==================== design 1
==> design_1/metal_stack.png <==
Scale bar: 20 um.
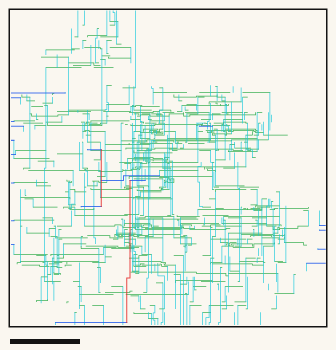

### src/rtl/keccak_round_ctrl_if.sv
// Handshake bundle between the top level, the Keccak step units and the round scheduler.
// The master side drives job requests and finish levels; the slave side is the controller.
interface keccak_round_ctrl_if;
  logic       start;
  logic [9:0] file_index_in;
  logic [4:0] step_finish;
  logic [4:0] step_start;
  logic [4:0] iteration;
  logic [9:0] file_index;
  logic       busy;
  logic       done;
  logic       error;

  modport master (
    output start, file_index_in, step_finish,
    input  step_start, iteration, file_index, busy, done, error
  );

  modport slave (
    input  start, file_index_in, step_finish,
    output step_start, iteration, file_index, busy, done, error
  );
endinterface

### src/rtl/keccak_round_ctrl.sv
// Keccak-f round scheduler: launches theta, rho, pi, chi and addRC in turn for NUM_ROUNDS
// rounds, waiting on each unit's finish level with a per-step timeout.
module keccak_round_ctrl #(
  parameter int NUM_ROUNDS = 24,
  parameter int TIMEOUT    = 1023
) (
  input  logic               clk,
  input  logic               rst_n,
  keccak_round_ctrl_if.slave bus
);

  typedef enum logic [1:0] {
    S_IDLE   = 2'd0,
    S_LAUNCH = 2'd1,
    S_WAIT   = 2'd2,
    S_DONE   = 2'd3
  } state_e;

  localparam logic [4:0] LAST_ROUND = 5'(NUM_ROUNDS - 1);
  localparam logic [9:0] WCNT_LAST  = 10'(TIMEOUT - 1);

  state_e     state_q, state_d;
  logic [2:0] step_q, step_d;
  logic [4:0] iteration_q, iteration_d;
  logic [9:0] wcnt_q, wcnt_d;
  logic [9:0] file_index_q, file_index_d;
  logic       error_q, error_d;
  logic [4:0] step_start_q, step_start_d;
  logic       busy_q, busy_d;
  logic       done_q, done_d;
  logic       finish_s;

  always_comb begin
    case (step_q)
      3'd0:    finish_s = bus.step_finish[0];
      3'd1:    finish_s = bus.step_finish[1];
      3'd2:    finish_s = bus.step_finish[2];
      3'd3:    finish_s = bus.step_finish[3];
      3'd4:    finish_s = bus.step_finish[4];
      default: finish_s = 1'b0;
    endcase
  end

  always_ff @(posedge clk or negedge rst_n) begin
    if (!rst_n) begin
      state_q      <= S_IDLE;
      step_q       <= 3'd0;
      iteration_q  <= 5'd0;
      wcnt_q       <= 10'd0;
      file_index_q <= 10'd0;
      error_q      <= 1'b0;
      step_start_q <= 5'd0;
      busy_q       <= 1'b0;
      done_q       <= 1'b0;
    end else begin
      state_q      <= state_d;
      step_q       <= step_d;
      iteration_q  <= iteration_d;
      wcnt_q       <= wcnt_d;
      file_index_q <= file_index_d;
      error_q      <= error_d;
      step_start_q <= step_start_d;
      busy_q       <= busy_d;
      done_q       <= done_d;
    end
  end

  // Finish is only looked at in WAIT, so a level left high from the previous launch is harmless.
  always_comb begin
    state_d      = state_q;
    step_d       = step_q;
    iteration_d  = iteration_q;
    wcnt_d       = wcnt_q;
    file_index_d = file_index_q;
    error_d      = error_q;
    case (state_q)
      S_IDLE: begin
        if (bus.start) begin
          file_index_d = bus.file_index_in;
          error_d      = 1'b0;
          iteration_d  = 5'd0;
          step_d       = 3'd0;
          state_d      = S_LAUNCH;
        end else begin
          state_d = S_IDLE;
        end
      end
      S_LAUNCH: begin
        wcnt_d  = 10'd0;
        state_d = S_WAIT;
      end
      S_WAIT: begin
        if (finish_s) begin
          if (step_q < 3'd4) begin
            step_d  = step_q + 3'd1;
            state_d = S_LAUNCH;
          end else if (iteration_q < LAST_ROUND) begin
            step_d      = 3'd0;
            iteration_d = iteration_q + 5'd1;
            state_d     = S_LAUNCH;
          end else begin
            state_d = S_DONE;
          end
        end else if (wcnt_q == WCNT_LAST) begin
          error_d = 1'b1;
          state_d = S_DONE;
        end else begin
          wcnt_d = wcnt_q + 10'd1;
        end
      end
      S_DONE: begin
        state_d = S_IDLE;
      end
      default: begin
        state_d = S_IDLE;
      end
    endcase
  end

  // Outputs are decoded from the next state so they appear registered in the matching cycle.
  always_comb begin
    step_start_d = 5'd0;
    busy_d       = 1'b0;
    done_d       = 1'b0;
    case (state_d)
      S_LAUNCH: begin
        step_start_d = 5'd1 << step_d;
        busy_d       = 1'b1;
      end
      S_WAIT: begin
        busy_d = 1'b1;
      end
      S_DONE: begin
        done_d = 1'b1;
      end
      default: begin
        busy_d = 1'b0;
      end
    endcase
  end

  assign bus.step_start = step_start_q;
  assign bus.iteration  = iteration_q;
  assign bus.file_index = file_index_q;
  assign bus.busy       = busy_q;
  assign bus.done       = done_q;
  assign bus.error      = error_q;

endmodule

### src/flat_wrapper.sv
// flat-port wrapper written by rule: the top's interface ports become plain ports
module keccak_round_ctrl_flat 
#(
  parameter int NUM_ROUNDS = 24,
  parameter int TIMEOUT    = 1023
)
  (clk, rst_n, bus_start, bus_file_index_in, bus_step_finish, bus_step_start, bus_iteration, bus_file_index, bus_busy, bus_done, bus_error);
  keccak_round_ctrl_if bus_i ();
  input  logic clk;
  input  logic rst_n;
  input wire logic [$bits(bus_i.start)-1:0] bus_start;
  input wire logic [$bits(bus_i.file_index_in)-1:0] bus_file_index_in;
  input wire logic [$bits(bus_i.step_finish)-1:0] bus_step_finish;
  output wire logic [$bits(bus_i.step_start)-1:0] bus_step_start;
  output wire logic [$bits(bus_i.iteration)-1:0] bus_iteration;
  output wire logic [$bits(bus_i.file_index)-1:0] bus_file_index;
  output wire logic [$bits(bus_i.busy)-1:0] bus_busy;
  output wire logic [$bits(bus_i.done)-1:0] bus_done;
  output wire logic [$bits(bus_i.error)-1:0] bus_error;
  assign bus_i.start = bus_start;
  assign bus_i.file_index_in = bus_file_index_in;
  assign bus_i.step_finish = bus_step_finish;
  assign bus_step_start = bus_i.step_start;
  assign bus_iteration = bus_i.iteration;
  assign bus_file_index = bus_i.file_index;
  assign bus_busy = bus_i.busy;
  assign bus_done = bus_i.done;
  assign bus_error = bus_i.error;
  keccak_round_ctrl #(.NUM_ROUNDS(NUM_ROUNDS), .TIMEOUT(TIMEOUT)) u_core (.clk(clk), .rst_n(rst_n), .bus(bus_i));
endmodule
### config.mk
export PLATFORM = sky130hd
export DESIGN_NAME = keccak_round_ctrl_flat
export DESIGN_NICKNAME = d
export VERILOG_FILES = /design/src/rtl/keccak_round_ctrl_if.sv /design/src/rtl/keccak_round_ctrl.sv /design/src/flat_wrapper.sv
export SDC_FILE = /design/constraint.sdc
export NUM_CORES = 1
export LEC_CHECK = 0
export CAP_MARGIN = 20
export CORE_MARGIN = 1.5
export CORE_UTILIZATION = 25
export CTS_CLUSTER_SIZE = 20
export DETAILED_ROUTE_END_ITERATION = 10
export PLACE_DENSITY = 0.43
export SYNTH_ARGS = -nofsm -noshare
export SYNTH_HDL_FRONTEND = slang
export SYNTH_SLANG_ARGS = --single-unit
### constraint.sdc
create_clock -name clk -period 3.05 [get_ports clk]
set_input_delay 0.61 -clock clk [delete_from_list [all_inputs] [get_ports clk]]
set_output_delay 0.61 -clock clk [all_outputs]
set_load 0.005 [all_outputs]
==================== design 2
## src/rtl/bcd_counter_multi_if.sv

```systemverilog
// Control and count bus for the multi-decade BCD counter.
// master drives enable/direction/load; slave returns the count and status pulses.
interface bcd_counter_multi_if #(
  parameter int NUM_DIGITS = 4
);
  logic                    en;
  logic                    up;
  logic                    load;
  logic [4*NUM_DIGITS-1:0] load_val;
  logic [4*NUM_DIGITS-1:0] count;
  logic                    carry;
  logic                    zero;
  logic                    load_err;

  modport master (
    output en, up, load, load_val,
    input  count, carry, zero, load_err
  );

  modport slave (
    input  en, up, load, load_val,
    output count, carry, zero, load_err
  );
endinterface

```

## src/rtl/bcd_counter_multi.sv

```systemverilog
// Multi-decade BCD up/down counter with validated parallel load,
// wrap or saturate at the limits, and registered carry/load_err pulses.
module bcd_counter_multi #(
  parameter int NUM_DIGITS = 4,
  parameter bit SATURATE   = 1'b0
) (
  input logic              clk,
  input logic              reset,
  bcd_counter_multi_if.slave bus
);
  localparam int W = 4 * NUM_DIGITS;

  logic [W-1:0] count_q;
  logic [W-1:0] inc_val;
  logic [W-1:0] dec_val;
  logic         carry_q;
  logic         load_err_q;
  logic         all_nine;
  logic         all_zero;
  logic         load_ok;
  logic         inc_c;
  logic         dec_b;

  // Carry and borrow chains are resolved in one pass so every digit updates on the same edge.
  always_comb begin
    inc_val  = count_q;
    dec_val  = count_q;
    all_nine = 1'b1;
    all_zero = 1'b1;
    load_ok  = 1'b1;
    inc_c    = 1'b1;
    dec_b    = 1'b1;
    for (int k = 0; k < NUM_DIGITS; k++) begin
      if (count_q[4*k +: 4] != 4'd9) all_nine = 1'b0;
      if (count_q[4*k +: 4] != 4'd0) all_zero = 1'b0;
      if (bus.load_val[4*k +: 4] > 4'd9) load_ok = 1'b0;
      if (inc_c) begin
        if (count_q[4*k +: 4] == 4'd9) begin
          inc_val[4*k +: 4] = 4'd0;
        end else begin
          inc_val[4*k +: 4] = count_q[4*k +: 4] + 4'd1;
          inc_c = 1'b0;
        end
      end
      if (dec_b) begin
        if (count_q[4*k +: 4] == 4'd0) begin
          dec_val[4*k +: 4] = 4'd9;
        end else begin
          dec_val[4*k +: 4] = count_q[4*k +: 4] - 4'd1;
          dec_b = 1'b0;
        end
      end
    end
  end

  always_ff @(posedge clk) begin
    if (reset) begin
      count_q    <= '0;
      carry_q    <= 1'b0;
      load_err_q <= 1'b0;
    end else begin
      carry_q    <= 1'b0;
      load_err_q <= 1'b0;
      if (bus.load) begin
        if (load_ok) count_q <= bus.load_val;
        else         load_err_q <= 1'b1;
      end else if (bus.en) begin
        if (bus.up) begin
          carry_q <= all_nine;
          if (!(SATURATE && all_nine)) count_q <= inc_val;
        end else begin
          carry_q <= all_zero;
          if (!(SATURATE && all_zero)) count_q <= dec_val;
        end
      end
    end
  end

  assign bus.count    = count_q;
  assign bus.carry    = carry_q;
  assign bus.load_err = load_err_q;
  assign bus.zero     = (count_q == '0);
endmodule

```

## src/flat_wrapper.sv

```systemverilog
// flat-port wrapper written by rule: the top's interface ports become plain ports
module bcd_counter_multi_flat 
#(
  parameter int NUM_DIGITS = 4,
  parameter bit SATURATE   = 1'b0
)
  (clk, reset, bus_en, bus_up, bus_load, bus_load_val, bus_count, bus_carry, bus_zero, bus_load_err);
  bcd_counter_multi_if #(.NUM_DIGITS(NUM_DIGITS)) bus_i ();
  input logic clk;
  input logic reset;
  input wire logic [$bits(bus_i.en)-1:0] bus_en;
  input wire logic [$bits(bus_i.up)-1:0] bus_up;
  input wire logic [$bits(bus_i.load)-1:0] bus_load;
  input wire logic [$bits(bus_i.load_val)-1:0] bus_load_val;
  output wire logic [$bits(bus_i.count)-1:0] bus_count;
  output wire logic [$bits(bus_i.carry)-1:0] bus_carry;
  output wire logic [$bits(bus_i.zero)-1:0] bus_zero;
  output wire logic [$bits(bus_i.load_err)-1:0] bus_load_err;
  assign bus_i.en = bus_en;
  assign bus_i.up = bus_up;
  assign bus_i.load = bus_load;
  assign bus_i.load_val = bus_load_val;
  assign bus_count = bus_i.count;
  assign bus_carry = bus_i.carry;
  assign bus_zero = bus_i.zero;
  assign bus_load_err = bus_i.load_err;
  bcd_counter_multi #(.NUM_DIGITS(NUM_DIGITS), .SATURATE(SATURATE)) u_core (.clk(clk), .reset(reset), .bus(bus_i));
endmodule
```

## config.mk

```make
export PLATFORM = sky130hd
export DESIGN_NAME = bcd_counter_multi_flat
export DESIGN_NICKNAME = d
export VERILOG_FILES = /design/src/rtl/bcd_counter_multi_if.sv /design/src/rtl/bcd_counter_multi.sv /design/src/flat_wrapper.sv
export SDC_FILE = /design/constraint.sdc
export NUM_CORES = 1
export LEC_CHECK = 0
export CAP_MARGIN = 10
export CORE_MARGIN = 2
export CORE_UTILIZATION = 40
export CTS_CLUSTER_DIAMETER = 40
export CTS_CLUSTER_SIZE = 10
export DETAILED_ROUTE_END_ITERATION = 8
export DONT_BUFFER_PORTS = 1
export GPL_TIMING_DRIVEN = 0
export RECOVER_POWER = 25
export REMOVE_ABC_BUFFERS = 1
export SETUP_SLACK_MARGIN = 0.15
export SYNTH_ARGS = -nofsm -noshare
export SYNTH_HDL_FRONTEND = slang
export SYNTH_SLANG_ARGS = --single-unit
export TNS_END_PERCENT = 1
```

## constraint.sdc

```tcl
create_clock -name clk -period 1.6 [get_ports clk]
set_input_delay 0.32 -clock clk [delete_from_list [all_inputs] [get_ports clk]]
set_output_delay 0.32 -clock clk [all_outputs]
set_load 0.01 [all_outputs]
```


## Gallery

Congestion heat map.
picture 1
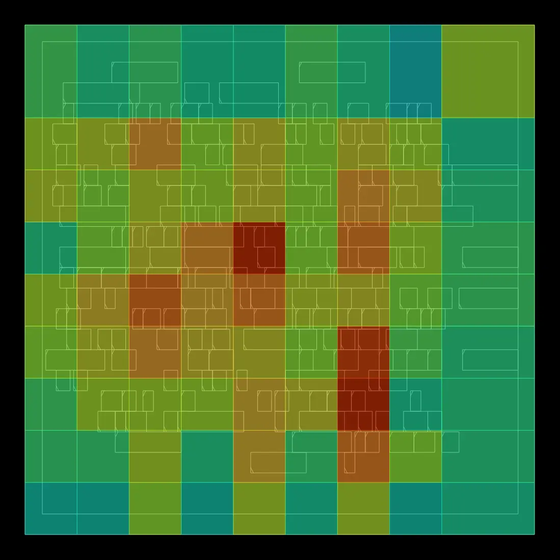
picture 2
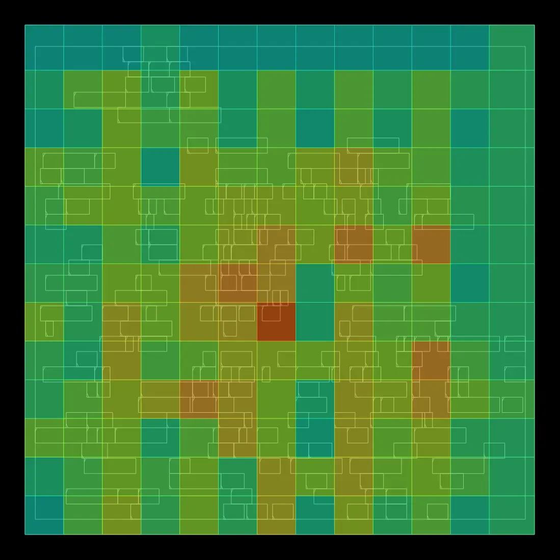
| picture | from |
|---|---|
| picture 1 | design 2 |
| picture 2 | design 1 |

==> design_1/registers.png <==
Scale bar: 20 um. Other sequential cells in the stronger gray, the rest of the logic in the fainter gray.
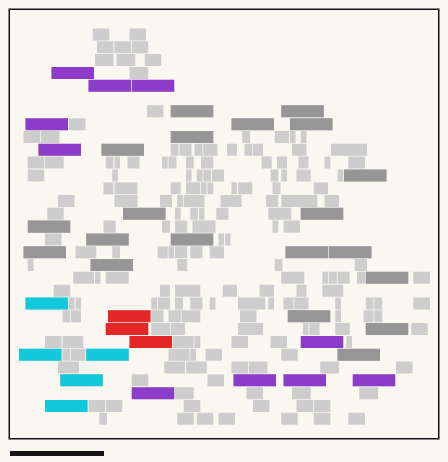
cyan -> `u_core.bus.step_start`  # placed flops 5, where south-west
purple -> `u_core.bus.file_index`  # placed flops 10, where widely spread
red -> `u_core.step_q`  # placed flops 3
not colored = 20

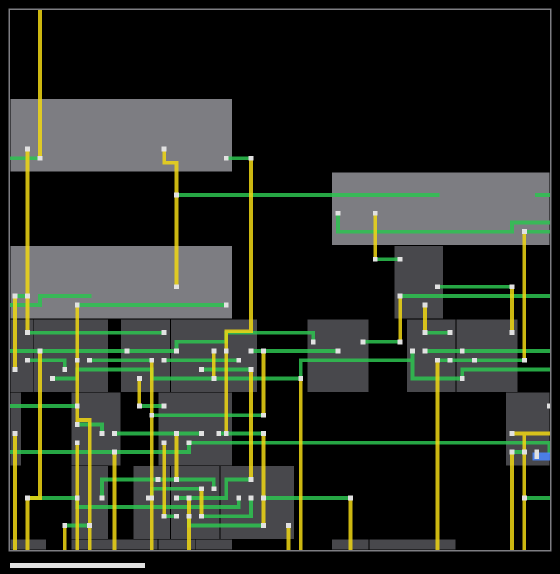
(design_1/zoom.png)
Scale bar: 5 um. Window x 35 to 55, y 54 to 74 um. Cells in gray, sequential cells in the stronger gray; small squares are vias.
green -> met1
yellow -> met2
blue -> met3
cells with their middle in the window = 17
netlist names of flops here include = `u_core.wcnt_q` (3)
most frequent = dfrtp_1 (3), o21ai_1 (2), a21oi_1 (2)
sequential cells in the window = 3

About design_1/metal_stack.png:
red -> met4  # wire length 58.0 um
cyan -> met2  # wire length 1880 um
green -> met1  # wire length 2090 um
blue -> met3  # wire length 92.9 um

==> flow_summary.toml, design 1 <==
# yosys + openroad results
[status]
run_status = "complete, no violations"

[global_routing]
met1_usage_pct = 14.20

[route]
ant_nets = 0
post-route-drc-count = 0
num_vias = 1438

[finish]
clkCellAreaFrac_pct = 3.736
mi_logic_area_sq_um = 897.1
drive_gt1_share_pct = 13.24
comb_share_pct = 35.25
seq_area_sq_um = 950.9
seq_area_share_pct = 37.36

[sta]
setup_tns_ps = 0
slew_viol_final = 0
worstMarginPinSlew_ps = 856.0

[floorplanning]
die_y_um = 90.88

[synth]
yosys.area.top_type = "dfrtp_1"
simple_gate_share_pct = 18.60
top_cell_area_share_pct = 49.25
synth.most_common_cell = "dfrtp_1"
syn_area_sq_mm = 0.001931
ys_top_cells_by_count = "dfrtp_1 (38), inv_1 (13), nand2_1 (11)"

[setup_path]
critPathLaunchType = "input port"
rr_endpoint = "u_core.bus.step_start[3]"
cpLargestDelayFamily = "AND-OR/OR-AND gates"
cp_max_fo = 4
cp_data_required_time_ps = 3240

[power]
pwr-share-clk_pct = 20.1
power.density_mw_per_mm2 = 719.5
power_mw = 1.831
p_seq_mw = 0.732

[cts]
cts.repair.resized = 0
post_cts_buffers = 0

[placement]
dp_cells = 310
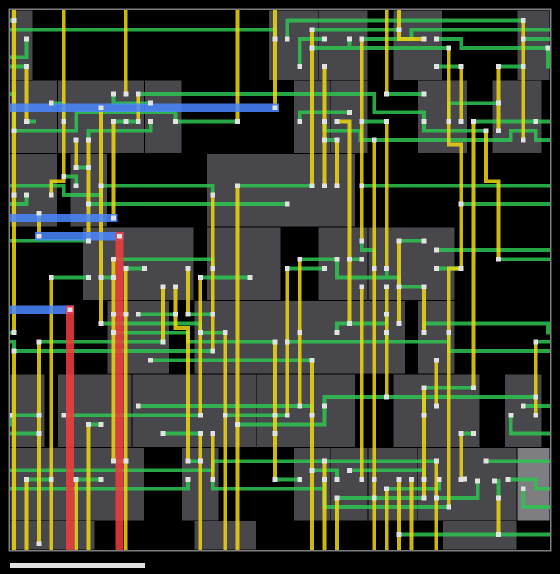
(design_2/zoom.png)
Scale bar: 5 um. Window x 24 to 44, y 37 to 57 um. Cells in gray, sequential cells in the stronger gray; small squares are vias.
blue -> met3
yellow -> met2
red -> met4
green -> met1
cells with their middle in the window = 31
most frequent = nand2_1 (5), nor2_1 (4), a21oi_1 (4)
sequential cells in the window = 0

==> flow_summary.toml, design 2 <==
# yosys + openroad results
[status]
run_status = "complete, but fails checks"
violations = "setup timing"

[synth]
topCellsByArea = "dfxtp_1 (22%), a21oi_1 (6.2%), o21ai_0 (5.9%), nand2_1 (4.7%), nor2_1 (4.2%)"
ys_chip_area_sq_mm = 0.001613
synth_flops = 18
muxShareOfSynthArea_pct = 1.319

[floorplanning]
chipArea_sq_mm = 0.004556

[finish]
fill_cells = 417
antenna_cells = 0
seq_area_sq_um = 402.9
inverters = 5

[route]
wl_met1_um = 1899
viasPerCell = 6.178
route.met2.wl_um = 2055
wirelength_um = 4335

[global_routing]
grt_pass1_wl_um = 7065
busiest_layer = "met2"
antenna_found_initial = 0

[sta]
min_period_ps = 1771
setup_viol = 8
worst_slack_ps = -170.7

[power]
pg_clk_mw = 0.399

[setup_path]
cp_max_fo = 8
crit_start = "u_core.bus.count[11]"
cp_data_required_time_ps = 1280
path_depth = 3

[cts]
h-tree-depth = 1

==================== design 3
===== src/rtl/pkg_opengpu.sv =====
`default_nettype none
// ============================================================================
// Module   : pkg_opengpu
// Purpose  : Shared widths and the memory-bridge state encoding.
// Revision : 1.0
// ============================================================================
package pkg_opengpu;

    localparam int ADDR_WIDTH      = 32;
    localparam int CACHE_LINE_BITS = 512;
    localparam int MEM_BEAT_BITS   = 64;

    typedef enum logic [2:0] {
        IDLE  = 3'd0,
        CMD   = 3'd1,
        WDATA = 3'd2,
        RDATA = 3'd3,
        RESP  = 3'd4
    } mem_bridge_state_t;

endpackage
`default_nettype wire


===== src/rtl/l2_mem_bridge.sv =====
`default_nettype none
// ============================================================================
// Module   : l2_mem_bridge
// Purpose  : Serialises L2 line requests into beat bursts and reassembles
//            read beats into a line. MEM_BRIDGE_STATS_EN builds the counters.
// Revision : 1.0
// ============================================================================
module l2_mem_bridge #(
    parameter int ADDR_WIDTH = pkg_opengpu::ADDR_WIDTH,
    parameter int LINE_BITS  = pkg_opengpu::CACHE_LINE_BITS,
    parameter int BEAT_BITS  = pkg_opengpu::MEM_BEAT_BITS
) (
    input  logic                  clk,
    input  logic                  rst,
    input  logic                  l2_req_valid,
    input  logic                  l2_req_we,
    input  logic [ADDR_WIDTH-1:0] l2_req_addr,
    input  logic [LINE_BITS-1:0]  l2_req_wdata,
    output logic                  l2_ready,
    output logic                  l2_resp_valid,
    output logic [LINE_BITS-1:0]  l2_resp_rdata,
    output logic                  mem_cmd_valid,
    input  logic                  mem_cmd_ready,
    output logic                  mem_cmd_we,
    output logic [ADDR_WIDTH-1:0] mem_cmd_addr,
    output logic [7:0]            mem_cmd_len,
    output logic                  mem_wdata_valid,
    input  logic                  mem_wdata_ready,
    output logic [BEAT_BITS-1:0]  mem_wdata,
    output logic                  mem_wdata_last,
    input  logic                  mem_rdata_valid,
    output logic                  mem_rdata_ready,
    input  logic [BEAT_BITS-1:0]  mem_rdata,
    input  logic                  mem_rdata_last,
    output logic                  proto_err,
    output logic [31:0]           stat_reads,
    output logic [31:0]           stat_writes,
    output logic [31:0]           stat_busy
);
    import pkg_opengpu::*;

    localparam int BEATS   = LINE_BITS / BEAT_BITS;
    localparam int c_CNT_W = $clog2(BEATS);
    localparam int c_OFF_W = $clog2(LINE_BITS / 8);

    localparam logic [c_CNT_W-1:0]    c_LAST     = c_CNT_W'(BEATS - 1);
    localparam logic [ADDR_WIDTH-1:0] c_OFF_MASK = ADDR_WIDTH'((64'd1 << c_OFF_W) - 64'd1);

    mem_bridge_state_t     r_state;
    logic                  r_l2_ready;
    logic                  r_we;
    logic [ADDR_WIDTH-1:0] r_addr;
    logic [LINE_BITS-1:0]  r_wline;
    logic [LINE_BITS-1:0]  r_rline;
    logic [c_CNT_W-1:0]    r_cnt;
    logic                  r_cmd_valid;
    logic                  r_wdata_valid;
    logic                  r_rdata_ready;
    logic                  r_resp_valid;
    logic                  r_proto_err;

    always_ff @(posedge clk or posedge rst) begin
        if (rst) begin
            r_state       <= IDLE;
            r_l2_ready    <= 1'b1;
            r_we          <= 1'b0;
            r_addr        <= '0;
            r_wline       <= '0;
            r_rline       <= '0;
            r_cnt         <= '0;
            r_cmd_valid   <= 1'b0;
            r_wdata_valid <= 1'b0;
            r_rdata_ready <= 1'b0;
            r_resp_valid  <= 1'b0;
            r_proto_err   <= 1'b0;
        end else begin
            r_resp_valid <= 1'b0;
            case (r_state)
                IDLE: begin
                    if (l2_req_valid) begin
                        r_we        <= l2_req_we;
                        r_addr      <= l2_req_addr & ~c_OFF_MASK;
                        r_wline     <= l2_req_wdata;
                        r_cnt       <= '0;
                        r_l2_ready  <= 1'b0;
                        r_cmd_valid <= 1'b1;
                        r_state     <= CMD;
                    end
                end
                CMD: begin
                    if (mem_cmd_ready) begin
                        r_cmd_valid <= 1'b0;
                        if (r_we) begin
                            r_wdata_valid <= 1'b1;
                            r_state       <= WDATA;
                        end else begin
                            r_rdata_ready <= 1'b1;
                            r_state       <= RDATA;
                        end
                    end
                end
                WDATA: begin
                    if (mem_wdata_ready) begin
                        r_cnt <= r_cnt + c_CNT_W'(1);
                        if (r_cnt == c_LAST) begin
                            r_wdata_valid <= 1'b0;
                            r_l2_ready    <= 1'b1;
                            r_state       <= IDLE;
                        end
                    end
                end
                RDATA: begin
                    if (mem_rdata_valid) begin
                        r_rline[r_cnt*BEAT_BITS +: BEAT_BITS] <= mem_rdata;
                        r_cnt <= r_cnt + c_CNT_W'(1);
                        // Memory's last marker is advisory; completion is decided by the count.
                        if (mem_rdata_last != (r_cnt == c_LAST)) begin
                            r_proto_err <= 1'b1;
                        end
                        if (r_cnt == c_LAST) begin
                            r_rdata_ready <= 1'b0;
                            r_resp_valid  <= 1'b1;
                            r_state       <= RESP;
                        end
                    end
                end
                RESP: begin
                    r_l2_ready <= 1'b1;
                    r_state    <= IDLE;
                end
                default: begin
                    r_l2_ready <= 1'b1;
                    r_state    <= IDLE;
                end
            endcase
        end
    end

    assign l2_ready        = r_l2_ready & ~rst;
    assign l2_resp_valid   = r_resp_valid;
    assign l2_resp_rdata   = r_rline;
    assign mem_cmd_valid   = r_cmd_valid;
    assign mem_cmd_we      = r_we;
    assign mem_cmd_addr    = r_addr;
    assign mem_cmd_len     = 8'(BEATS - 1);
    assign mem_wdata_valid = r_wdata_valid;
    assign mem_wdata       = r_wline[r_cnt*BEAT_BITS +: BEAT_BITS];
    assign mem_wdata_last  = r_wdata_valid & (r_cnt == c_LAST);
    assign mem_rdata_ready = r_rdata_ready;
    assign proto_err       = r_proto_err;

`ifdef MEM_BRIDGE_STATS_EN
    logic [31:0] r_stat_reads;
    logic [31:0] r_stat_writes;
    logic [31:0] r_stat_busy;

    always_ff @(posedge clk or posedge rst) begin
        if (rst) begin
            r_stat_reads  <= '0;
            r_stat_writes <= '0;
            r_stat_busy   <= '0;
        end else begin
            if (r_cmd_valid && mem_cmd_ready) begin
                if (r_we) begin
                    r_stat_writes <= r_stat_writes + 32'd1;
                end else begin
                    r_stat_reads <= r_stat_reads + 32'd1;
                end
            end
            if (r_state != IDLE) begin
                r_stat_busy <= r_stat_busy + 32'd1;
            end
        end
    end

    assign stat_reads  = r_stat_reads;
    assign stat_writes = r_stat_writes;
    assign stat_busy   = r_stat_busy;
`else
    assign stat_reads  = 32'd0;
    assign stat_writes = 32'd0;
    assign stat_busy   = 32'd0;
`endif

endmodule
`default_nettype wire


===== config.mk =====
export PLATFORM = sky130hd
export DESIGN_NAME = l2_mem_bridge
export DESIGN_NICKNAME = d
export VERILOG_FILES = /design/src/rtl/pkg_opengpu.sv /design/src/rtl/l2_mem_bridge.sv
export SDC_FILE = /design/constraint.sdc
export NUM_CORES = 2
export LEC_CHECK = 0
export ABC_AREA = 1
export CORE_AREA = 2 2 515 517
export CTS_BUF_LIST = sky130_fd_sc_hd__clkbuf_8
export CTS_CLUSTER_DIAMETER = 100
export DETAILED_ROUTE_END_ITERATION = 7
export DIE_AREA = 0 0 517 519
export GPL_TIMING_DRIVEN = 0
export PLACE_DENSITY = 0.34
export RECOVER_POWER = 25
export SETUP_SLACK_MARGIN = 0.5
export SYNTH_ARGS = -nofsm -noshare
export SYNTH_HDL_FRONTEND = slang
export SYNTH_SLANG_ARGS = --single-unit

===== constraint.sdc =====
create_clock -name clk -period 53.4 [get_ports clk]
set_input_delay 10.68 -clock clk [delete_from_list [all_inputs] [get_ports clk]]
set_output_delay 10.68 -clock clk [all_outputs]
set_load 0.01 [all_outputs]

==================== design 4
## src/rtl/queue_rd_sched_if.sv

```systemverilog
// Handshake bundle between the read scheduler and the queue bank / egress side.
// master = scheduler (drives read strobes and grant status), slave = queue bank / egress.
interface queue_rd_sched_if #(
    parameter int NUM_Q     = 4,
    parameter int FIFO_SIZE = 64
);
    localparam int CW = $clog2(FIFO_SIZE) + 1;
    localparam int IW = $clog2(NUM_Q);

    logic [NUM_Q*CW-1:0] q_cnt;
    logic                arb_en;
    logic                out_ready;
    logic [NUM_Q-1:0]    rd_en;
    logic [NUM_Q-1:0]    grant;
    logic [IW-1:0]       grant_id;
    logic                busy;
    logic                burst_done;

    modport master (
        input  q_cnt, arb_en, out_ready,
        output rd_en, grant, grant_id, busy, burst_done
    );

    modport slave (
        output q_cnt, arb_en, out_ready,
        input  rd_en, grant, grant_id, busy, burst_done
    );
endinterface

```

## src/rtl/queue_rd_sched.sv

```systemverilog
// Round-robin read scheduler: grants one non-empty queue for a bounded burst and
// issues one-hot read strobes to that queue and its occupancy counter.
module queue_rd_sched #(
    parameter int NUM_Q     = 4,
    parameter int FIFO_SIZE = 64,
    parameter int MAX_BURST = 8
) (
    input  logic              clk,
    input  logic              rst_n,
    queue_rd_sched_if.master  bus
);
    localparam int CW = $clog2(FIFO_SIZE) + 1;
    localparam int BW = $clog2(MAX_BURST + 1);
    localparam int IW = $clog2(NUM_Q);

    typedef enum logic {IDLE, XFER} state_t;

    state_t           state_q, state_d;
    logic [IW-1:0]    rr_ptr_q, rr_ptr_d;
    logic [IW-1:0]    gid_q, gid_d;
    logic [BW-1:0]    beat_q, beat_d;
    logic [NUM_Q-1:0] grant_q, grant_d;
    logic             done_q, done_d;

    logic [NUM_Q-1:0] req;
    logic [IW-1:0]    winner;
    logic             any_req;
    logic [CW-1:0]    cnt_g;
    logic             rd_fire;
    logic             burst_end;

    always_comb begin
        for (int unsigned i = 0; i < NUM_Q; i++) begin
            req[i] = bus.q_cnt[i*CW +: CW] != '0;
        end
    end

    // Rotating priority search starting at rr_ptr; first hit wins.
    always_comb begin
        int unsigned idx;
        winner  = '0;
        any_req = 1'b0;
        for (int unsigned k = 0; k < NUM_Q; k++) begin
            idx = (32'(rr_ptr_q) + k) % 32'(NUM_Q);
            if (!any_req && req[idx]) begin
                any_req = 1'b1;
                winner  = IW'(idx);
            end
        end
    end

    assign cnt_g   = bus.q_cnt[gid_q*CW +: CW];
    assign rd_fire = (state_q == XFER) && bus.arb_en && bus.out_ready && (cnt_g != '0);

    assign burst_end = (state_q == XFER) &&
                       (!bus.arb_en || (cnt_g == '0) ||
                        (rd_fire && ((beat_q == BW'(MAX_BURST - 1)) || (cnt_g == CW'(1)))));

    always_comb begin
        state_d  = state_q;
        rr_ptr_d = rr_ptr_q;
        gid_d    = gid_q;
        beat_d   = beat_q;
        grant_d  = grant_q;
        done_d   = 1'b0;
        unique case (state_q)
            IDLE: begin
                if (bus.arb_en && any_req) begin
                    state_d         = XFER;
                    grant_d         = '0;
                    grant_d[winner] = 1'b1;
                    gid_d           = winner;
                    beat_d          = '0;
                end
            end
            XFER: begin
                if (burst_end) begin
                    state_d  = IDLE;
                    grant_d  = '0;
                    rr_ptr_d = IW'((32'(gid_q) + 32'd1) % 32'(NUM_Q));
                    done_d   = 1'b1;
                end else if (rd_fire) begin
                    beat_d = beat_q + BW'(1);
                end
            end
            default: state_d = IDLE;
        endcase
    end

    always_ff @(posedge clk or negedge rst_n) begin
        if (!rst_n) begin
            state_q  <= IDLE;
            rr_ptr_q <= '0;
            gid_q    <= '0;
            beat_q   <= '0;
            grant_q  <= '0;
            done_q   <= 1'b0;
        end else begin
            state_q  <= state_d;
            rr_ptr_q <= rr_ptr_d;
            gid_q    <= gid_d;
            beat_q   <= beat_d;
            grant_q  <= grant_d;
            done_q   <= done_d;
        end
    end

    // Read strobe comes from registered state, so it drops as soon as reset clears state_q.
    assign bus.rd_en      = rd_fire ? grant_q : '0;
    assign bus.grant      = grant_q;
    assign bus.grant_id   = gid_q;
    assign bus.busy       = (state_q == XFER);
    assign bus.burst_done = done_q;
endmodule

```

## src/flat_wrapper.sv

```systemverilog
// flat-port wrapper written by rule: the top's interface ports become plain ports
module queue_rd_sched_flat 
#(
    parameter int NUM_Q     = 4,
    parameter int FIFO_SIZE = 64,
    parameter int MAX_BURST = 8
)
  (clk, rst_n, bus_q_cnt, bus_arb_en, bus_out_ready, bus_rd_en, bus_grant, bus_grant_id, bus_busy, bus_burst_done);
  queue_rd_sched_if #(.NUM_Q(NUM_Q), .FIFO_SIZE(FIFO_SIZE)) bus_i ();
  input  logic clk;
  input  logic rst_n;
  input wire logic [$bits(bus_i.q_cnt)-1:0] bus_q_cnt;
  input wire logic [$bits(bus_i.arb_en)-1:0] bus_arb_en;
  input wire logic [$bits(bus_i.out_ready)-1:0] bus_out_ready;
  output wire logic [$bits(bus_i.rd_en)-1:0] bus_rd_en;
  output wire logic [$bits(bus_i.grant)-1:0] bus_grant;
  output wire logic [$bits(bus_i.grant_id)-1:0] bus_grant_id;
  output wire logic [$bits(bus_i.busy)-1:0] bus_busy;
  output wire logic [$bits(bus_i.burst_done)-1:0] bus_burst_done;
  assign bus_i.q_cnt = bus_q_cnt;
  assign bus_i.arb_en = bus_arb_en;
  assign bus_i.out_ready = bus_out_ready;
  assign bus_rd_en = bus_i.rd_en;
  assign bus_grant = bus_i.grant;
  assign bus_grant_id = bus_i.grant_id;
  assign bus_busy = bus_i.busy;
  assign bus_burst_done = bus_i.burst_done;
  queue_rd_sched #(.NUM_Q(NUM_Q), .FIFO_SIZE(FIFO_SIZE), .MAX_BURST(MAX_BURST)) u_core (.clk(clk), .rst_n(rst_n), .bus(bus_i));
endmodule
```

## config.mk

```make
export PLATFORM = sky130hd
export DESIGN_NAME = queue_rd_sched_flat
export DESIGN_NICKNAME = d
export VERILOG_FILES = /design/src/rtl/queue_rd_sched_if.sv /design/src/rtl/queue_rd_sched.sv /design/src/flat_wrapper.sv
export SDC_FILE = /design/constraint.sdc
export NUM_CORES = 1
export LEC_CHECK = 0
export CELL_PAD_IN_SITES_DETAIL_PLACEMENT = 1
export CELL_PAD_IN_SITES_GLOBAL_PLACEMENT = 2
export CORE_MARGIN = 10
export CORE_UTILIZATION = 26
export CTS_BUF_LIST = sky130_fd_sc_hd__clkbuf_2 sky130_fd_sc_hd__clkbuf_4 sky130_fd_sc_hd__clkbuf_8
export DETAILED_ROUTE_END_ITERATION = 6
export HOLD_SLACK_MARGIN = 0.12
export PLACE_DENSITY = 0.84
export SYNTH_ARGS = -nofsm -noshare
export SYNTH_HDL_FRONTEND = slang
export SYNTH_SLANG_ARGS = --single-unit
```

## constraint.sdc

```tcl
create_clock -name clk -period 3.62 [get_ports clk]
set_clock_uncertainty 0.1 [all_clocks]
set_input_delay 0.724 -clock clk [delete_from_list [all_inputs] [get_ports clk]]
set_output_delay 0.724 -clock clk [all_outputs]
set_load 0.05 [all_outputs]
```

==================== design 5
## src/rtl/if_fetch_queue_if.sv

```systemverilog
// Fetch-to-decode queue interface: fetch/ID side is master, the queue is slave.
interface if_fetch_queue_if #(
   parameter int unsigned DATA_WIDTH = 32,
   parameter int unsigned DEPTH      = 4
);
   localparam int unsigned PTR_W = $clog2(DEPTH);

   logic                  i_valid;
   logic [DATA_WIDTH-1:0] i_PC;
   logic [DATA_WIDTH-1:0] i_Inst;
   logic                  i_ctrl_is_C;
   logic                  i_flush;
   logic                  i_ready;
   logic                  o_ctrl_Busy;
   logic                  o_valid;
   logic [DATA_WIDTH-1:0] o_PC;
   logic [DATA_WIDTH-1:0] o_Inst;
   logic                  o_ctrl_is_C;
   logic [PTR_W:0]        o_count;

   modport master (
      output i_valid, i_PC, i_Inst, i_ctrl_is_C, i_flush, i_ready,
      input  o_ctrl_Busy, o_valid, o_PC, o_Inst, o_ctrl_is_C, o_count
   );

   modport slave (
      input  i_valid, i_PC, i_Inst, i_ctrl_is_C, i_flush, i_ready,
      output o_ctrl_Busy, o_valid, o_PC, o_Inst, o_ctrl_is_C, o_count
   );
endinterface

```

## src/rtl/if_fetch_queue.sv

```systemverilog
// Fetch-to-decode decoupling FIFO holding {PC, expanded instruction, compressed flag}.
// Optional IF_FQ_BYPASS_EN: forward the input straight to the head when the queue is empty.
module if_fetch_queue #(
   parameter int unsigned DATA_WIDTH = 32,
   parameter int unsigned DEPTH      = 4
) (
   input logic             clk,
   input logic             rst,
   if_fetch_queue_if.slave fq
);
   localparam int unsigned PTR_W = $clog2(DEPTH);
   localparam int unsigned CNT_W = PTR_W + 1;

   typedef struct packed {
      logic [DATA_WIDTH-1:0] pc;
      logic [DATA_WIDTH-1:0] inst;
      logic                  is_c;
   } entry_t;

   entry_t           mem [DEPTH];
   logic [PTR_W-1:0] rd_ptr;
   logic [PTR_W-1:0] wr_ptr;
   logic [CNT_W-1:0] count;

   logic full;
   logic empty;
   logic byp;
   logic head_vld;
   logic push;
   logic pop;

   assign full     = (count == CNT_W'(DEPTH));
   assign empty    = (count == '0);
   assign head_vld = ~empty & ~fq.i_flush;

`ifdef IF_FQ_BYPASS_EN
   assign byp = empty & fq.i_valid & fq.i_ready & ~fq.i_flush;
`else
   assign byp = 1'b0;
`endif

   // A bypassed instruction is consumed directly and never written.
   assign push = fq.i_valid & ~full & ~fq.i_flush & ~byp;
   assign pop  = head_vld & fq.i_ready;

   always_ff @(posedge clk) begin
      if (push) begin
         mem[wr_ptr] <= '{pc: fq.i_PC, inst: fq.i_Inst, is_c: fq.i_ctrl_is_C};
      end
   end

   always_ff @(posedge clk) begin
      if (rst || fq.i_flush) begin
         rd_ptr <= '0;
         wr_ptr <= '0;
         count  <= '0;
      end else begin
         if (push) wr_ptr <= wr_ptr + PTR_W'(1);
         if (pop)  rd_ptr <= rd_ptr + PTR_W'(1);
         count <= count + CNT_W'(push) - CNT_W'(pop);
      end
   end

   // Head presentation: stored entry, forwarded input, or zeros when idle.
   always_comb begin
      fq.o_valid     = 1'b0;
      fq.o_PC        = '0;
      fq.o_Inst      = '0;
      fq.o_ctrl_is_C = 1'b0;
      if (head_vld) begin
         fq.o_valid     = 1'b1;
         fq.o_PC        = mem[rd_ptr].pc;
         fq.o_Inst      = mem[rd_ptr].inst;
         fq.o_ctrl_is_C = mem[rd_ptr].is_c;
      end else if (byp) begin
         fq.o_valid     = 1'b1;
         fq.o_PC        = fq.i_PC;
         fq.o_Inst      = fq.i_Inst;
         fq.o_ctrl_is_C = fq.i_ctrl_is_C;
      end
   end

   assign fq.o_ctrl_Busy = full;
   assign fq.o_count     = count;

endmodule
```

## src/flat_wrapper.sv

```systemverilog
// flat-port wrapper written by rule: the top's interface ports become plain ports
module if_fetch_queue_flat 
#(
   parameter int unsigned DATA_WIDTH = 32,
   parameter int unsigned DEPTH      = 4
)
  (clk, rst, fq_i_valid, fq_i_PC, fq_i_Inst, fq_i_ctrl_is_C, fq_i_flush, fq_i_ready, fq_o_ctrl_Busy, fq_o_valid, fq_o_PC, fq_o_Inst, fq_o_ctrl_is_C, fq_o_count);
  if_fetch_queue_if #(.DATA_WIDTH(DATA_WIDTH), .DEPTH(DEPTH)) fq_i ();
  input logic clk;
  input logic rst;
  input wire logic [$bits(fq_i.i_valid)-1:0] fq_i_valid;
  input wire logic [$bits(fq_i.i_PC)-1:0] fq_i_PC;
  input wire logic [$bits(fq_i.i_Inst)-1:0] fq_i_Inst;
  input wire logic [$bits(fq_i.i_ctrl_is_C)-1:0] fq_i_ctrl_is_C;
  input wire logic [$bits(fq_i.i_flush)-1:0] fq_i_flush;
  input wire logic [$bits(fq_i.i_ready)-1:0] fq_i_ready;
  output wire logic [$bits(fq_i.o_ctrl_Busy)-1:0] fq_o_ctrl_Busy;
  output wire logic [$bits(fq_i.o_valid)-1:0] fq_o_valid;
  output wire logic [$bits(fq_i.o_PC)-1:0] fq_o_PC;
  output wire logic [$bits(fq_i.o_Inst)-1:0] fq_o_Inst;
  output wire logic [$bits(fq_i.o_ctrl_is_C)-1:0] fq_o_ctrl_is_C;
  output wire logic [$bits(fq_i.o_count)-1:0] fq_o_count;
  assign fq_i.i_valid = fq_i_valid;
  assign fq_i.i_PC = fq_i_PC;
  assign fq_i.i_Inst = fq_i_Inst;
  assign fq_i.i_ctrl_is_C = fq_i_ctrl_is_C;
  assign fq_i.i_flush = fq_i_flush;
  assign fq_i.i_ready = fq_i_ready;
  assign fq_o_ctrl_Busy = fq_i.o_ctrl_Busy;
  assign fq_o_valid = fq_i.o_valid;
  assign fq_o_PC = fq_i.o_PC;
  assign fq_o_Inst = fq_i.o_Inst;
  assign fq_o_ctrl_is_C = fq_i.o_ctrl_is_C;
  assign fq_o_count = fq_i.o_count;
  if_fetch_queue #(.DATA_WIDTH(DATA_WIDTH), .DEPTH(DEPTH)) u_core (.clk(clk), .rst(rst), .fq(fq_i));
endmodule
```

## config.mk

```make
export PLATFORM = sky130hd
export DESIGN_NAME = if_fetch_queue_flat
export DESIGN_NICKNAME = d
export VERILOG_FILES = /design/src/rtl/if_fetch_queue_if.sv /design/src/rtl/if_fetch_queue.sv /design/src/flat_wrapper.sv
export SDC_FILE = /design/constraint.sdc
export NUM_CORES = 1
export LEC_CHECK = 0
export CORE_AREA = 2 2 140 142
export CTS_CLUSTER_DIAMETER = 40
export DETAILED_ROUTE_END_ITERATION = 7
export DIE_AREA = 0 0 142 144
export PLACE_DENSITY_LB_ADDON = 0.2
export SLEW_MARGIN = 25
export SYNTH_ARGS = -nofsm -noshare
export SYNTH_HDL_FRONTEND = slang
export SYNTH_SLANG_ARGS = --single-unit
export TNS_END_PERCENT = 30
```

## constraint.sdc

```tcl
create_clock -name clk -period 4.1 [get_ports clk]
set_input_delay 0.41 -clock clk [delete_from_list [all_inputs] [get_ports clk]]
set_output_delay 0.41 -clock clk [all_outputs]
set_load 0.05 [all_outputs]
```

==> design_4/final_congestion.png <==
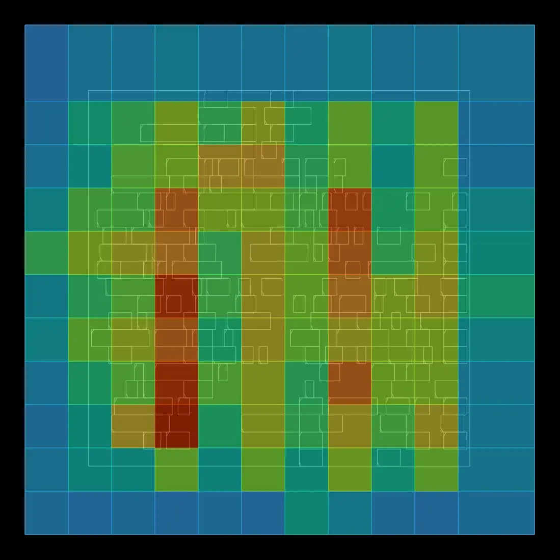
Routed wire per std cell: 16.58 um
utilization after layout: 42.22%
M1 GR Usage: 12.47%
gr busiest metal: met2
GR Util met3: 3.642%

==> flow_summary.toml, design 4 <==
# yosys + openroad results
[synth]
ys_chip_area_sq_um = 972.2
top_logic_kind = "simple AND/OR/NAND/NOR gates"
top_cell_area_share_pct = 36.04
ys_seq_share_pct = 36.04
ff_type = "dfrtp_1"
ys_cells = 99
yosys.area.top_type = "dfrtp_1"

[setup_path]
crit_chain = "clkdlybuf4s50_1 -> nor4_1 -> and3_1 -> o41a_2 -> a21oi_1 -> and2_1 -> buf_12"
reg2reg_depth = 5
arrival_ps = 2680

[global_routing]
use_met2_pct = 14.89
grt_max_degree = 18

[power]
swShare_pct = 42.82
power.switching_mw = 0.3469

[finish]
lay_top_count = "clkdlybuf4s50_1"
drive_gt1_share_pct = 13.99
clock_buffers = 4
final_cells = 191
comb_share_pct = 38.25
fill_cells = 411

[route]
ant_nets = 0
top_layer = "met4"

[hold_path]
hp-class = "register to register"

[sta]
hold_violations = 0
worst_slack_ps = 116.6

[cts]
cts_tree = "built"

[status]
run_status = "complete, no violations"
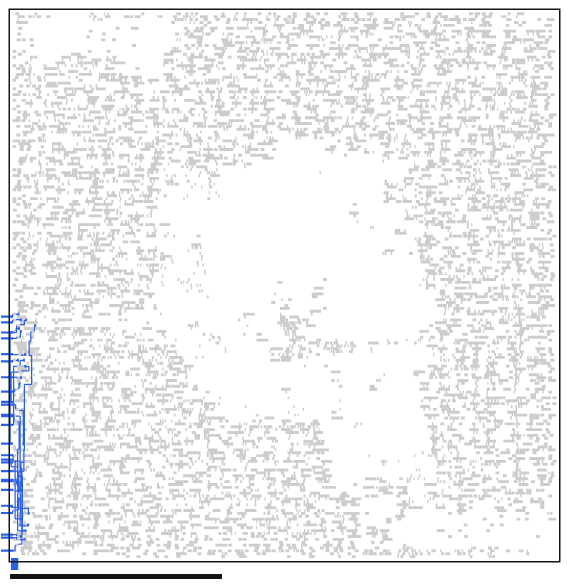
(design_3/port_nets.png)
Scale bar: 200 um.
blue -> `l2_req_addr`  # bits 32, direction input, edge 26 west, 6 south, end cells 26, buffers 26, wire 1110 um

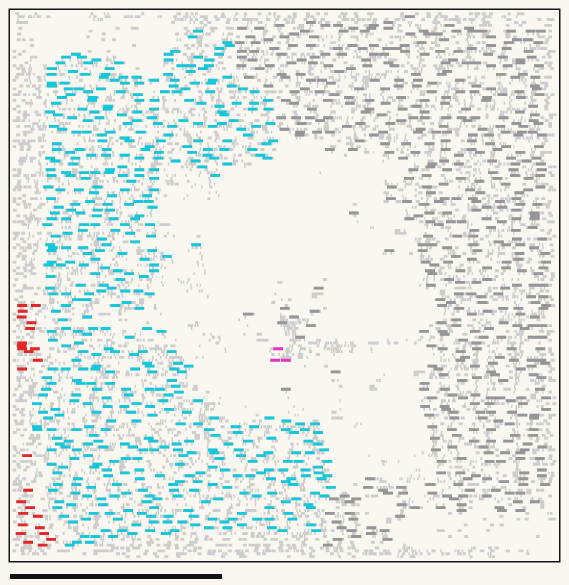
(design_3/registers.png)
Scale bar: 200 um. Other sequential cells in the stronger gray, the rest of the logic in the fainter gray.
cyan -> `r_wline`  # placed flops 512
magenta -> `r_cnt`  # placed flops 3
red -> `mem_cmd_addr`  # placed flops 26

==> flow_summary.toml, design 3 <==
# yosys + openroad results
[status]
violations = "capacitance limit, slew limit"
run_status = "complete, but fails checks"

[finish]
inverters = 281
final_cell_mix = "nand2_1 (2305), clkdlybuf4s50_1 (1215), dfrtp_1 (1062)"
clock_buffers = 259

[synth]
edf_count = 0
top_cell_area_share_pct = 55.68
synth.avg_cell_area_sq_um = 8.084
synth.most_common_cell = "nand2_1"
yosysWarnings = 0

[sta]
hold_slack_ps = 467.3
slew_viol_final = 831

[setup_path]
reg2reg_depth = 14

[job]
cap_violations = 13

[cts]
max-clock-path-buffers = 3

[power]
power.density_mw_per_mm2 = 53.24
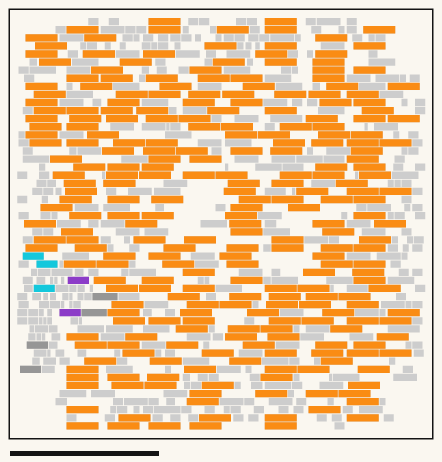
(design_5/registers.png)
Scale bar: 50 um. Other sequential cells in the stronger gray, the rest of the logic in the fainter gray.
cyan -> `u_core.fq.o_count`  # placed flops 3
purple -> `u_core.rd_ptr`  # placed flops 2
orange -> `u_core.mem`  # placed flops 260, where widely spread
not colored = 4

==> flow_summary.toml, design 5 <==
# yosys + openroad results
[status]
run_status = "complete, no violations"

[setup_path]
crit_type = "register to output port"
worstReg2RegStart = "u_core.fq.o_count[1]"
rr_endpoint = "u_core.mem[1][44]"
cpLargestDelayFamily = "buffers and inverters"

[power]
p_comb_share_pct = 5.1
pg_clk_mw = 3.02

[global_routing]
grt_util_met3_pct = 5.099
busiest_layer = "met2"
use_met2_pct = 33.23

[finish]
syn_to_final_growth_pct = 28.19
final_cell_mix = "edfxtp_1 (260), clkdlybuf4s50_1 (139), and2_1 (67)"
seq_area_sq_mm = 0.007995
fin_nets = 710

[synth]
top_logic_kind = "multiplexers"
ys_types = 24
yosys.area_share.aoi_pct = 0.6184

[cts]
cts_tree = "built"
ctsHoldBuffers = 0

[sta]
setup_tns_ps = 0
setup_viol = 0
slew_viol_final = 0

[floorplanning]
die_w_um = 142
tap_cells = 238
core_sq_mm = 0.01908

[route]
wl_per_cell_um = 21.17

==================== design 6
==> design_6/metal_stack.png <==
Scale bar: 20 um.
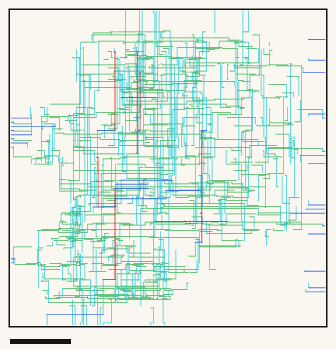

$ cat config.mk
export PLATFORM = sky130hd
export DESIGN_NAME = rx_buffer
export DESIGN_NICKNAME = d
export VERILOG_FILES = /design/src/rtl/rx_buffer.sv
export SDC_FILE = /design/constraint.sdc
export NUM_CORES = 1
export LEC_CHECK = 0
export ABC_AREA = 0
export CORE_MARGIN = 5
export CORE_UTILIZATION = 45
export CTS_CLUSTER_DIAMETER = 30
export CTS_CLUSTER_SIZE = 8
export DETAILED_ROUTE_END_ITERATION = 8
export HOLD_SLACK_MARGIN = 0.15
export PLACE_DENSITY = 0.68
export SYNTH_ARGS = -nofsm -noshare
export SYNTH_HDL_FRONTEND = slang
export SYNTH_SLANG_ARGS = --single-unit
$ cat constraint.sdc
create_clock -name clk_i -period 4.9 [get_ports clk_i]
set_input_delay 0.98 -clock clk_i [delete_from_list [all_inputs] [get_ports clk_i]]
set_output_delay 0.98 -clock clk_i [all_outputs]
set_load 0.01 [all_outputs]
$ cat src/rtl/rx_buffer.sv
// rtl/rx_buffer.sv - UART receive decode (parity/stop check) feeding a first-word-fall-through FIFO.
// Optional macro RX_ERR_DROP_EN: drop pe/fe frames and count them on err_cnt_o.
module rx_buffer #(
    parameter int DEPTH          = 8,
    parameter int MAX_FRAME_SIZE = 11
) (
    input  logic                      clk_i,
    input  logic                      rst_i,
    input  logic                      cr_ds_i,
    input  logic                      cr_s_i,
    input  logic [1:0]                cr_p_i,
    input  logic [MAX_FRAME_SIZE-1:0] frame_i,
    input  logic                      parity_i,
    input  logic                      valid_i,
    input  logic                      pop_i,
    input  logic                      clear_ovr_i,
    output logic [7:0]                data_o,
    output logic                      pe_o,
    output logic                      fe_o,
    output logic                      empty_o,
    output logic                      full_o,
    output logic [$clog2(DEPTH):0]    count_o,
    output logic                      overrun_o,
    output logic [7:0]                err_cnt_o
);

    localparam int AW = $clog2(DEPTH);
    localparam int SW = $clog2(MAX_FRAME_SIZE) + 1;

    logic [9:0]                mem [DEPTH];
    logic [AW-1:0]             wr_ptr;
    logic [AW-1:0]             rd_ptr;
    logic [AW:0]               count;
    logic                      overrun;

    logic                      par_en;
    logic [7:0]                dec_data;
    logic [SW-1:0]             stop_idx;
    logic [MAX_FRAME_SIZE-1:0] shifted;
    logic                      dec_pe;
    logic                      dec_fe;

    logic                      empty;
    logic                      full;
    logic                      accept;
    logic                      do_push;
    logic                      do_pop;
    logic                      ovr_set;
    logic [9:0]                head;

    always_comb begin
        par_en   = (cr_p_i == 2'b01) || (cr_p_i == 2'b10);
        dec_data = cr_ds_i ? frame_i[7:0] : {1'b0, frame_i[6:0]};
        stop_idx = SW'(7) + SW'(cr_ds_i) + SW'(par_en);
        shifted  = frame_i >> stop_idx;
        dec_fe   = !shifted[0] || (cr_s_i && !shifted[1]);
        // cr_p_i[1] is set only for odd mode, which inverts the even-mode check
        dec_pe   = par_en && ((^dec_data) ^ parity_i ^ cr_p_i[1]);
    end

    assign empty = (count == '0);
    assign full  = (count == (AW+1)'(DEPTH));

`ifdef RX_ERR_DROP_EN
    logic       drop;
    logic [7:0] err_cnt;

    assign drop   = valid_i && (dec_pe || dec_fe);
    assign accept = valid_i && !(dec_pe || dec_fe);

    always_ff @(posedge clk_i) begin
        if (rst_i) begin
            err_cnt <= '0;
        end else if (clear_ovr_i) begin
            err_cnt <= drop ? 8'd1 : 8'd0;
        end else if (drop && err_cnt != 8'hFF) begin
            err_cnt <= err_cnt + 8'd1;
        end
    end

    assign err_cnt_o = err_cnt;
`else
    assign accept    = valid_i;
    assign err_cnt_o = '0;
`endif

    assign do_pop  = pop_i && !empty;
    assign do_push = accept && (!full || do_pop);
    assign ovr_set = accept && full && !pop_i;

    always_ff @(posedge clk_i) begin
        if (do_push) begin
            mem[wr_ptr] <= {dec_fe, dec_pe, dec_data};
        end
    end

    always_ff @(posedge clk_i) begin
        if (rst_i) begin
            wr_ptr  <= '0;
            rd_ptr  <= '0;
            count   <= '0;
            overrun <= 1'b0;
        end else begin
            if (do_push) begin
                wr_ptr <= wr_ptr + AW'(1);
            end
            if (do_pop) begin
                rd_ptr <= rd_ptr + AW'(1);
            end
            case ({do_push, do_pop})
                2'b10:   count <= count + (AW+1)'(1);
                2'b01:   count <= count - (AW+1)'(1);
                default: count <= count;
            endcase
            if (ovr_set) begin
                overrun <= 1'b1;
            end else if (clear_ovr_i) begin
                overrun <= 1'b0;
            end
        end
    end

    assign head      = mem[rd_ptr];
    assign data_o    = empty ? 8'h00 : head[7:0];
    assign pe_o      = empty ? 1'b0 : head[8];
    assign fe_o      = empty ? 1'b0 : head[9];
    assign empty_o   = empty;
    assign full_o    = full;
    assign count_o   = count;
    assign overrun_o = overrun;

endmodule

==================== design 7
### src/rtl/base_fifo_pkg.sv
// Shared helpers for the base FIFO family: pointer and occupancy widths
// derived from an arbitrary (not necessarily power-of-2) entry count.
package base_fifo_pkg;

    function automatic int base_clog2_min1(input int n);
        int r;
        r = 0;
        for (int i = 0; i < 31; i++) begin
            if ((32'sd1 << i) < n) begin
                r = i + 1;
            end else begin
                r = r;
            end
        end
        return (r < 1) ? 1 : r;
    endfunction

    // Pointer width for a FIFO of the given depth.
    function automatic int base_aw(input int depth);
        return base_clog2_min1(depth);
    endfunction

    // Occupancy width: one extra bit so that "full" is representable.
    function automatic int base_cw(input int depth);
        return base_clog2_min1(depth) + 1;
    endfunction

endpackage

### src/rtl/base_fifo_ptr.sv
// Entry pointer that advances on request and wraps from depth-1 back to 0.
module base_fifo_ptr
    import base_fifo_pkg::*;
#(
    parameter int depth = 2,
    parameter int aw    = base_aw(depth)
) (
    input  logic          clk,
    input  logic          reset,
    input  logic          adv,
    output logic [aw-1:0] ptr
);
    localparam logic [aw-1:0] LAST = aw'(depth - 1);

    logic [aw-1:0] ptr_q;
    logic [aw-1:0] ptr_d;

    // next pointer with explicit wrap so non-power-of-2 depths work
    always_comb begin
        ptr_d = ptr_q;
        if (adv) begin
            if (ptr_q == LAST) begin
                ptr_d = '0;
            end else begin
                ptr_d = ptr_q + aw'(1);
            end
        end else begin
            ptr_d = ptr_q;
        end
    end

    // pointer register
    always_ff @(posedge clk or posedge reset) begin
        if (reset) begin
            ptr_q <= '0;
        end else begin
            ptr_q <= ptr_d;
        end
    end

    assign ptr = ptr_q;

endmodule

### src/rtl/base_afifo_oe.sv
// Parametrised-depth ready/valid FIFO exporting its push strobe and entry
// pointers; an optional delayed lane is captured one cycle after each accept.
module base_afifo_oe
    import base_fifo_pkg::*;
#(
    parameter int  width      = 1,
    parameter int  del_width  = 0,
    parameter int  depth      = 2,
    parameter int  pass_ready = 1,
    localparam int AW         = base_aw(depth),
    localparam int CW         = base_cw(depth)
) (
    input  logic                       clk,
    input  logic                       reset,
    input  logic                       i_v,
    input  logic [0:width+del_width-1] i_d,
    output logic                       i_r,
    output logic                       o_v,
    output logic [0:width+del_width-1] o_d,
    input  logic                       o_r,
    output logic                       o_en,
    output logic [AW-1:0]              o_wa,
    output logic [AW-1:0]              o_ra,
    output logic [CW-1:0]              o_cnt
);
    localparam logic [CW-1:0] DEPTH_C = CW'(depth);

    logic [AW-1:0] wptr_s;
    logic [AW-1:0] rptr_s;
    logic [CW-1:0] cnt_q;
    logic [CW-1:0] cnt_d;
    logic          full_s;
    logic          nempty_s;
    logic          ready_s;
    logic          push_s;
    logic          pop_s;

    // handshake decode; with pass_ready a full FIFO still accepts when the head leaves
    always_comb begin
        full_s   = (cnt_q == DEPTH_C);
        nempty_s = (cnt_q != '0);
        if (pass_ready != 0) begin
            ready_s = ~full_s | o_r;
        end else begin
            ready_s = ~full_s;
        end
        push_s = i_v & ready_s;
        pop_s  = nempty_s & o_r;
    end

    // occupancy next state
    always_comb begin
        case ({push_s, pop_s})
            2'b10:   cnt_d = cnt_q + CW'(1);
            2'b01:   cnt_d = cnt_q - CW'(1);
            default: cnt_d = cnt_q;
        endcase
    end

    // occupancy register
    always_ff @(posedge clk or posedge reset) begin
        if (reset) begin
            cnt_q <= '0;
        end else begin
            cnt_q <= cnt_d;
        end
    end

    base_fifo_ptr #(.depth(depth), .aw(AW)) u_wptr (
        .clk   (clk),
        .reset (reset),
        .adv   (push_s),
        .ptr   (wptr_s)
    );

    base_fifo_ptr #(.depth(depth), .aw(AW)) u_rptr (
        .clk   (clk),
        .reset (reset),
        .adv   (pop_s),
        .ptr   (rptr_s)
    );

    generate
        if (width > 0) begin : g_lead
            logic [0:width-1] lead_mem [depth];

            // lead lane storage, written on the accept edge
            always_ff @(posedge clk) begin
                if (push_s) begin
                    lead_mem[wptr_s] <= i_d[0:width-1];
                end
            end

            assign o_d[0:width-1] = lead_mem[rptr_s];
        end

        if (del_width > 0) begin : g_del
            logic [0:del_width-1] del_mem [depth];
            logic [0:del_width-1] del_head_s;
            logic                 push_dly_q;
            logic                 push_dly_d;
            logic [AW-1:0]        wptr_dly_q;
            logic [AW-1:0]        wptr_dly_d;

            // remember which entry owes its delayed bits next cycle
            always_comb begin
                push_dly_d = push_s;
                if (push_s) begin
                    wptr_dly_d = wptr_s;
                end else begin
                    wptr_dly_d = wptr_dly_q;
                end
            end

            // delayed-write bookkeeping; reset drops any pending delayed write
            always_ff @(posedge clk or posedge reset) begin
                if (reset) begin
                    push_dly_q <= 1'b0;
                    wptr_dly_q <= '0;
                end else begin
                    push_dly_q <= push_dly_d;
                    wptr_dly_q <= wptr_dly_d;
                end
            end

            // delayed lane storage, written one edge after the accept
            always_ff @(posedge clk) begin
                if (push_dly_q) begin
                    del_mem[wptr_dly_q] <= i_d[width +: del_width];
                end
            end

            // a head accepted last cycle has not had its delayed bits stored yet
            always_comb begin
                if (push_dly_q && (wptr_dly_q == rptr_s)) begin
                    del_head_s = i_d[width +: del_width];
                end else begin
                    del_head_s = del_mem[rptr_s];
                end
            end

            assign o_d[width +: del_width] = del_head_s;
        end
    endgenerate

    assign i_r   = ready_s;
    assign o_v   = nempty_s;
    assign o_en  = push_s;
    assign o_wa  = wptr_s;
    assign o_ra  = rptr_s;
    assign o_cnt = cnt_q;

endmodule

### config.mk
export PLATFORM = sky130hd
export DESIGN_NAME = base_afifo_oe
export DESIGN_NICKNAME = d
export VERILOG_FILES = /design/src/rtl/base_fifo_pkg.sv /design/src/rtl/base_fifo_ptr.sv /design/src/rtl/base_afifo_oe.sv
export SDC_FILE = /design/constraint.sdc
export NUM_CORES = 1
export LEC_CHECK = 0
export ABC_AREA = 0
export ABC_CLOCK_PERIOD_IN_PS = 2830
export CAP_MARGIN = 5
export CORE_AREA = 10 10 47 49
export CTS_BUF_LIST = sky130_fd_sc_hd__clkbuf_4 sky130_fd_sc_hd__clkbuf_8
export DETAILED_ROUTE_END_ITERATION = 8
export DIE_AREA = 0 0 57 59
export GPL_TIMING_DRIVEN = 0
export HOLD_SLACK_MARGIN = 0.15
export PLACE_DENSITY_LB_ADDON = 0.12
export SYNTH_ARGS = -nofsm -noshare
export SYNTH_HDL_FRONTEND = slang
export SYNTH_HIERARCHICAL = 1
export SYNTH_SLANG_ARGS = --single-unit
### constraint.sdc
create_clock -name clk -period 2.83 [get_ports clk]
set_input_delay 0.566 -clock clk [delete_from_list [all_inputs] [get_ports clk]]
set_output_delay 0.566 -clock clk [all_outputs]
set_load 0.01 [all_outputs]
==================== design 8
`config.mk`:
```
export PLATFORM = sky130hd
export DESIGN_NAME = gray_mod_counter_flat
export DESIGN_NICKNAME = d
export VERILOG_FILES = /design/src/rtl/gray_mod_counter_pkg.sv /design/src/rtl/gray_mod_counter_if.sv /design/src/rtl/gray_mod_counter_next.sv /design/src/rtl/gray_mod_counter.sv /design/src/flat_wrapper.sv
export SDC_FILE = /design/constraint.sdc
export NUM_CORES = 1
export LEC_CHECK = 0
export ABC_AREA = 1
export CAP_MARGIN = 20
export CORE_AREA = 8 8 45 47
export CTS_BUF_LIST = sky130_fd_sc_hd__clkbuf_8 sky130_fd_sc_hd__clkbuf_16
export CTS_CLUSTER_DIAMETER = 120
export DETAILED_ROUTE_END_ITERATION = 8
export DIE_AREA = 0 0 53 55
export GPL_TIMING_DRIVEN = 0
export PLACE_DENSITY = 0.69
export SKIP_CTS_REPAIR_TIMING = 1
export SLEW_MARGIN = 40
export SYNTH_ARGS = -nofsm -noshare
export SYNTH_HDL_FRONTEND = slang
export SYNTH_SLANG_ARGS = --single-unit
```
`constraint.sdc`:
```
create_clock -name clk -period 2.4 [get_ports clk]
set_input_delay 0.48 -clock clk [delete_from_list [all_inputs] [get_ports clk]]
set_output_delay 0.48 -clock clk [all_outputs]
set_load 0.05 [all_outputs]
```
`src/rtl/gray_mod_counter_pkg.sv`:
```
// gray_counter_pkg: shared direction type, clog2 helper and binary-to-Gray conversion
package gray_counter_pkg;
  typedef enum logic {DIR_DOWN = 1'b0, DIR_UP = 1'b1} dir_e;
  function automatic int clog2(input int v);
    int r;
    r = 0;
    while ((1 << r) < v) r++;
    return r;
  endfunction
  // Callers size-cast the result back to their own width.
  function automatic logic [31:0] bin2gray(input logic [31:0] b);
    return b ^ (b >> 1);
  endfunction
endpackage

```
`src/rtl/gray_mod_counter_if.sv`:
```
// gray_mod_counter_if: control and output bundle of gray_mod_counter
//   en, up, load, din : master -> counter (count enable, direction, load strobe, load value)
//   q_bin, q, cout    : counter -> master (binary count, output code, wrap pulse)
interface gray_mod_counter_if #(parameter int WIDTH = 4);
  logic en, up, load, cout;
  logic [WIDTH-1:0] din, q_bin, q;
  modport master (output en, up, load, din, input q_bin, q, cout);
  modport slave (input en, up, load, din, output q_bin, q, cout);
endinterface

```
`src/rtl/gray_mod_counter_next.sv`:
```
// gray_mod_next: next-state logic of the modulo counter (next binary value, wrap flag, output code)
//   in : q_bin, up, load, en, din    out : nxt, nxt_code, wrap
//   GRAY_MOD_COUNTER_GRAY_OUT_EN selects Gray output code; otherwise nxt_code == nxt
module gray_mod_next
  import gray_counter_pkg::*;
#(
  parameter int WIDTH = 4,
  parameter int MODULUS = 11
) (
  input  logic [WIDTH-1:0] q_bin,
  input  logic             up,
  input  logic             load,
  input  logic             en,
  input  logic [WIDTH-1:0] din,
  output logic [WIDTH-1:0] nxt,
  output logic [WIDTH-1:0] nxt_code,
  output logic             wrap
);
  localparam logic [WIDTH-1:0] TOP = WIDTH'(MODULUS - 1);
  logic is_up, at_end;
  logic [WIDTH-1:0] step;
  // Wrap is detected before stepping, so no intermediate value ever leaves 0..MODULUS-1.
  always_comb begin
    is_up = dir_e'(up) == DIR_UP;
    at_end = is_up ? (q_bin == TOP) : (q_bin == '0);
    step = at_end ? (is_up ? '0 : TOP) : (is_up ? q_bin + WIDTH'(1) : q_bin - WIDTH'(1));
    nxt = load ? ((din > TOP) ? TOP : din) : (en ? step : q_bin);
    wrap = !load && en && at_end;
  end
`ifdef GRAY_MOD_COUNTER_GRAY_OUT_EN
  assign nxt_code = WIDTH'(bin2gray(32'(nxt)));
`else
  assign nxt_code = nxt;
`endif
endmodule

```
`src/rtl/gray_mod_counter.sv`:
```
// gray_mod_counter: modulo-MODULUS up/down counter with Gray-coded output, clamped load and wrap pulse
//   clk : rising-edge clock    clr : asynchronous active-low reset
//   bus : gray_mod_counter_if.slave (en, up, load, din in; q_bin, q, cout out)
//   GRAY_MOD_COUNTER_GRAY_OUT_EN defined -> q is Gray code; undefined -> q == q_bin
module gray_mod_counter #(
  parameter int WIDTH = 4,
  parameter int MODULUS = 11
) (
  input logic clk,
  input logic clr,
  gray_mod_counter_if.slave bus
);
  logic [WIDTH-1:0] nxt, nxt_code;
  logic wrap;
  gray_mod_next #(.WIDTH(WIDTH), .MODULUS(MODULUS)) u_next (
    .q_bin(bus.q_bin),
    .up(bus.up),
    .load(bus.load),
    .en(bus.en),
    .din(bus.din),
    .nxt(nxt),
    .nxt_code(nxt_code),
    .wrap(wrap)
  );
  // The output code is derived from the next value, so q and q_bin update on the same edge.
  always_ff @(posedge clk or negedge clr)
    if (!clr) begin
      bus.q_bin <= '0;
      bus.q <= '0;
      bus.cout <= 1'b0;
    end else begin
      bus.q_bin <= nxt;
      bus.q <= nxt_code;
      bus.cout <= wrap;
    end
endmodule
```
`src/flat_wrapper.sv`:
```
// flat-port wrapper written by rule: the top's interface ports become plain ports
module gray_mod_counter_flat 
#(
  parameter int WIDTH = 4,
  parameter int MODULUS = 11
)
  (clk, clr, bus_en, bus_up, bus_load, bus_din, bus_q_bin, bus_q, bus_cout);
  gray_mod_counter_if #(.WIDTH(WIDTH)) bus_i ();
  input logic clk;
  input logic clr;
  input wire logic [$bits(bus_i.en)-1:0] bus_en;
  input wire logic [$bits(bus_i.up)-1:0] bus_up;
  input wire logic [$bits(bus_i.load)-1:0] bus_load;
  input wire logic [$bits(bus_i.din)-1:0] bus_din;
  output wire logic [$bits(bus_i.q_bin)-1:0] bus_q_bin;
  output wire logic [$bits(bus_i.q)-1:0] bus_q;
  output wire logic [$bits(bus_i.cout)-1:0] bus_cout;
  assign bus_i.en = bus_en;
  assign bus_i.up = bus_up;
  assign bus_i.load = bus_load;
  assign bus_i.din = bus_din;
  assign bus_q_bin = bus_i.q_bin;
  assign bus_q = bus_i.q;
  assign bus_cout = bus_i.cout;
  gray_mod_counter #(.WIDTH(WIDTH), .MODULUS(MODULUS)) u_core (.clk(clk), .clr(clr), .bus(bus_i));
endmodule
```
==================== design 9
[config.mk]
export PLATFORM = sky130hd
export DESIGN_NAME = food_spawner
export DESIGN_NICKNAME = d
export VERILOG_FILES = /design/src/rtl/snake_pkg.sv /design/src/rtl/food_spawner.sv
export SDC_FILE = /design/constraint.sdc
export NUM_CORES = 1
export LEC_CHECK = 0
export CELL_PAD_IN_SITES_DETAIL_PLACEMENT = 1
export CELL_PAD_IN_SITES_GLOBAL_PLACEMENT = 2
export CORE_UTILIZATION = 33
export CTS_BUF_LIST = sky130_fd_sc_hd__clkbuf_8
export DETAILED_ROUTE_END_ITERATION = 10
export GPL_ROUTABILITY_DRIVEN = 1
export HOLD_SLACK_MARGIN = 0.08
export PLACE_DENSITY_LB_ADDON = 0.1
export SYNTH_ARGS = -nofsm -noshare
export SYNTH_HDL_FRONTEND = slang
export SYNTH_SLANG_ARGS = --single-unit
[constraint.sdc]
create_clock -name clk -period 3.31 [get_ports clk]
set_input_delay 0.8275 -clock clk [delete_from_list [all_inputs] [get_ports clk]]
set_output_delay 0.8275 -clock clk [all_outputs]
set_load 0.02 [all_outputs]
[src/rtl/snake_pkg.sv]
// Shared snake-game definitions: the playfield window for food placement,
// the pixel colour type and the food spawner's state encoding.
package snake_pkg;

  typedef logic [2:0] colour_t;

  typedef enum logic [2:0] {
    IDLE,
    SAMPLE,
    QUERY,
    WAIT_OCC,
    ERASE,
    DRAW,
    DONE
  } spawn_state_t;

  // Food may only land inside this window; border cells are reserved.
  localparam logic [7:0] X_MIN = 8'd1;
  localparam logic [7:0] X_MAX = 8'd158;
  localparam logic [6:0] Y_MIN = 7'd1;
  localparam logic [6:0] Y_MAX = 7'd118;

  function automatic logic in_window(input logic [7:0] x, input logic [6:0] y);
    return (x >= X_MIN) && (x <= X_MAX) && (y >= Y_MIN) && (y <= Y_MAX);
  endfunction

endpackage

[src/rtl/food_spawner.sv]
// Food spawner: on request, draws random candidate positions, rejects border
// cells and cells occupied by the snake, then erases the old food pixel and
// draws the new one. Gives up after MAX_TRIES rejected candidates.
//
// Ports:
//   clk, rst_n              clock, asynchronous active-low reset
//   spawn_req               start a spawn (sampled in IDLE only)
//   rng_posX, rng_posY      random candidate coordinate
//   occ_req, occ_x, occ_y   occupancy query to the snake-body checker
//   occ_ack, occ_hit        checker response (hit qualified by ack)
//   food_x, food_y          current food position
//   food_valid              a food has been placed
//   spawn_busy              high whenever not in IDLE
//   spawn_done, spawn_fail  one-cycle completion / give-up pulses
//   vga_x, vga_y,
//   vga_colour, vga_plot    pixel write port
module food_spawner
  import snake_pkg::*;
#(
  parameter int unsigned MAX_TRIES   = 16,
  parameter colour_t     FOOD_COLOUR = 3'b010,
  parameter colour_t     BG_COLOUR   = 3'b000
) (
  input  logic       clk,
  input  logic       rst_n,
  input  logic       spawn_req,
  input  logic [7:0] rng_posX,
  input  logic [6:0] rng_posY,
  output logic       occ_req,
  output logic [7:0] occ_x,
  output logic [6:0] occ_y,
  input  logic       occ_ack,
  input  logic       occ_hit,
  output logic [7:0] food_x,
  output logic [6:0] food_y,
  output logic       food_valid,
  output logic       spawn_busy,
  output logic       spawn_done,
  output logic       spawn_fail,
  output logic [7:0] vga_x,
  output logic [6:0] vga_y,
  output colour_t    vga_colour,
  output logic       vga_plot
);

  localparam int unsigned     TW        = $clog2(MAX_TRIES + 1);
  localparam logic [TW-1:0]   TRY_LIMIT = TW'(MAX_TRIES);

  spawn_state_t  state;
  logic [TW-1:0] tries;
  logic [TW-1:0] tries_inc;
  logic [7:0]    cand_x;
  logic [6:0]    cand_y;

  // Saturating increment so the counter can never wrap back below the limit.
  always_comb begin
    tries_inc = tries;
    if (tries != TRY_LIMIT) tries_inc = tries + TW'(1);
  end

  // The candidate register doubles as the query coordinate; it is only
  // reloaded in SAMPLE, so it is stable for the whole of WAIT_OCC.
  assign occ_x = cand_x;
  assign occ_y = cand_y;

  always_ff @(posedge clk or negedge rst_n) begin
    if (!rst_n) begin
      state      <= IDLE;
      tries      <= '0;
      cand_x     <= '0;
      cand_y     <= '0;
      food_x     <= '0;
      food_y     <= '0;
      food_valid <= 1'b0;
      spawn_busy <= 1'b0;
      spawn_done <= 1'b0;
      spawn_fail <= 1'b0;
      occ_req    <= 1'b0;
      vga_plot   <= 1'b0;
      vga_x      <= '0;
      vga_y      <= '0;
      vga_colour <= '0;
    end else begin
      // Strobes are high only in the cycle after the transition that sets them.
      occ_req    <= 1'b0;
      vga_plot   <= 1'b0;
      spawn_done <= 1'b0;
      spawn_fail <= 1'b0;
      unique case (state)
        IDLE: begin
          if (spawn_req) begin
            state      <= SAMPLE;
            tries      <= '0;
            spawn_busy <= 1'b1;
          end
        end
        SAMPLE: begin
          cand_x <= rng_posX;
          cand_y <= rng_posY;
          tries  <= tries_inc;
          // Window check is done on the live RNG value so that a border
          // candidate costs a single cycle and never reaches the checker.
          if (in_window(rng_posX, rng_posY)) begin
            state   <= QUERY;
            occ_req <= 1'b1;
          end else if (tries_inc == TRY_LIMIT) begin
            state      <= IDLE;
            spawn_fail <= 1'b1;
            spawn_busy <= 1'b0;
          end
        end
        QUERY: begin
          state <= WAIT_OCC;
        end
        WAIT_OCC: begin
          if (occ_ack) begin
            if (occ_hit) begin
              if (tries == TRY_LIMIT) begin
                state      <= IDLE;
                spawn_fail <= 1'b1;
                spawn_busy <= 1'b0;
              end else begin
                state <= SAMPLE;
              end
            end else if (food_valid) begin
              state      <= ERASE;
              vga_plot   <= 1'b1;
              vga_x      <= food_x;
              vga_y      <= food_y;
              vga_colour <= BG_COLOUR;
            end else begin
              state      <= DRAW;
              vga_plot   <= 1'b1;
              vga_x      <= cand_x;
              vga_y      <= cand_y;
              vga_colour <= FOOD_COLOUR;
            end
          end
        end
        ERASE: begin
          state      <= DRAW;
          vga_plot   <= 1'b1;
          vga_x      <= cand_x;
          vga_y      <= cand_y;
          vga_colour <= FOOD_COLOUR;
        end
        DRAW: begin
          food_x     <= cand_x;
          food_y     <= cand_y;
          state      <= DONE;
          spawn_done <= 1'b1;
        end
        DONE: begin
          food_valid <= 1'b1;
          state      <= IDLE;
          spawn_busy <= 1'b0;
        end
        default: begin
          state      <= IDLE;
          spawn_busy <= 1'b0;
        end
      endcase
    end
  end

endmodule
==> design_8/zoom.png <==
Scale bar: 5 um. Window x 16 to 36, y 28 to 48 um. Cells in gray, sequential cells in the stronger gray; small squares are vias.
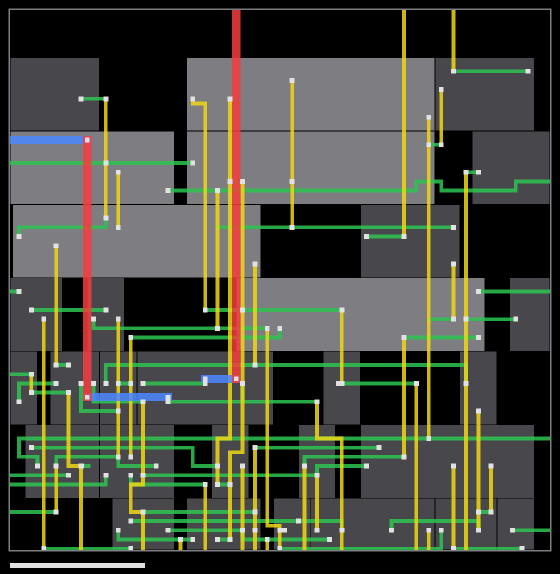
yellow -> met2
red -> met4
blue -> met3
green -> met1
sequential cells in the window = 5
netlist names of flops here include = `u_core.bus.q` (4), `u_core.bus.cout` (1)
most frequent = dfrtp_1 (5)
cells with their middle in the window = 29

==> flow_summary.toml, design 8 <==
# yosys + openroad results
[finish]
logic_gate_count = 43
postLayoutCellArea_sq_um = 690.7
area_dominant_class = "logic gates"
top_regs = "u_core.bus.q x4, u_core.bus.cout x1"
seq_area_sq_um = 125.1
seq_area_share_pct = 18.12
clock_buffers = 3
clkCellAreaFrac_pct = 6.522
final_util_pct = 49.91
inverters = 11
fill_cells = 145

[power]
intPower_mw = 0.3047
pwr-share-clk_pct = 28.9
power.density_mw_per_mm2 = 756.9
pg_comb_mw = 0.252
swShare_pct = 41.71
irDropWorstVdd_mv = 0.4128
seq_power_share_pct = 22.8
p_comb_share_pct = 48.3
pg_clk_mw = 0.151
leakage_nw = 0.3483

[global_routing]
use_met2_pct = 11.91
grt_pass1_wl_um = 1794
antenna_found_initial = 0
met1_usage_pct = 10.02
grt.overflow.total = 0

[route]
top_layer = "met4"
wl_met1_um = 449
wirelength_um = 1053
met3WireLength_um = 115
route.met2.wl_um = 459
first_pass_iters = 4
ant_nets = 0

[hold_path]
hp-class = "input port to async pin"

[setup_path]
reg2reg_depth = 6
crit_type = "register to output port"
path_buffers = 2
critical_path.max_stage_delay_ps = 790
critPathLaunchType = "register"
critical_path.endpoint = "bus_q_bin[0]"
rr_endpoint = "u_core.bus.q[2]"
r2r_slack_ps = 880

[cts]
cts_tree = "built"
cts_root_buffer = "clkbuf_8"
cts.sinks = 5
clock_latency_ps = 220

[sta]
period_used_pct = 90.17
skew_ps = 3.144
hold_slack_ps = 471.6
setup_viol = 0

[synth]
ys_seq_share_pct = 27.47
syn_inst = 63
ys_chip_area_sq_um = 455.4
synth-xor-area-share_pct = 0
edf_count = 0
ys_cells = 63
yosys.area_share.aoi_pct = 10.16
top_logic_kind = "simple AND/OR/NAND/NOR gates"
ys_top_cells_by_count = "nand2_1 (17), inv_1 (9), dfrtp_1 (5)"
muxShareOfSynthArea_pct = 0
top_cell_area_share_pct = 27.47

[floorplanning]
chipArea_sq_mm = 0.002915
core_sq_mm = 0.001384
tap_cells = 16

[placement]
dp_hpwl_um = 855.4

[status]
run_status = "complete, no violations"
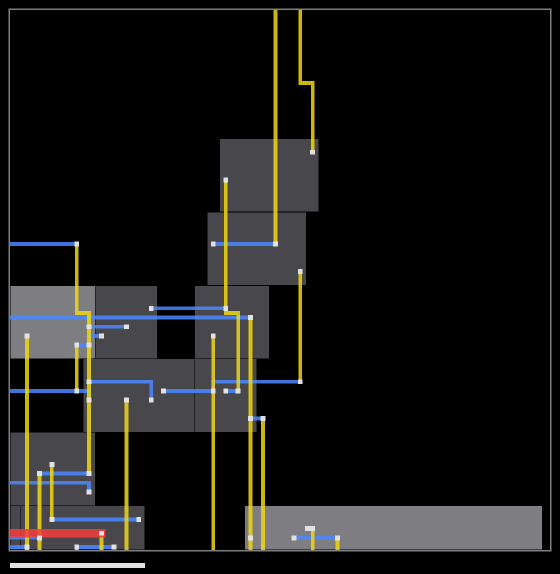
(design_7/zoom.png)
Scale bar: 5 um. Window x 18 to 38, y 31 to 51 um. Cells in gray, sequential cells in the stronger gray; small squares are vias.
yellow -> met2
blue -> met1
red -> met3
sequential cells in the window = 1
cells with their middle in the window = 9
most frequent = clkdlybuf4s50_1 (2)
netlist names of flops here include = `g_lead.lead_mem` (1)

==> flow_summary.toml, design 7 <==
# yosys + openroad results
[setup_path]
critPathLaunchType = "input port"
cp_max_fo = 3
rr_endpoint = "o_cnt[1]"
reg2reg_depth = 5

[floorplanning]
chipArea_sq_mm = 0.003363
die_y_um = 59
tap_cells = 16
num_rows = 14

[power]
irDropWorstVdd_mv = 0.3217
seq_power_share_pct = 34.4
power_mw = 0.4802
p_comb_share_pct = 48.9
swShare_pct = 32.77
leakage_nw = 0.1993

[finish]
postLayoutCellArea_sq_um = 446.7
final_cell_mix = "clkdlybuf4s50_1 (12), inv_1 (4), dfrtp_1 (4)"
logic_gate_count = 14
seq_area_share_pct = 35.85
antenna_cells = 0
clock_buffers = 3
mi_logic_area_sq_um = 108.9
lay_top_count = "clkdlybuf4s50_1"

[global_routing]
grt_usage_pct = 4.636
antenna_found_initial = 0

[synth]
top_cell_area_share_pct = 35.24
async_flop_share_pct = 66.67
edf_count = 2
ys_types = 13
syn_area_sq_um = 284.0
synth-xor-area-share_pct = 15.42
topCellsByArea = "dfrtp_1 (35%), edfxtp_1 (21%), xor2_1 (9.3%), xnor2_1 (6.2%), inv_1 (5.3%)"
top_logic_kind = "XOR/XNOR gates"
yosysWarnings = 6

[placement]
post-place-ws_ps = 216.6

[sta]
slew_headroom_pct = 87.24
hold_slack_ps = 494.3
setup_viol = 0
slew_viol_final = 0

[cts]
cts.sinks = 6

[status]
run_status = "complete, no violations"

[hold_path]
worstHoldPathCells = 1

[route]
met3WireLength_um = 61
wl_per_cell_um = 12.44
wl_met1_um = 258
wirelength_um = 684

[job]
cap_violations = 0
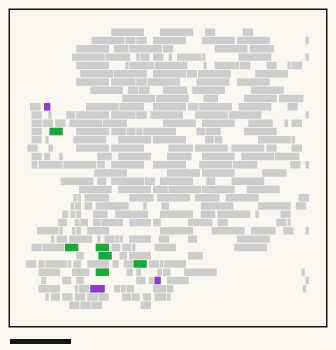
(design_6/gate_families.png)
Scale bar: 20 um.
green -> adder and majority cells  # cells 6, most used ha_1
purple -> AND and OR gates  # cells 3

Notes on design_6/metal_stack.png above:
cyan -> met2  # wire length 3490 um
red -> met4  # wire length 161 um
blue -> met3  # wire length 271 um
green -> met1  # wire length 3220 um

==> flow_summary.toml, design 6 <==
# yosys + openroad results
[synth]
synth.avg_cell_area_sq_um = 17.33
synth-xor-area-share_pct = 4.005
ys_seq_share_pct = 67.61
edf_count = 80

[sta]
hold_slack_ps = 477.1
rsz0062_at_grt = "no"

[finish]
postLayoutCellArea_sq_mm = 0.004697

[floorplanning]
num_rows = 34

[setup_path]
cp-end-kind = "output port"

[placement]
portBuffers = 37

[global_routing]
grt_max_degree = 21
grt_util_met3_pct = 2.607

[route]
route.met2.wl_um = 3490
ant_nets = 0

[status]
run_status = "complete, no violations"

[power]
p_seq_mw = 0.995

[cts]
post_cts_buffers = 0

[hold_path]
hold_path_end = "overrun_o"
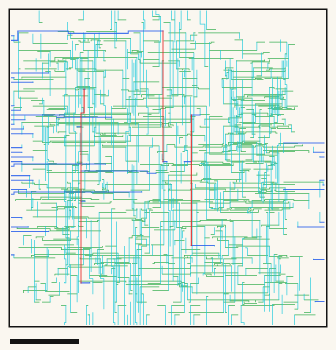
(design_9/metal_stack.png)
Scale bar: 20 um.
blue -> met3  # wire length 316 um
red -> met4  # wire length 134 um
cyan -> met2  # wire length 3370 um
green -> met1  # wire length 3260 um

==> flow_summary.toml, design 9 <==
# yosys + openroad results
[global_routing]
grt_usage_pct = 18.36
use_met2_pct = 28.67
antenna_found_initial = 0

[cts]
post_cts_buffers = 0
cts.repair.resized = 0

[setup_path]
crit_chain = "clkdlybuf4s50_1 -> or4_1 -> o41ai_1 -> a211oi_1 -> o211ai_1 -> nand3_1"
cp_data_required_time_ps = 3520
cp_slowest_cell = "or4_1"

[finish]
comb_share_pct = 29.85
syn_to_final_growth_pct = 38.62
postLayoutCellArea_sq_mm = 0.003719

[synth]
yosys.area.top_type = "dfrtp_1"
ys_top_cells_by_count = "dfrtp_1 (60), nand2_1 (53), nor2_1 (23)"
top_logic_kind = "simple AND/OR/NAND/NOR gates"
syn_inst = 256

[sta]
worstMarginPinSlew_ps = 984.3
rsz0062_at_grt = "no"

[status]
run_status = "complete, no violations"

==================== design 10
$ cat config.mk
export PLATFORM = sky130hd
export DESIGN_NAME = mem_port_arbiter
export DESIGN_NICKNAME = d
export VERILOG_FILES = /design/src/rtl/mem_port_arbiter.sv
export SDC_FILE = /design/constraint.sdc
export NUM_CORES = 1
export LEC_CHECK = 0
export CORE_MARGIN = 5
export CORE_UTILIZATION = 25
export DETAILED_ROUTE_END_ITERATION = 6
export PLACE_DENSITY = 0.59
export SYNTH_ARGS = -nofsm -noshare
export SYNTH_HDL_FRONTEND = slang
export SYNTH_SLANG_ARGS = --single-unit
$ cat constraint.sdc
create_clock -name clk -period 2 [get_ports clk]
set_input_delay 0.4 -clock clk [delete_from_list [all_inputs] [get_ports clk]]
set_output_delay 0.4 -clock clk [all_outputs]
set_load 0.01 [all_outputs]
$ cat src/rtl/mem_port_arbiter.sv
// mem_port_arbiter
//   Shares one memory port between instruction fetch (i_*) and data access
//   (d_*). One access is in flight at a time. The port outputs and the
//   completion outputs are registered. A watchdog aborts an access that gets
//   no m_ack within TIMEOUT busy cycles, and reports it through *_err.
// Ports
//   clk, rst_n                  clock, async active-low reset
//   i_req/i_addr                fetch request (held until i_done)
//   i_done/i_err/i_rdata        fetch completion pulse, timeout flag, data
//   d_req/d_wr/d_addr/d_wdata   data request (held until d_done)
//   d_done/d_err/d_rdata        data completion pulse, timeout flag, load data
//   stall_if/stall_mem          pipeline stalls (combinational)
//   m_req/m_wr/m_addr/m_wdata   memory port request (registered)
//   m_ack/m_rdata               memory port acknowledge and read data
module mem_port_arbiter #(
  parameter int unsigned TIMEOUT = 255
) (
  input  logic        clk,
  input  logic        rst_n,
  input  logic        i_req,
  input  logic [31:0] i_addr,
  output logic        i_done,
  output logic        i_err,
  output logic [31:0] i_rdata,
  input  logic        d_req,
  input  logic        d_wr,
  input  logic [31:0] d_addr,
  input  logic [31:0] d_wdata,
  output logic        d_done,
  output logic        d_err,
  output logic [31:0] d_rdata,
  output logic        stall_if,
  output logic        stall_mem,
  output logic        m_req,
  output logic        m_wr,
  output logic [31:0] m_addr,
  output logic [31:0] m_wdata,
  input  logic        m_ack,
  input  logic [31:0] m_rdata
);

  typedef enum logic [1:0] {IDLE, IBUSY, DBUSY} state_e;

  state_e      state_q, state_d;
  logic        last_d_q, last_d_d;
  logic [15:0] cnt_q, cnt_d;
  logic        m_req_q, m_req_d, m_wr_q, m_wr_d;
  logic [31:0] m_addr_q, m_addr_d, m_wdata_q, m_wdata_d;
  logic        i_done_q, i_done_d, i_err_q, i_err_d;
  logic        d_done_q, d_done_d, d_err_q, d_err_d;
  logic [31:0] i_rdata_q, i_rdata_d, d_rdata_q, d_rdata_d;

  // A requester in its done cycle still holds req; masking it keeps the
  // finished request from being granted a second time.
  logic i_act, d_act;
  assign i_act = i_req & ~i_done_q;
  assign d_act = d_req & ~d_done_q;

  always_comb begin
    state_d   = state_q;
    last_d_d  = last_d_q;
    cnt_d     = cnt_q;
    m_req_d   = m_req_q;
    m_wr_d    = m_wr_q;
    m_addr_d  = m_addr_q;
    m_wdata_d = m_wdata_q;
    i_done_d  = 1'b0;
    i_err_d   = 1'b0;
    d_done_d  = 1'b0;
    d_err_d   = 1'b0;
    i_rdata_d = i_rdata_q;
    d_rdata_d = d_rdata_q;
    case (state_q)
      IDLE: begin
        // Data has priority, except right after a data grant when fetch
        // also waits: this alternates under continuous contention.
        if (d_act && (!i_act || !last_d_q)) begin
          state_d   = DBUSY;
          m_req_d   = 1'b1;
          m_wr_d    = d_wr;
          m_addr_d  = d_addr;
          m_wdata_d = d_wdata;
          cnt_d     = '0;
          last_d_d  = 1'b1;
        end else if (i_act) begin
          state_d   = IBUSY;
          m_req_d   = 1'b1;
          m_wr_d    = 1'b0;
          m_addr_d  = i_addr;
          m_wdata_d = '0;
          cnt_d     = '0;
          last_d_d  = 1'b0;
        end
      end
      IBUSY, DBUSY: begin
        if (m_ack) begin
          state_d = IDLE;
          m_req_d = 1'b0;
          if (state_q == IBUSY) begin
            i_done_d  = 1'b1;
            i_rdata_d = m_rdata;
          end else begin
            d_done_d  = 1'b1;
            d_rdata_d = m_wr_q ? '0 : m_rdata;
          end
        end else if (cnt_q == 16'(TIMEOUT - 1)) begin
          // Ack is checked first, so an ack on the last allowed cycle wins.
          state_d = IDLE;
          m_req_d = 1'b0;
          if (state_q == IBUSY) begin
            i_done_d  = 1'b1;
            i_err_d   = 1'b1;
            i_rdata_d = '0;
          end else begin
            d_done_d  = 1'b1;
            d_err_d   = 1'b1;
            d_rdata_d = '0;
          end
        end else begin
          cnt_d = cnt_q + 16'd1;
        end
      end
      default: state_d = IDLE;
    endcase
  end

  always_ff @(posedge clk or negedge rst_n) begin
    if (!rst_n) begin
      state_q   <= IDLE;
      last_d_q  <= 1'b0;
      cnt_q     <= '0;
      m_req_q   <= 1'b0;
      m_wr_q    <= 1'b0;
      m_addr_q  <= '0;
      m_wdata_q <= '0;
      i_done_q  <= 1'b0;
      i_err_q   <= 1'b0;
      d_done_q  <= 1'b0;
      d_err_q   <= 1'b0;
      i_rdata_q <= '0;
      d_rdata_q <= '0;
    end else begin
      state_q   <= state_d;
      last_d_q  <= last_d_d;
      cnt_q     <= cnt_d;
      m_req_q   <= m_req_d;
      m_wr_q    <= m_wr_d;
      m_addr_q  <= m_addr_d;
      m_wdata_q <= m_wdata_d;
      i_done_q  <= i_done_d;
      i_err_q   <= i_err_d;
      d_done_q  <= d_done_d;
      d_err_q   <= d_err_d;
      i_rdata_q <= i_rdata_d;
      d_rdata_q <= d_rdata_d;
    end
  end

  assign m_req     = m_req_q;
  assign m_wr      = m_wr_q;
  assign m_addr    = m_addr_q;
  assign m_wdata   = m_wdata_q;
  assign i_done    = i_done_q;
  assign i_err     = i_err_q;
  assign i_rdata   = i_rdata_q;
  assign d_done    = d_done_q;
  assign d_err     = d_err_q;
  assign d_rdata   = d_rdata_q;
  assign stall_if  = i_req & ~i_done_q;
  assign stall_mem = d_req & ~d_done_q;

endmodule
==================== design 11
**src/rtl/mips_memory_data_port.sv**
```systemverilog
// mips_memory_data_port: bridges the pipeline memory stage to a word-wide RAM
// with a valid/ready request side and a req/gnt + rvalid RAM side.
// Byte/half/word loads and stores are handled with little-endian lane
// steering. Loads are sign- or zero-extended.
// Optional feature: define MIPS_MEMORY_DATA_PORT_UNALIGNED_EN to split
// word-crossing misaligned accesses into two RAM accesses. When it is not
// defined, misaligned requests complete at once with fault set.
module mips_memory_data_port (
    input  logic        clock_i,
    input  logic        reset_i,
    input  logic        in_valid_i,
    output logic        in_ready_o,
    input  logic        write_enable_i,
    input  logic [1:0]  byte_enable_i,
    input  logic        byte_extend_i,
    input  logic [31:0] address_i,
    input  logic [31:0] store_data_i,
    output logic        out_valid_o,
    output logic [31:0] load_data_o,
    output logic        fault_o,
    output logic        mem_req_o,
    output logic        mem_we_o,
    output logic [29:0] mem_addr_o,
    output logic [3:0]  mem_wstrb_o,
    output logic [31:0] mem_wdata_o,
    input  logic        mem_gnt_i,
    input  logic        mem_rvalid_i,
    input  logic [31:0] mem_rdata_i
);

    localparam int unsigned DATA_W  = 32;
    localparam int unsigned WADDR_W = 30;
    localparam int unsigned STRB_W  = 4;

    // Access size codes carried on byte_enable_i
    localparam logic [1:0] SZ_NONE = 2'd0;
    localparam logic [1:0] SZ_BYTE = 2'd1;
    localparam logic [1:0] SZ_HALF = 2'd2;
    localparam logic [1:0] SZ_WORD = 2'd3;

    // FSM encoding
    localparam logic [2:0] ST_IDLE  = 3'd0;
    localparam logic [2:0] ST_REQ   = 3'd1;
    localparam logic [2:0] ST_WAIT  = 3'd2;
    localparam logic [2:0] ST_DONE  = 3'd3;
`ifdef MIPS_MEMORY_DATA_PORT_UNALIGNED_EN
    localparam logic [2:0] ST_REQ2  = 3'd4;
    localparam logic [2:0] ST_WAIT2 = 3'd5;
`endif

    // Byte lanes touched by an access. Bits [7:4] fall into the next word.
    function automatic logic [7:0] lane_span(input logic [1:0] size, input logic [1:0] ofs);
        logic [7:0] base;
        case (size)
            SZ_BYTE: base = 8'b0000_0001;
            SZ_HALF: base = 8'b0000_0011;
            SZ_WORD: base = 8'b0000_1111;
            default: base = 8'b0000_0000;
        endcase
        return base << ofs;
    endfunction

    // Half on an odd byte, or word not on a word boundary
    function automatic logic is_misaligned(input logic [1:0] size, input logic [1:0] ofs);
        return ((size == SZ_HALF) && ofs[0]) || ((size == SZ_WORD) && (ofs != 2'd0));
    endfunction

    // Store operand replicated across all lanes for aligned accesses
    function automatic logic [31:0] replicate(input logic [1:0] size, input logic [31:0] data);
        logic [31:0] res;
        case (size)
            SZ_BYTE: res = {4{data[7:0]}};
            SZ_HALF: res = {2{data[15:0]}};
            default: res = data;
        endcase
        return res;
    endfunction

    // Pick the addressed bytes out of up to two words, then extend.
    // unsigned_ext = 1 zero-extends, 0 sign-extends.
    function automatic logic [31:0] extend_load(input logic [63:0] words,
                                                input logic [1:0]  size,
                                                input logic [1:0]  ofs,
                                                input logic        unsigned_ext);
        logic [31:0] sh;
        logic [31:0] res;
        sh = 32'(words >> {ofs, 3'b000});
        case (size)
            SZ_BYTE: res = unsigned_ext ? {24'h000000, sh[7:0]} : {{24{sh[7]}}, sh[7:0]};
            SZ_HALF: res = unsigned_ext ? {16'h0000, sh[15:0]}  : {{16{sh[15]}}, sh[15:0]};
            SZ_WORD: res = sh;
            default: res = '0;
        endcase
        return res;
    endfunction

`ifdef MIPS_MEMORY_DATA_PORT_UNALIGNED_EN
    // Rotate the store operand left by 8*ofs so each byte lands on its lane
    function automatic logic [31:0] rotate_store(input logic [1:0] ofs, input logic [31:0] data);
        return 32'({data, data} >> (6'd32 - {1'b0, ofs, 3'b000}));
    endfunction
`endif

    logic [2:0]         state_q,     state_d;
    logic [1:0]         size_q,      size_d;
    logic               ext_q,       ext_d;
    logic [1:0]         ofs_q,       ofs_d;
    logic               in_ready_q,  in_ready_d;
    logic               out_valid_q, out_valid_d;
    logic               fault_q,     fault_d;
    logic [DATA_W-1:0]  load_data_q, load_data_d;
    logic               mem_req_q,   mem_req_d;
    logic               mem_we_q,    mem_we_d;
    logic [WADDR_W-1:0] mem_addr_q,  mem_addr_d;
    logic [STRB_W-1:0]  mem_wstrb_q, mem_wstrb_d;
    logic [DATA_W-1:0]  mem_wdata_q, mem_wdata_d;
`ifdef MIPS_MEMORY_DATA_PORT_UNALIGNED_EN
    logic [STRB_W-1:0]  strb_hi_q,   strb_hi_d;
    logic [DATA_W-1:0]  rdata0_q,    rdata0_d;
    logic [7:0]         lanes;
`endif

    // Next-state and next-output logic
    always_comb begin
        state_d     = state_q;
        size_d      = size_q;
        ext_d       = ext_q;
        ofs_d       = ofs_q;
        fault_d     = 1'b0;
        load_data_d = load_data_q;
        mem_we_d    = mem_we_q;
        mem_addr_d  = mem_addr_q;
        mem_wdata_d = mem_wdata_q;
        mem_wstrb_d = '0;
`ifdef MIPS_MEMORY_DATA_PORT_UNALIGNED_EN
        strb_hi_d   = strb_hi_q;
        rdata0_d    = rdata0_q;
        lanes       = '0;
`endif

        case (state_q)
            ST_IDLE: begin
                if (in_valid_i) begin
                    size_d = byte_enable_i;
                    ext_d  = byte_extend_i;
                    ofs_d  = address_i[1:0];
                    if (byte_enable_i == SZ_NONE) begin
                        state_d     = ST_DONE;
                        load_data_d = '0;
                    end
`ifndef MIPS_MEMORY_DATA_PORT_UNALIGNED_EN
                    else if (is_misaligned(byte_enable_i, address_i[1:0])) begin
                        state_d = ST_DONE;
                        fault_d = 1'b1;
                    end
`endif
                    else begin
                        state_d    = ST_REQ;
                        mem_we_d   = write_enable_i;
                        mem_addr_d = address_i[31:2];
`ifdef MIPS_MEMORY_DATA_PORT_UNALIGNED_EN
                        lanes       = lane_span(byte_enable_i, address_i[1:0]);
                        strb_hi_d   = lanes[7:4];
                        mem_wstrb_d = write_enable_i ? lanes[3:0] : 4'b0000;
                        mem_wdata_d = is_misaligned(byte_enable_i, address_i[1:0])
                                    ? rotate_store(address_i[1:0], store_data_i)
                                    : replicate(byte_enable_i, store_data_i);
`else
                        mem_wstrb_d = write_enable_i ? 4'(lane_span(byte_enable_i, address_i[1:0]))
                                                     : 4'b0000;
                        mem_wdata_d = replicate(byte_enable_i, store_data_i);
`endif
                    end
                end
            end

            ST_REQ: begin
                mem_wstrb_d = mem_wstrb_q;
                if (mem_gnt_i) begin
                    mem_wstrb_d = '0;
                    if (!mem_we_q) begin
                        state_d = ST_WAIT;
                    end
`ifdef MIPS_MEMORY_DATA_PORT_UNALIGNED_EN
                    else if (strb_hi_q != 4'b0000) begin
                        state_d     = ST_REQ2;
                        mem_addr_d  = mem_addr_q + 30'd1;
                        mem_wstrb_d = strb_hi_q;
                    end
`endif
                    else begin
                        state_d = ST_DONE;
                    end
                end
            end

            ST_WAIT: begin
                if (mem_rvalid_i) begin
`ifdef MIPS_MEMORY_DATA_PORT_UNALIGNED_EN
                    if (strb_hi_q != 4'b0000) begin
                        rdata0_d   = mem_rdata_i;
                        state_d    = ST_REQ2;
                        mem_addr_d = mem_addr_q + 30'd1;
                    end else
`endif
                    begin
                        load_data_d = extend_load({32'h0, mem_rdata_i}, size_q, ofs_q, ext_q);
                        state_d     = ST_DONE;
                    end
                end
            end

`ifdef MIPS_MEMORY_DATA_PORT_UNALIGNED_EN
            ST_REQ2: begin
                mem_wstrb_d = mem_wstrb_q;
                if (mem_gnt_i) begin
                    mem_wstrb_d = '0;
                    state_d     = mem_we_q ? ST_DONE : ST_WAIT2;
                end
            end

            ST_WAIT2: begin
                if (mem_rvalid_i) begin
                    load_data_d = extend_load({mem_rdata_i, rdata0_q}, size_q, ofs_q, ext_q);
                    state_d     = ST_DONE;
                end
            end
`endif

            ST_DONE: begin
                state_d = ST_IDLE;
            end

            default: begin
                state_d = ST_IDLE;
            end
        endcase

        in_ready_d  = (state_d == ST_IDLE);
        out_valid_d = (state_d == ST_DONE);
`ifdef MIPS_MEMORY_DATA_PORT_UNALIGNED_EN
        mem_req_d   = (state_d == ST_REQ) || (state_d == ST_REQ2);
`else
        mem_req_d   = (state_d == ST_REQ);
`endif
    end

    // State and output registers, synchronous reset
    always_ff @(posedge clock_i) begin
        if (reset_i) begin
            state_q     <= ST_IDLE;
            size_q      <= SZ_NONE;
            ext_q       <= 1'b0;
            ofs_q       <= 2'd0;
            in_ready_q  <= 1'b1;
            out_valid_q <= 1'b0;
            fault_q     <= 1'b0;
            load_data_q <= '0;
            mem_req_q   <= 1'b0;
            mem_we_q    <= 1'b0;
            mem_addr_q  <= '0;
            mem_wstrb_q <= '0;
            mem_wdata_q <= '0;
`ifdef MIPS_MEMORY_DATA_PORT_UNALIGNED_EN
            strb_hi_q   <= '0;
            rdata0_q    <= '0;
`endif
        end else begin
            state_q     <= state_d;
            size_q      <= size_d;
            ext_q       <= ext_d;
            ofs_q       <= ofs_d;
            in_ready_q  <= in_ready_d;
            out_valid_q <= out_valid_d;
            fault_q     <= fault_d;
            load_data_q <= load_data_d;
            mem_req_q   <= mem_req_d;
            mem_we_q    <= mem_we_d;
            mem_addr_q  <= mem_addr_d;
            mem_wstrb_q <= mem_wstrb_d;
            mem_wdata_q <= mem_wdata_d;
`ifdef MIPS_MEMORY_DATA_PORT_UNALIGNED_EN
            strb_hi_q   <= strb_hi_d;
            rdata0_q    <= rdata0_d;
`endif
        end
    end

    assign in_ready_o  = in_ready_q;
    assign out_valid_o = out_valid_q;
    assign fault_o     = fault_q;
    assign load_data_o = load_data_q;
    assign mem_req_o   = mem_req_q;
    assign mem_we_o    = mem_we_q;
    assign mem_addr_o  = mem_addr_q;
    assign mem_wstrb_o = mem_wstrb_q;
    assign mem_wdata_o = mem_wdata_q;

endmodule

```
**config.mk**
```make
export PLATFORM = sky130hd
export DESIGN_NAME = mips_memory_data_port
export DESIGN_NICKNAME = d
export VERILOG_FILES = /design/src/rtl/mips_memory_data_port.sv
export SDC_FILE = /design/constraint.sdc
export NUM_CORES = 1
export LEC_CHECK = 0
export CAP_MARGIN = 25
export CORE_MARGIN = 4
export CORE_UTILIZATION = 47
export CTS_BUF_LIST = sky130_fd_sc_hd__clkbuf_8
export DETAILED_ROUTE_END_ITERATION = 8
export PLACE_DENSITY = 0.86
export SLEW_MARGIN = 20
export SYNTH_ARGS = -nofsm -noshare
export SYNTH_HDL_FRONTEND = slang
export SYNTH_SLANG_ARGS = --single-unit
```
**constraint.sdc**
```tcl
create_clock -name clock_i -period 3.4 [get_ports clock_i]
set_input_delay 0.68 -clock clock_i [delete_from_list [all_inputs] [get_ports clock_i]]
set_output_delay 0.68 -clock clock_i [all_outputs]
set_load 0.01 [all_outputs]
```
==================== design 12
--- src/rtl/regfile_mp.sv ---
// Multi-port register file with sequential clear sweep (busy while sweeping).
// Optional same-cycle write->read bypass enabled by defining REGFILE_BYPASS_EN.
module regfile_mp #(
  parameter int unsigned DATA_W   = 32,
  parameter int unsigned ADDR_W   = 5,
  parameter int unsigned N_RD     = 2,
  parameter int unsigned N_WR     = 1,
  parameter int unsigned ZERO_REG = 1
) (
  input  logic                     clk,
  input  logic                     reset,
  input  logic                     clear,
  output logic                     busy,
  input  logic [N_WR-1:0]          wr_en,
  input  logic [N_WR*ADDR_W-1:0]   wr_addr,
  input  logic [N_WR*DATA_W-1:0]   wr_data,
  input  logic [N_RD*ADDR_W-1:0]   rd_addr,
  output logic [N_RD*DATA_W-1:0]   rd_data
);

  localparam int unsigned       DEPTH = 1 << ADDR_W;
  localparam logic [ADDR_W-1:0] FIRST = (ZERO_REG != 0) ? ADDR_W'(1) : '0;
  localparam logic [ADDR_W-1:0] LAST  = '1;

  typedef enum logic {ST_CLEAR, ST_READY} state_t;

  state_t            state_q, state_d;
  logic [ADDR_W-1:0] cnt_q, cnt_d;
  logic [DATA_W-1:0] mem_q [DEPTH];

  always_comb begin
    state_d = state_q;
    cnt_d   = cnt_q;
    case (state_q)
      ST_CLEAR: begin
        cnt_d = cnt_q + 1'b1;
        if (cnt_q == LAST) state_d = ST_READY;
      end
      ST_READY: begin
        if (clear) begin
          state_d = ST_CLEAR;
          cnt_d   = FIRST;
        end
      end
      default: state_d = ST_CLEAR;
    endcase
  end

  always_ff @(posedge clk) begin
    if (reset) begin
      state_q <= ST_CLEAR;
      cnt_q   <= FIRST;
    end else begin
      state_q <= state_d;
      cnt_q   <= cnt_d;
    end
  end

  // Later ports are written last, so the highest port index wins a collision.
  always_ff @(posedge clk) begin
    if (!reset) begin
      if (state_q == ST_CLEAR) begin
        mem_q[cnt_q] <= '0;
      end else begin
        for (int unsigned p = 0; p < N_WR; p++) begin
          if (wr_en[p] && !(ZERO_REG != 0 && wr_addr[p*ADDR_W +: ADDR_W] == '0))
            mem_q[wr_addr[p*ADDR_W +: ADDR_W]] <= wr_data[p*DATA_W +: DATA_W];
        end
      end
    end
  end

  assign busy = (state_q == ST_CLEAR);

  for (genvar i = 0; i < N_RD; i++) begin : g_rd
    logic [ADDR_W-1:0] ra;
    logic [DATA_W-1:0] val;

    assign ra = rd_addr[i*ADDR_W +: ADDR_W];

    always_comb begin
      val = mem_q[ra];
`ifdef REGFILE_BYPASS_EN
      for (int unsigned p = 0; p < N_WR; p++) begin
        if (wr_en[p] && wr_addr[p*ADDR_W +: ADDR_W] == ra)
          val = wr_data[p*DATA_W +: DATA_W];
      end
`endif
      if (busy || (ZERO_REG != 0 && ra == '0)) val = '0;
    end

    assign rd_data[i*DATA_W +: DATA_W] = val;
  end

endmodule

--- config.mk ---
export PLATFORM = sky130hd
export DESIGN_NAME = regfile_mp
export DESIGN_NICKNAME = d
export VERILOG_FILES = /design/src/rtl/regfile_mp.sv
export SDC_FILE = /design/constraint.sdc
export NUM_CORES = 1
export LEC_CHECK = 0
export ABC_AREA = 1
export CORE_ASPECT_RATIO = 0.75
export CORE_UTILIZATION = 30
export DETAILED_ROUTE_END_ITERATION = 6
export PLACE_DENSITY = 0.51
export SLEW_MARGIN = 25
export SYNTH_ARGS = -nofsm -noshare
export SYNTH_HDL_FRONTEND = slang
export SYNTH_SLANG_ARGS = --single-unit
--- constraint.sdc ---
create_clock -name clk -period 10.5 [get_ports clk]
set_clock_uncertainty 0.05 [all_clocks]
set_input_delay 2.1 -clock clk [delete_from_list [all_inputs] [get_ports clk]]
set_output_delay 2.1 -clock clk [all_outputs]
set_load 0.01 [all_outputs]

## Gallery

Signal wires by layer.
panel A
Scale bar: 20 um.
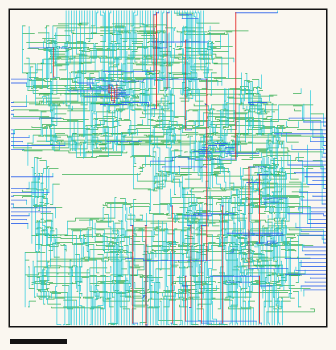
panel B
Scale bar: 100 um.
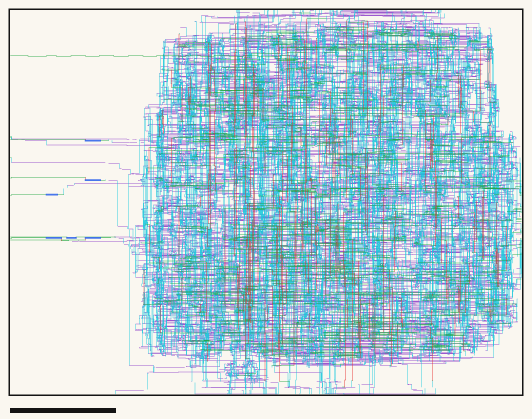
panel C
Scale bar: 50 um.
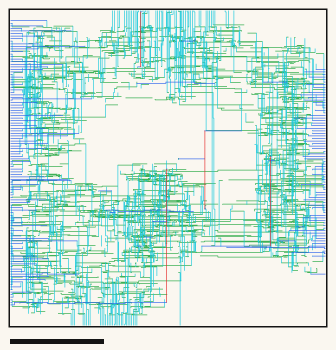
| from | picture |
|---|---|
| design 11 | panel A |
| design 10 | panel C |
| design 12 | panel B |
- least wire: panel A
- largest die: panel B

==> design_10/gate_families.png <==
Scale bar: 50 um.
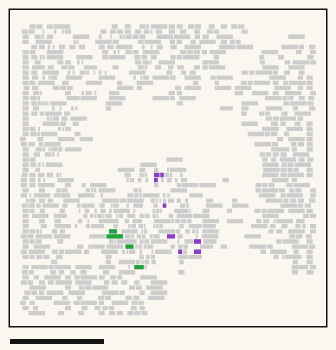
green -> adder and majority cells  # cells 4, most used ha_1
purple -> AND and OR gates  # cells 8, most used and3_1

==> flow_summary.toml, design 10 <==
# yosys + openroad results
[cts]
h-tree-depth = 4
clk_pin_slew_ps = 70

[global_routing]
grt_max_degree = 48
grt_pass1_vias = 5418

[status]
run_status = "complete, but fails checks"
violations = "setup timing"

[setup_path]
r2r_slack_ps = -100
crit_type = "register to register"

[floorplanning]
num_rows = 57
fp_util_pct = 25.48
chipArea_sq_mm = 0.02819
tap_cells = 324

[route]
route.met2.wl_um = 9253
wirelength_um = 20530
initialDrtViolationCount = 277
met3WireLength_um = 1959
first_pass_iters = 5

[synth]
top_logic_kind = "AND-OR/OR-AND gates"
yosys.area_share.aoi_pct = 19.63
yosysWarnings = 0
synth.most_common_cell = "dfrtp_1"
synth.avg_cell_area_sq_um = 12.54
synth-xor-area-share_pct = 0.2811
syn_inst = 497

[sta]
worst_slack_ps = -99.26
setup_viol = 64
hold_violations = 0
hold_slack_ps = 468.6

[finish]
syn_to_final_growth_pct = 68.76
clock_buffers = 18
postLayoutCellArea_sq_mm = 0.01052

[hold_path]
hp-class = "input port to async pin"

[power]
p_comb_share_pct = 47.0

[placement]
post-place-ws_ps = -233.3
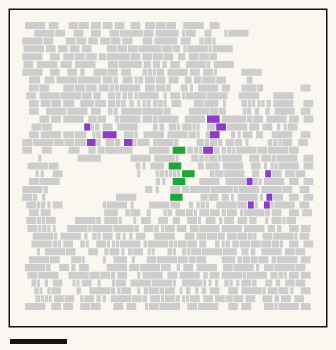
(design_11/gate_families.png)
Scale bar: 20 um.
green -> adder and majority cells  # cells 5, most used ha_1, where center
purple -> AND and OR gates  # cells 13, most used and3_1

==> flow_summary.toml, design 11 <==
# yosys + openroad results
[status]
run_status = "complete, no violations"

[placement]
portBuffers = 207
post-place-ws_ps = 327.0
dp_cells = 842

[floorplanning]
core_sq_mm = 0.01023
fp_util_pct = 47.89
tap_cells = 136
num_rows = 37

[finish]
syn_to_final_growth_pct = 46.09
final_util_pct = 69.96
mi_logic_area_sq_mm = 0.002405
ff_count = 111
lay_top_count = "clkdlybuf4s50_1"
logic_gate_count = 371
seq_area_sq_mm = 0.002222
clkCellAreaFrac_pct = 2.377
postLayoutCellArea_sq_mm = 0.007158

[setup_path]
critical_path.max_stage_delay_ps = 570
r2r_slack_ps = 1040
path_buffers = 3
path_depth = 8
critPathLaunchType = "input port"

[route]
num_vias = 4876
post-route-drc-count = 0
wl_met1_um = 6229
viasPerCell = 5.696
ant_nets = 0
initialDrtViolationCount = 328
met3WireLength_um = 1017

[power]
power.switching_mw = 0.6675
pwr-share-clk_pct = 28.6
leakage_nw = 2.458
swShare_pct = 26.17
power_mw = 2.550
power_leader = "registers"
p_comb_share_pct = 18.0
irDropWorstVdd_mv = 0.2183

[global_routing]
met1_usage_pct = 30.05
use_met2_pct = 43.67
grt_util_met3_pct = 5.649
grt_usage_pct = 25.18

[synth]
top_logic_kind = "AND-OR/OR-AND gates"
ys_top_cells_by_count = "nand2_1 (118), dfxtp_1 (111), a21oi_1 (71)"
synth_flops = 111
muxShareOfSynthArea_pct = 7.584
ys_types = 56
async_flop_share_pct = 0
yosys.area.top_type = "dfxtp_1"
ys_chip_area_sq_mm = 0.004900
synth.most_common_cell = "nand2_1"
syn_inst = 533

[hold_path]
holdCritStartpoint = "mem_wdata_o[31]"

[cts]
cts.repair.resized = 0
clk_pin_slew_ps = 100

[sta]
min_period_ps = 2721
worstMarginPinSlew_ps = 881.0
setup_viol = 0
hold_violations = 0
period_used_pct = 80.04

[job]
cap_violations = 0
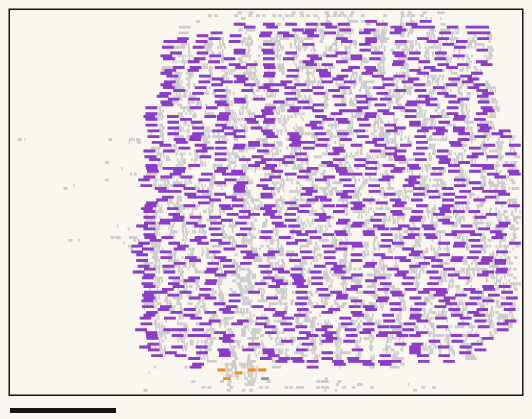
(design_12/registers.png)
Scale bar: 100 um. Other sequential cells in the stronger gray, the rest of the logic in the fainter gray.
purple -> `mem_q`  # placed flops 1024
orange -> `cnt_q`  # placed flops 5, where south
not colored = 1

==> flow_summary.toml, design 12 <==
# yosys + openroad results
[cts]
cts_tree = "built"
ctsHoldBuffers = 0
cts.sinks = 1030
cts_buffers = 117

[power]
power_leader = "registers"
leakage_nw = 23.04
swShare_pct = 25.60
power.switching_mw = 2.442
irDropWorstVdd_mv = 0.1468
p_comb_share_pct = 9.8
power.density_mw_per_mm2 = 162.0

[global_routing]
grt_util_met3_pct = 4.211
busiest_layer = "met2"
grt.overflow.total = 0
antenna_found_initial = 7

[route]
route.met2.wl_um = 94110
first_pass_iters = 7
post-route-drc-count = 4

[synth]
yosysWarnings = 0
yosys.area_share.adder_pct = 0.04802
synth.avg_cell_area_sq_um = 8.757
ys_cells = 5951
syn_area_sq_mm = 0.05211
top_logic_kind = "simple AND/OR/NAND/NOR gates"
synth-xor-area-share_pct = 0

[placement]
post-place-ws_ps = 2393
place_congestion = 0.8128
placed_area_sq_mm = 0.05511

[finish]
syn_to_final_growth_pct = 13.00
seq_area_sq_mm = 0.03087
clock_buffers = 143
area_dominant_class = "flip-flops and latches"
drive_gt1_share_pct = 6.178
final_util_pct = 34.12
largest_reg_flops = 1024
inverters = 97
logic_gate_count = 4406

[floorplanning]
chipArea_sq_mm = 0.1754
tap_cells = 2278

[sta]
setup_tns_ps = 0
min_period_ps = 8127
worst_slack_ps = 2373
slew_headroom_pct = 23.29

[status]
violations = "DRC"
run_status = "complete, but fails checks"

[setup_path]
rr_endpoint = "mem_q[12][12]"
cp-end-kind = "output port"
reg2reg_depth = 8
crit_start = "rd_addr[0]"
cpLargestDelayFamily = "buffers and inverters"

[job]
tool_warnings = 43

[hold_path]
worstHoldPathCells = 1

==================== design 13
**src/rtl/inst_rr_arbiter.sv**
```systemverilog
// Round-robin arbiter: one owner at a time, grant held until done, priority rotates after each grant.
// Optional forced release after MAX_HOLD cycles when the ARB_TIMEOUT_EN macro is defined.
module inst_rr_arbiter #(
    parameter  int NUM_REQ  = 5,
    parameter  int MAX_HOLD = 16,
    localparam int IDW      = $clog2(NUM_REQ)
) (
    input  logic               clk,
    input  logic               rst,
    input  logic [NUM_REQ-1:0] req,
    input  logic [NUM_REQ-1:0] done,
    output logic [NUM_REQ-1:0] grant,
    output logic [IDW-1:0]     grant_id,
    output logic               grant_valid,
    output logic               timeout
);

    if (NUM_REQ < 2 || NUM_REQ > 8) begin : g_bad_num_req
        $error("inst_rr_arbiter: NUM_REQ out of range 2..8");
    end
    if (MAX_HOLD < 2 || MAX_HOLD > 255) begin : g_bad_max_hold
        $error("inst_rr_arbiter: MAX_HOLD out of range 2..255");
    end

    typedef enum logic {S_IDLE, S_OWNED} state_t;

    state_t             state_q, state_d;
    logic [NUM_REQ-1:0] grant_q, grant_d;
    logic [IDW-1:0]     grant_id_q, grant_id_d;
    logic               grant_valid_q, grant_valid_d;
    logic [IDW-1:0]     last_id_q, last_id_d;
    logic               timeout_q, timeout_d;
    logic               win_found;
    logic [IDW-1:0]     win_id;
    logic [IDW-1:0]     scan_idx;
    logic               release_now;

`ifdef ARB_TIMEOUT_EN
    logic [7:0] hold_cnt_q, hold_cnt_d;
`endif

    // Scan starts just after the last winner, so the previous owner is seen last.
    always_comb begin
        win_found = 1'b0;
        win_id    = '0;
        scan_idx  = '0;
        for (int k = 1; k <= NUM_REQ; k++) begin
            scan_idx = IDW'((int'(last_id_q) + k) % NUM_REQ);
            if (!win_found && req[scan_idx]) begin
                win_found = 1'b1;
                win_id    = scan_idx;
            end
        end
    end

    always_comb begin
        state_d       = state_q;
        grant_d       = grant_q;
        grant_id_d    = grant_id_q;
        grant_valid_d = grant_valid_q;
        last_id_d     = last_id_q;
        timeout_d     = 1'b0;
        release_now   = 1'b0;
`ifdef ARB_TIMEOUT_EN
        hold_cnt_d    = hold_cnt_q;
`endif
        case (state_q)
            S_IDLE: begin
`ifdef ARB_TIMEOUT_EN
                hold_cnt_d = '0;
`endif
                if (win_found) begin
                    grant_d         = '0;
                    grant_d[win_id] = 1'b1;
                    grant_id_d      = win_id;
                    grant_valid_d   = 1'b1;
                    last_id_d       = win_id;
                    state_d         = S_OWNED;
                end
            end
            S_OWNED: begin
`ifdef ARB_TIMEOUT_EN
                hold_cnt_d = hold_cnt_q + 8'd1;
`endif
                if (done[grant_id_q]) begin
                    release_now = 1'b1;
`ifdef ARB_TIMEOUT_EN
                end else if (hold_cnt_q == 8'(MAX_HOLD - 1)) begin
                    // Forced release; done wins when both occur together.
                    release_now = 1'b1;
                    timeout_d   = 1'b1;
`endif
                end
                if (release_now) begin
                    grant_d       = '0;
                    grant_valid_d = 1'b0;
                    state_d       = S_IDLE;
                end
            end
            default: state_d = S_IDLE;
        endcase
    end

    always_ff @(posedge clk) begin
        if (rst) begin
            state_q       <= S_IDLE;
            grant_q       <= '0;
            grant_id_q    <= '0;
            grant_valid_q <= 1'b0;
            last_id_q     <= IDW'(NUM_REQ - 1);
            timeout_q     <= 1'b0;
        end else begin
            state_q       <= state_d;
            grant_q       <= grant_d;
            grant_id_q    <= grant_id_d;
            grant_valid_q <= grant_valid_d;
            last_id_q     <= last_id_d;
            timeout_q     <= timeout_d;
        end
    end

`ifdef ARB_TIMEOUT_EN
    always_ff @(posedge clk) begin
        if (rst) begin
            hold_cnt_q <= '0;
        end else begin
            hold_cnt_q <= hold_cnt_d;
        end
    end
    assign timeout = timeout_q;
`else
    assign timeout = 1'b0;
`endif

    assign grant       = grant_q;
    assign grant_id    = grant_id_q;
    assign grant_valid = grant_valid_q;

endmodule

```
**config.mk**
```make
export PLATFORM = sky130hd
export DESIGN_NAME = inst_rr_arbiter
export DESIGN_NICKNAME = d
export VERILOG_FILES = /design/src/rtl/inst_rr_arbiter.sv
export SDC_FILE = /design/constraint.sdc
export NUM_CORES = 1
export LEC_CHECK = 0
export CAP_MARGIN = 5
export CORE_MARGIN = 2
export CORE_UTILIZATION = 30
export CTS_BUF_LIST = sky130_fd_sc_hd__clkbuf_16
export DETAILED_ROUTE_END_ITERATION = 12
export GPL_TIMING_DRIVEN = 0
export SLEW_MARGIN = 20
export SYNTH_ARGS = -nofsm -noshare
export SYNTH_HDL_FRONTEND = slang
export SYNTH_SLANG_ARGS = --single-unit
```
**constraint.sdc**
```tcl
create_clock -name clk -period 7.5 [get_ports clk]
set_clock_uncertainty 0.05 [all_clocks]
set_input_delay 1.5 -clock clk [delete_from_list [all_inputs] [get_ports clk]]
set_output_delay 1.5 -clock clk [all_outputs]
set_load 0.01 [all_outputs]
```
==> flow_summary.toml <==
# yosys + openroad results
[status]
run_status = "complete, no violations"

[power]
intPower_mw = 0.6787
power.switching_mw = 0.8319
swShare_pct = 55.07
pwr-share-clk_pct = 6.4
power_mw = 1.511

[finish]
logic_gate_count = 281
seq_area_share_pct = 7.696
largest_reg_flops = 5
drive_gt1_share_pct = 10.06
signal_buffers = 45
clkCellAreaFrac_pct = 2.755
fin_nets = 392
final_util_pct = 35.18
clock_buffers = 3
comb_share_pct = 71.80
final_cell_mix = "nand2_1 (37), o21ai_0 (22), ha_1 (21)"

[setup_path]
crit_chain = "buf_6 -> clkbuf_1 -> inv_1 -> clkbuf_1 -> ha_1 -> ha_1 -> nor4b_1 -> or3_1 -> xnor2_2 -> ha_1 -> nor2b_1 -> o2bb2ai_1 -> nand3b_1 -> or2_1 -> clkbuf_1 -> a41o_1 -> o2bb2ai_1 -> nor2_1 -> o21ai_0 -> a21oi_2 -> o41ai_2"
critical_path.max_stage_delay_ps = 510
cpLargestDelayFamily = "AND-OR/OR-AND gates"
path_depth = 21
cp_data_required_time_ps = 7590
cp_max_fo = 12
rr_endpoint = "grant[1]"
cp-end-kind = "register"
r2r_slack_ps = 1580
critPathLaunchType = "register"

[sta]
period_used_pct = 78.98
setup_viol = 0
rsz0062_at_grt = "no"
worstMarginPinSlew_ps = 767.8

[synth]
edf_count = 0
top_cell_area_share_pct = 10.59
ys_cells = 337
ys_top_cells_by_count = "nand2_1 (37), o21ai_0 (22), ha_1 (21)"
fp_nets = 370
simple_gate_share_pct = 23.15
yosys.area.top_type = "ha_1"
yosys.area_share.aoi_pct = 36.41

[cts]
h-tree-depth = 1
cts_buffers = 3
clock_latency_ps = 240
cts.sinks = 11
cts_root_buffer = "clkbuf_16"
clk_pin_slew_ps = 40

[route]
wl_per_cell_um = 15.81
wirelength_um = 7319
met3WireLength_um = 359

[global_routing]
grt_util_met3_pct = 1.277
grt_pass1_vias = 2500
grt.overflow.total = 0
grt_usage_pct = 16.96
met1_usage_pct = 23.55

[job]
cap_violations = 0
tool_warnings = 39

[placement]
post-place-ws_ps = 1680
portBuffers = 17

[hold_path]
worstHoldPathCells = 2
hp-class = "register to register"
hold_path_end = "grant_valid"

[floorplanning]
core_sq_mm = 0.008134
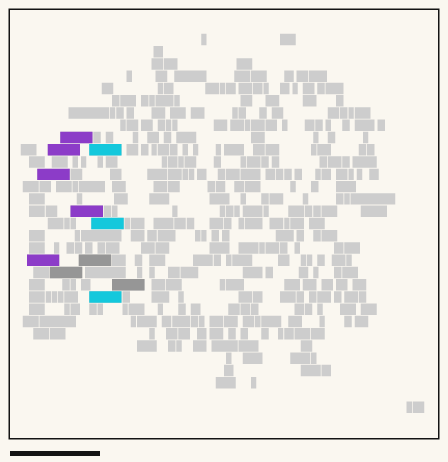
(design_13/registers.png)
Scale bar: 20 um. Other sequential cells in the stronger gray, the rest of the logic in the fainter gray.
cyan -> `grant_id`  # placed flops 3
purple -> `grant`  # placed flops 5, where west
not colored = 3

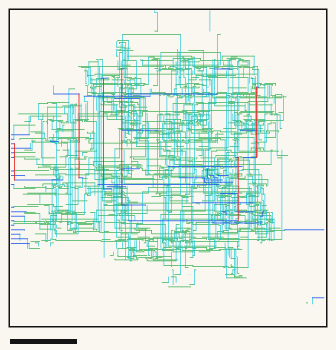
(design_13/metal_stack.png)
Scale bar: 20 um.
blue -> met3  # wire length 359 um
cyan -> met2  # wire length 3300 um
green -> met1  # wire length 3510 um
red -> met4  # wire length 150 um



## Gallery

Zoomed window.
image #1
Scale bar: 5 um. Window x 31 to 51, y 47 to 67 um. Cells in gray, sequential cells in the stronger gray; small squares are vias.
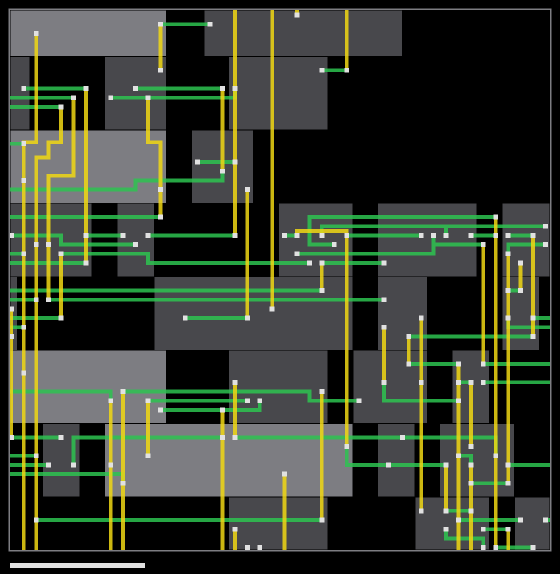
image #2
Scale bar: 5 um. Window x 45 to 65, y 67 to 87 um. Cells in gray, sequential cells in the stronger gray; small squares are vias.
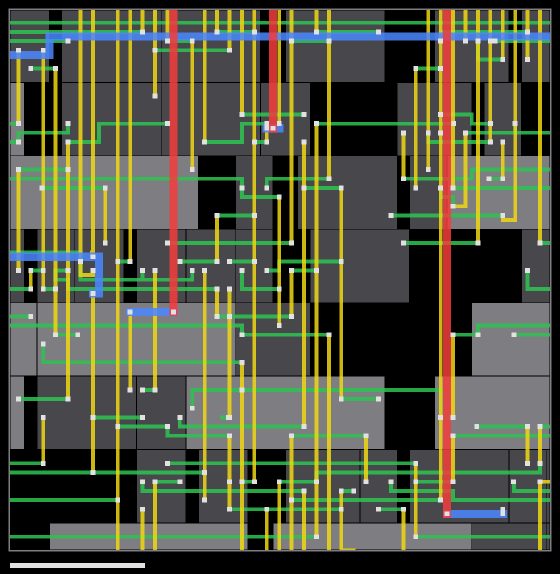
image #3
Scale bar: 5 um. Window x 37 to 57, y 56 to 76 um. Cells in gray, sequential cells in the stronger gray; small squares are vias.
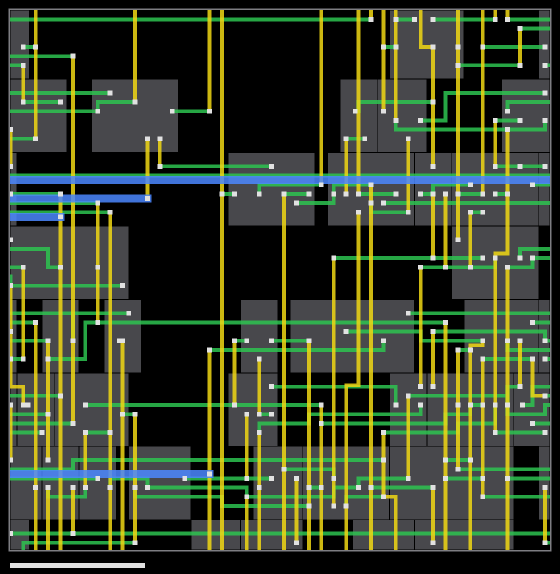
image #4
Scale bar: 5 um. Window x 61 to 81, y 91 to 111 um. Cells in gray, sequential cells in the stronger gray; small squares are vias.
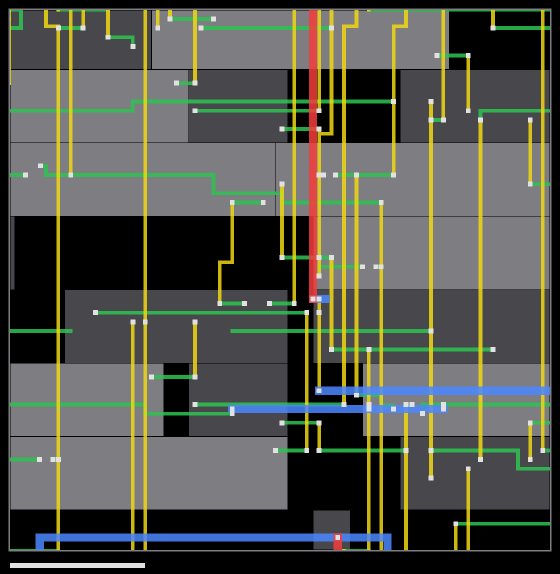
image #5
Scale bar: 5 um. Window x 232 to 252, y 244 to 264 um. Cells in gray, sequential cells in the stronger gray; small squares are vias.
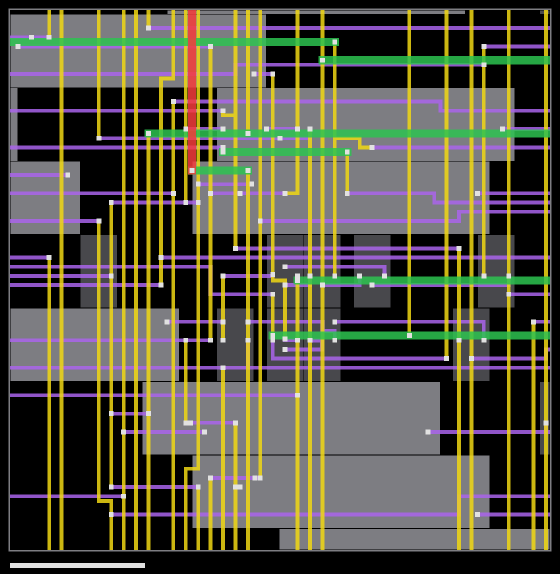
image #6
Scale bar: 5 um. Window x 42 to 62, y 63 to 83 um. Cells in gray, sequential cells in the stronger gray; small squares are vias.
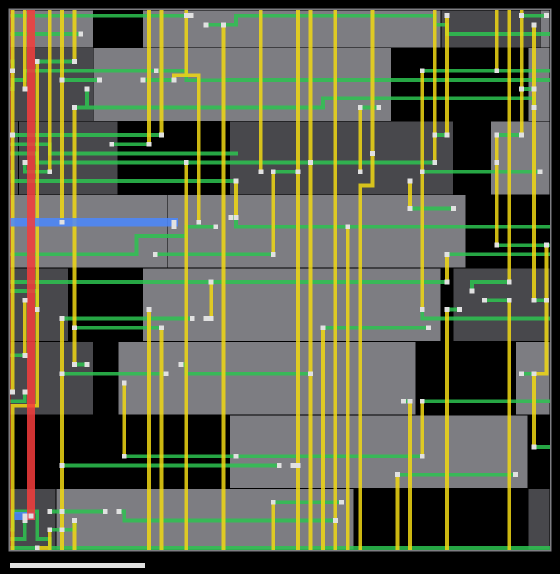
design 5: image #4
design 4: image #1
design 6: image #6
design 12: image #5
design 13: image #3
design 11: image #2

Key to image #2:
blue -> met3
red -> met4
green -> met1
yellow -> met2
most frequent = clkdlybuf4s50_1 (9), o21ai_0 (5), dfxtp_1 (5)
sequential cells in the window = 5
cells with their middle in the window = 33
netlist names of flops here include = `load_data_o` (4), `mem_wstrb_o` (1)


==> notes/layouts.md <==
Pictures saved along the way, in no particular order.

I/O nets highlighted.
Scale bar: 20 um.
Plate I
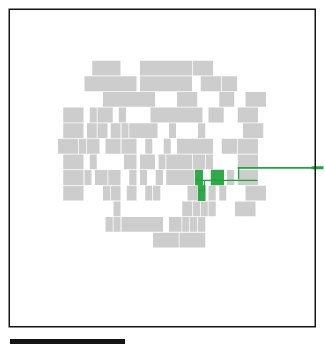
Plate II
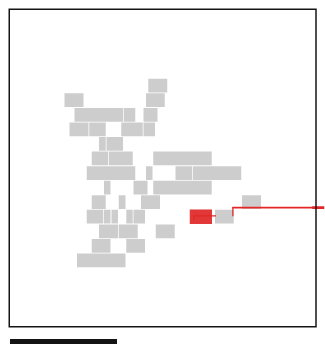
Plate III
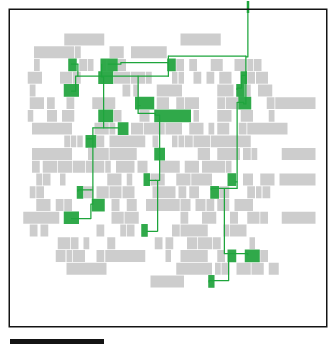
For design 8, see Plate I.
For design 2, see Plate III.
For design 7, see Plate II.
- most cells: Plate III
- fewest cells: Plate II

Key to Plate II:
red -> `o_d`  # bits 1, direction output, edge east, end cells 1, buffers 1, wire 21.3 um

No activity file was given, so power comes from the tool's default toggle rates.
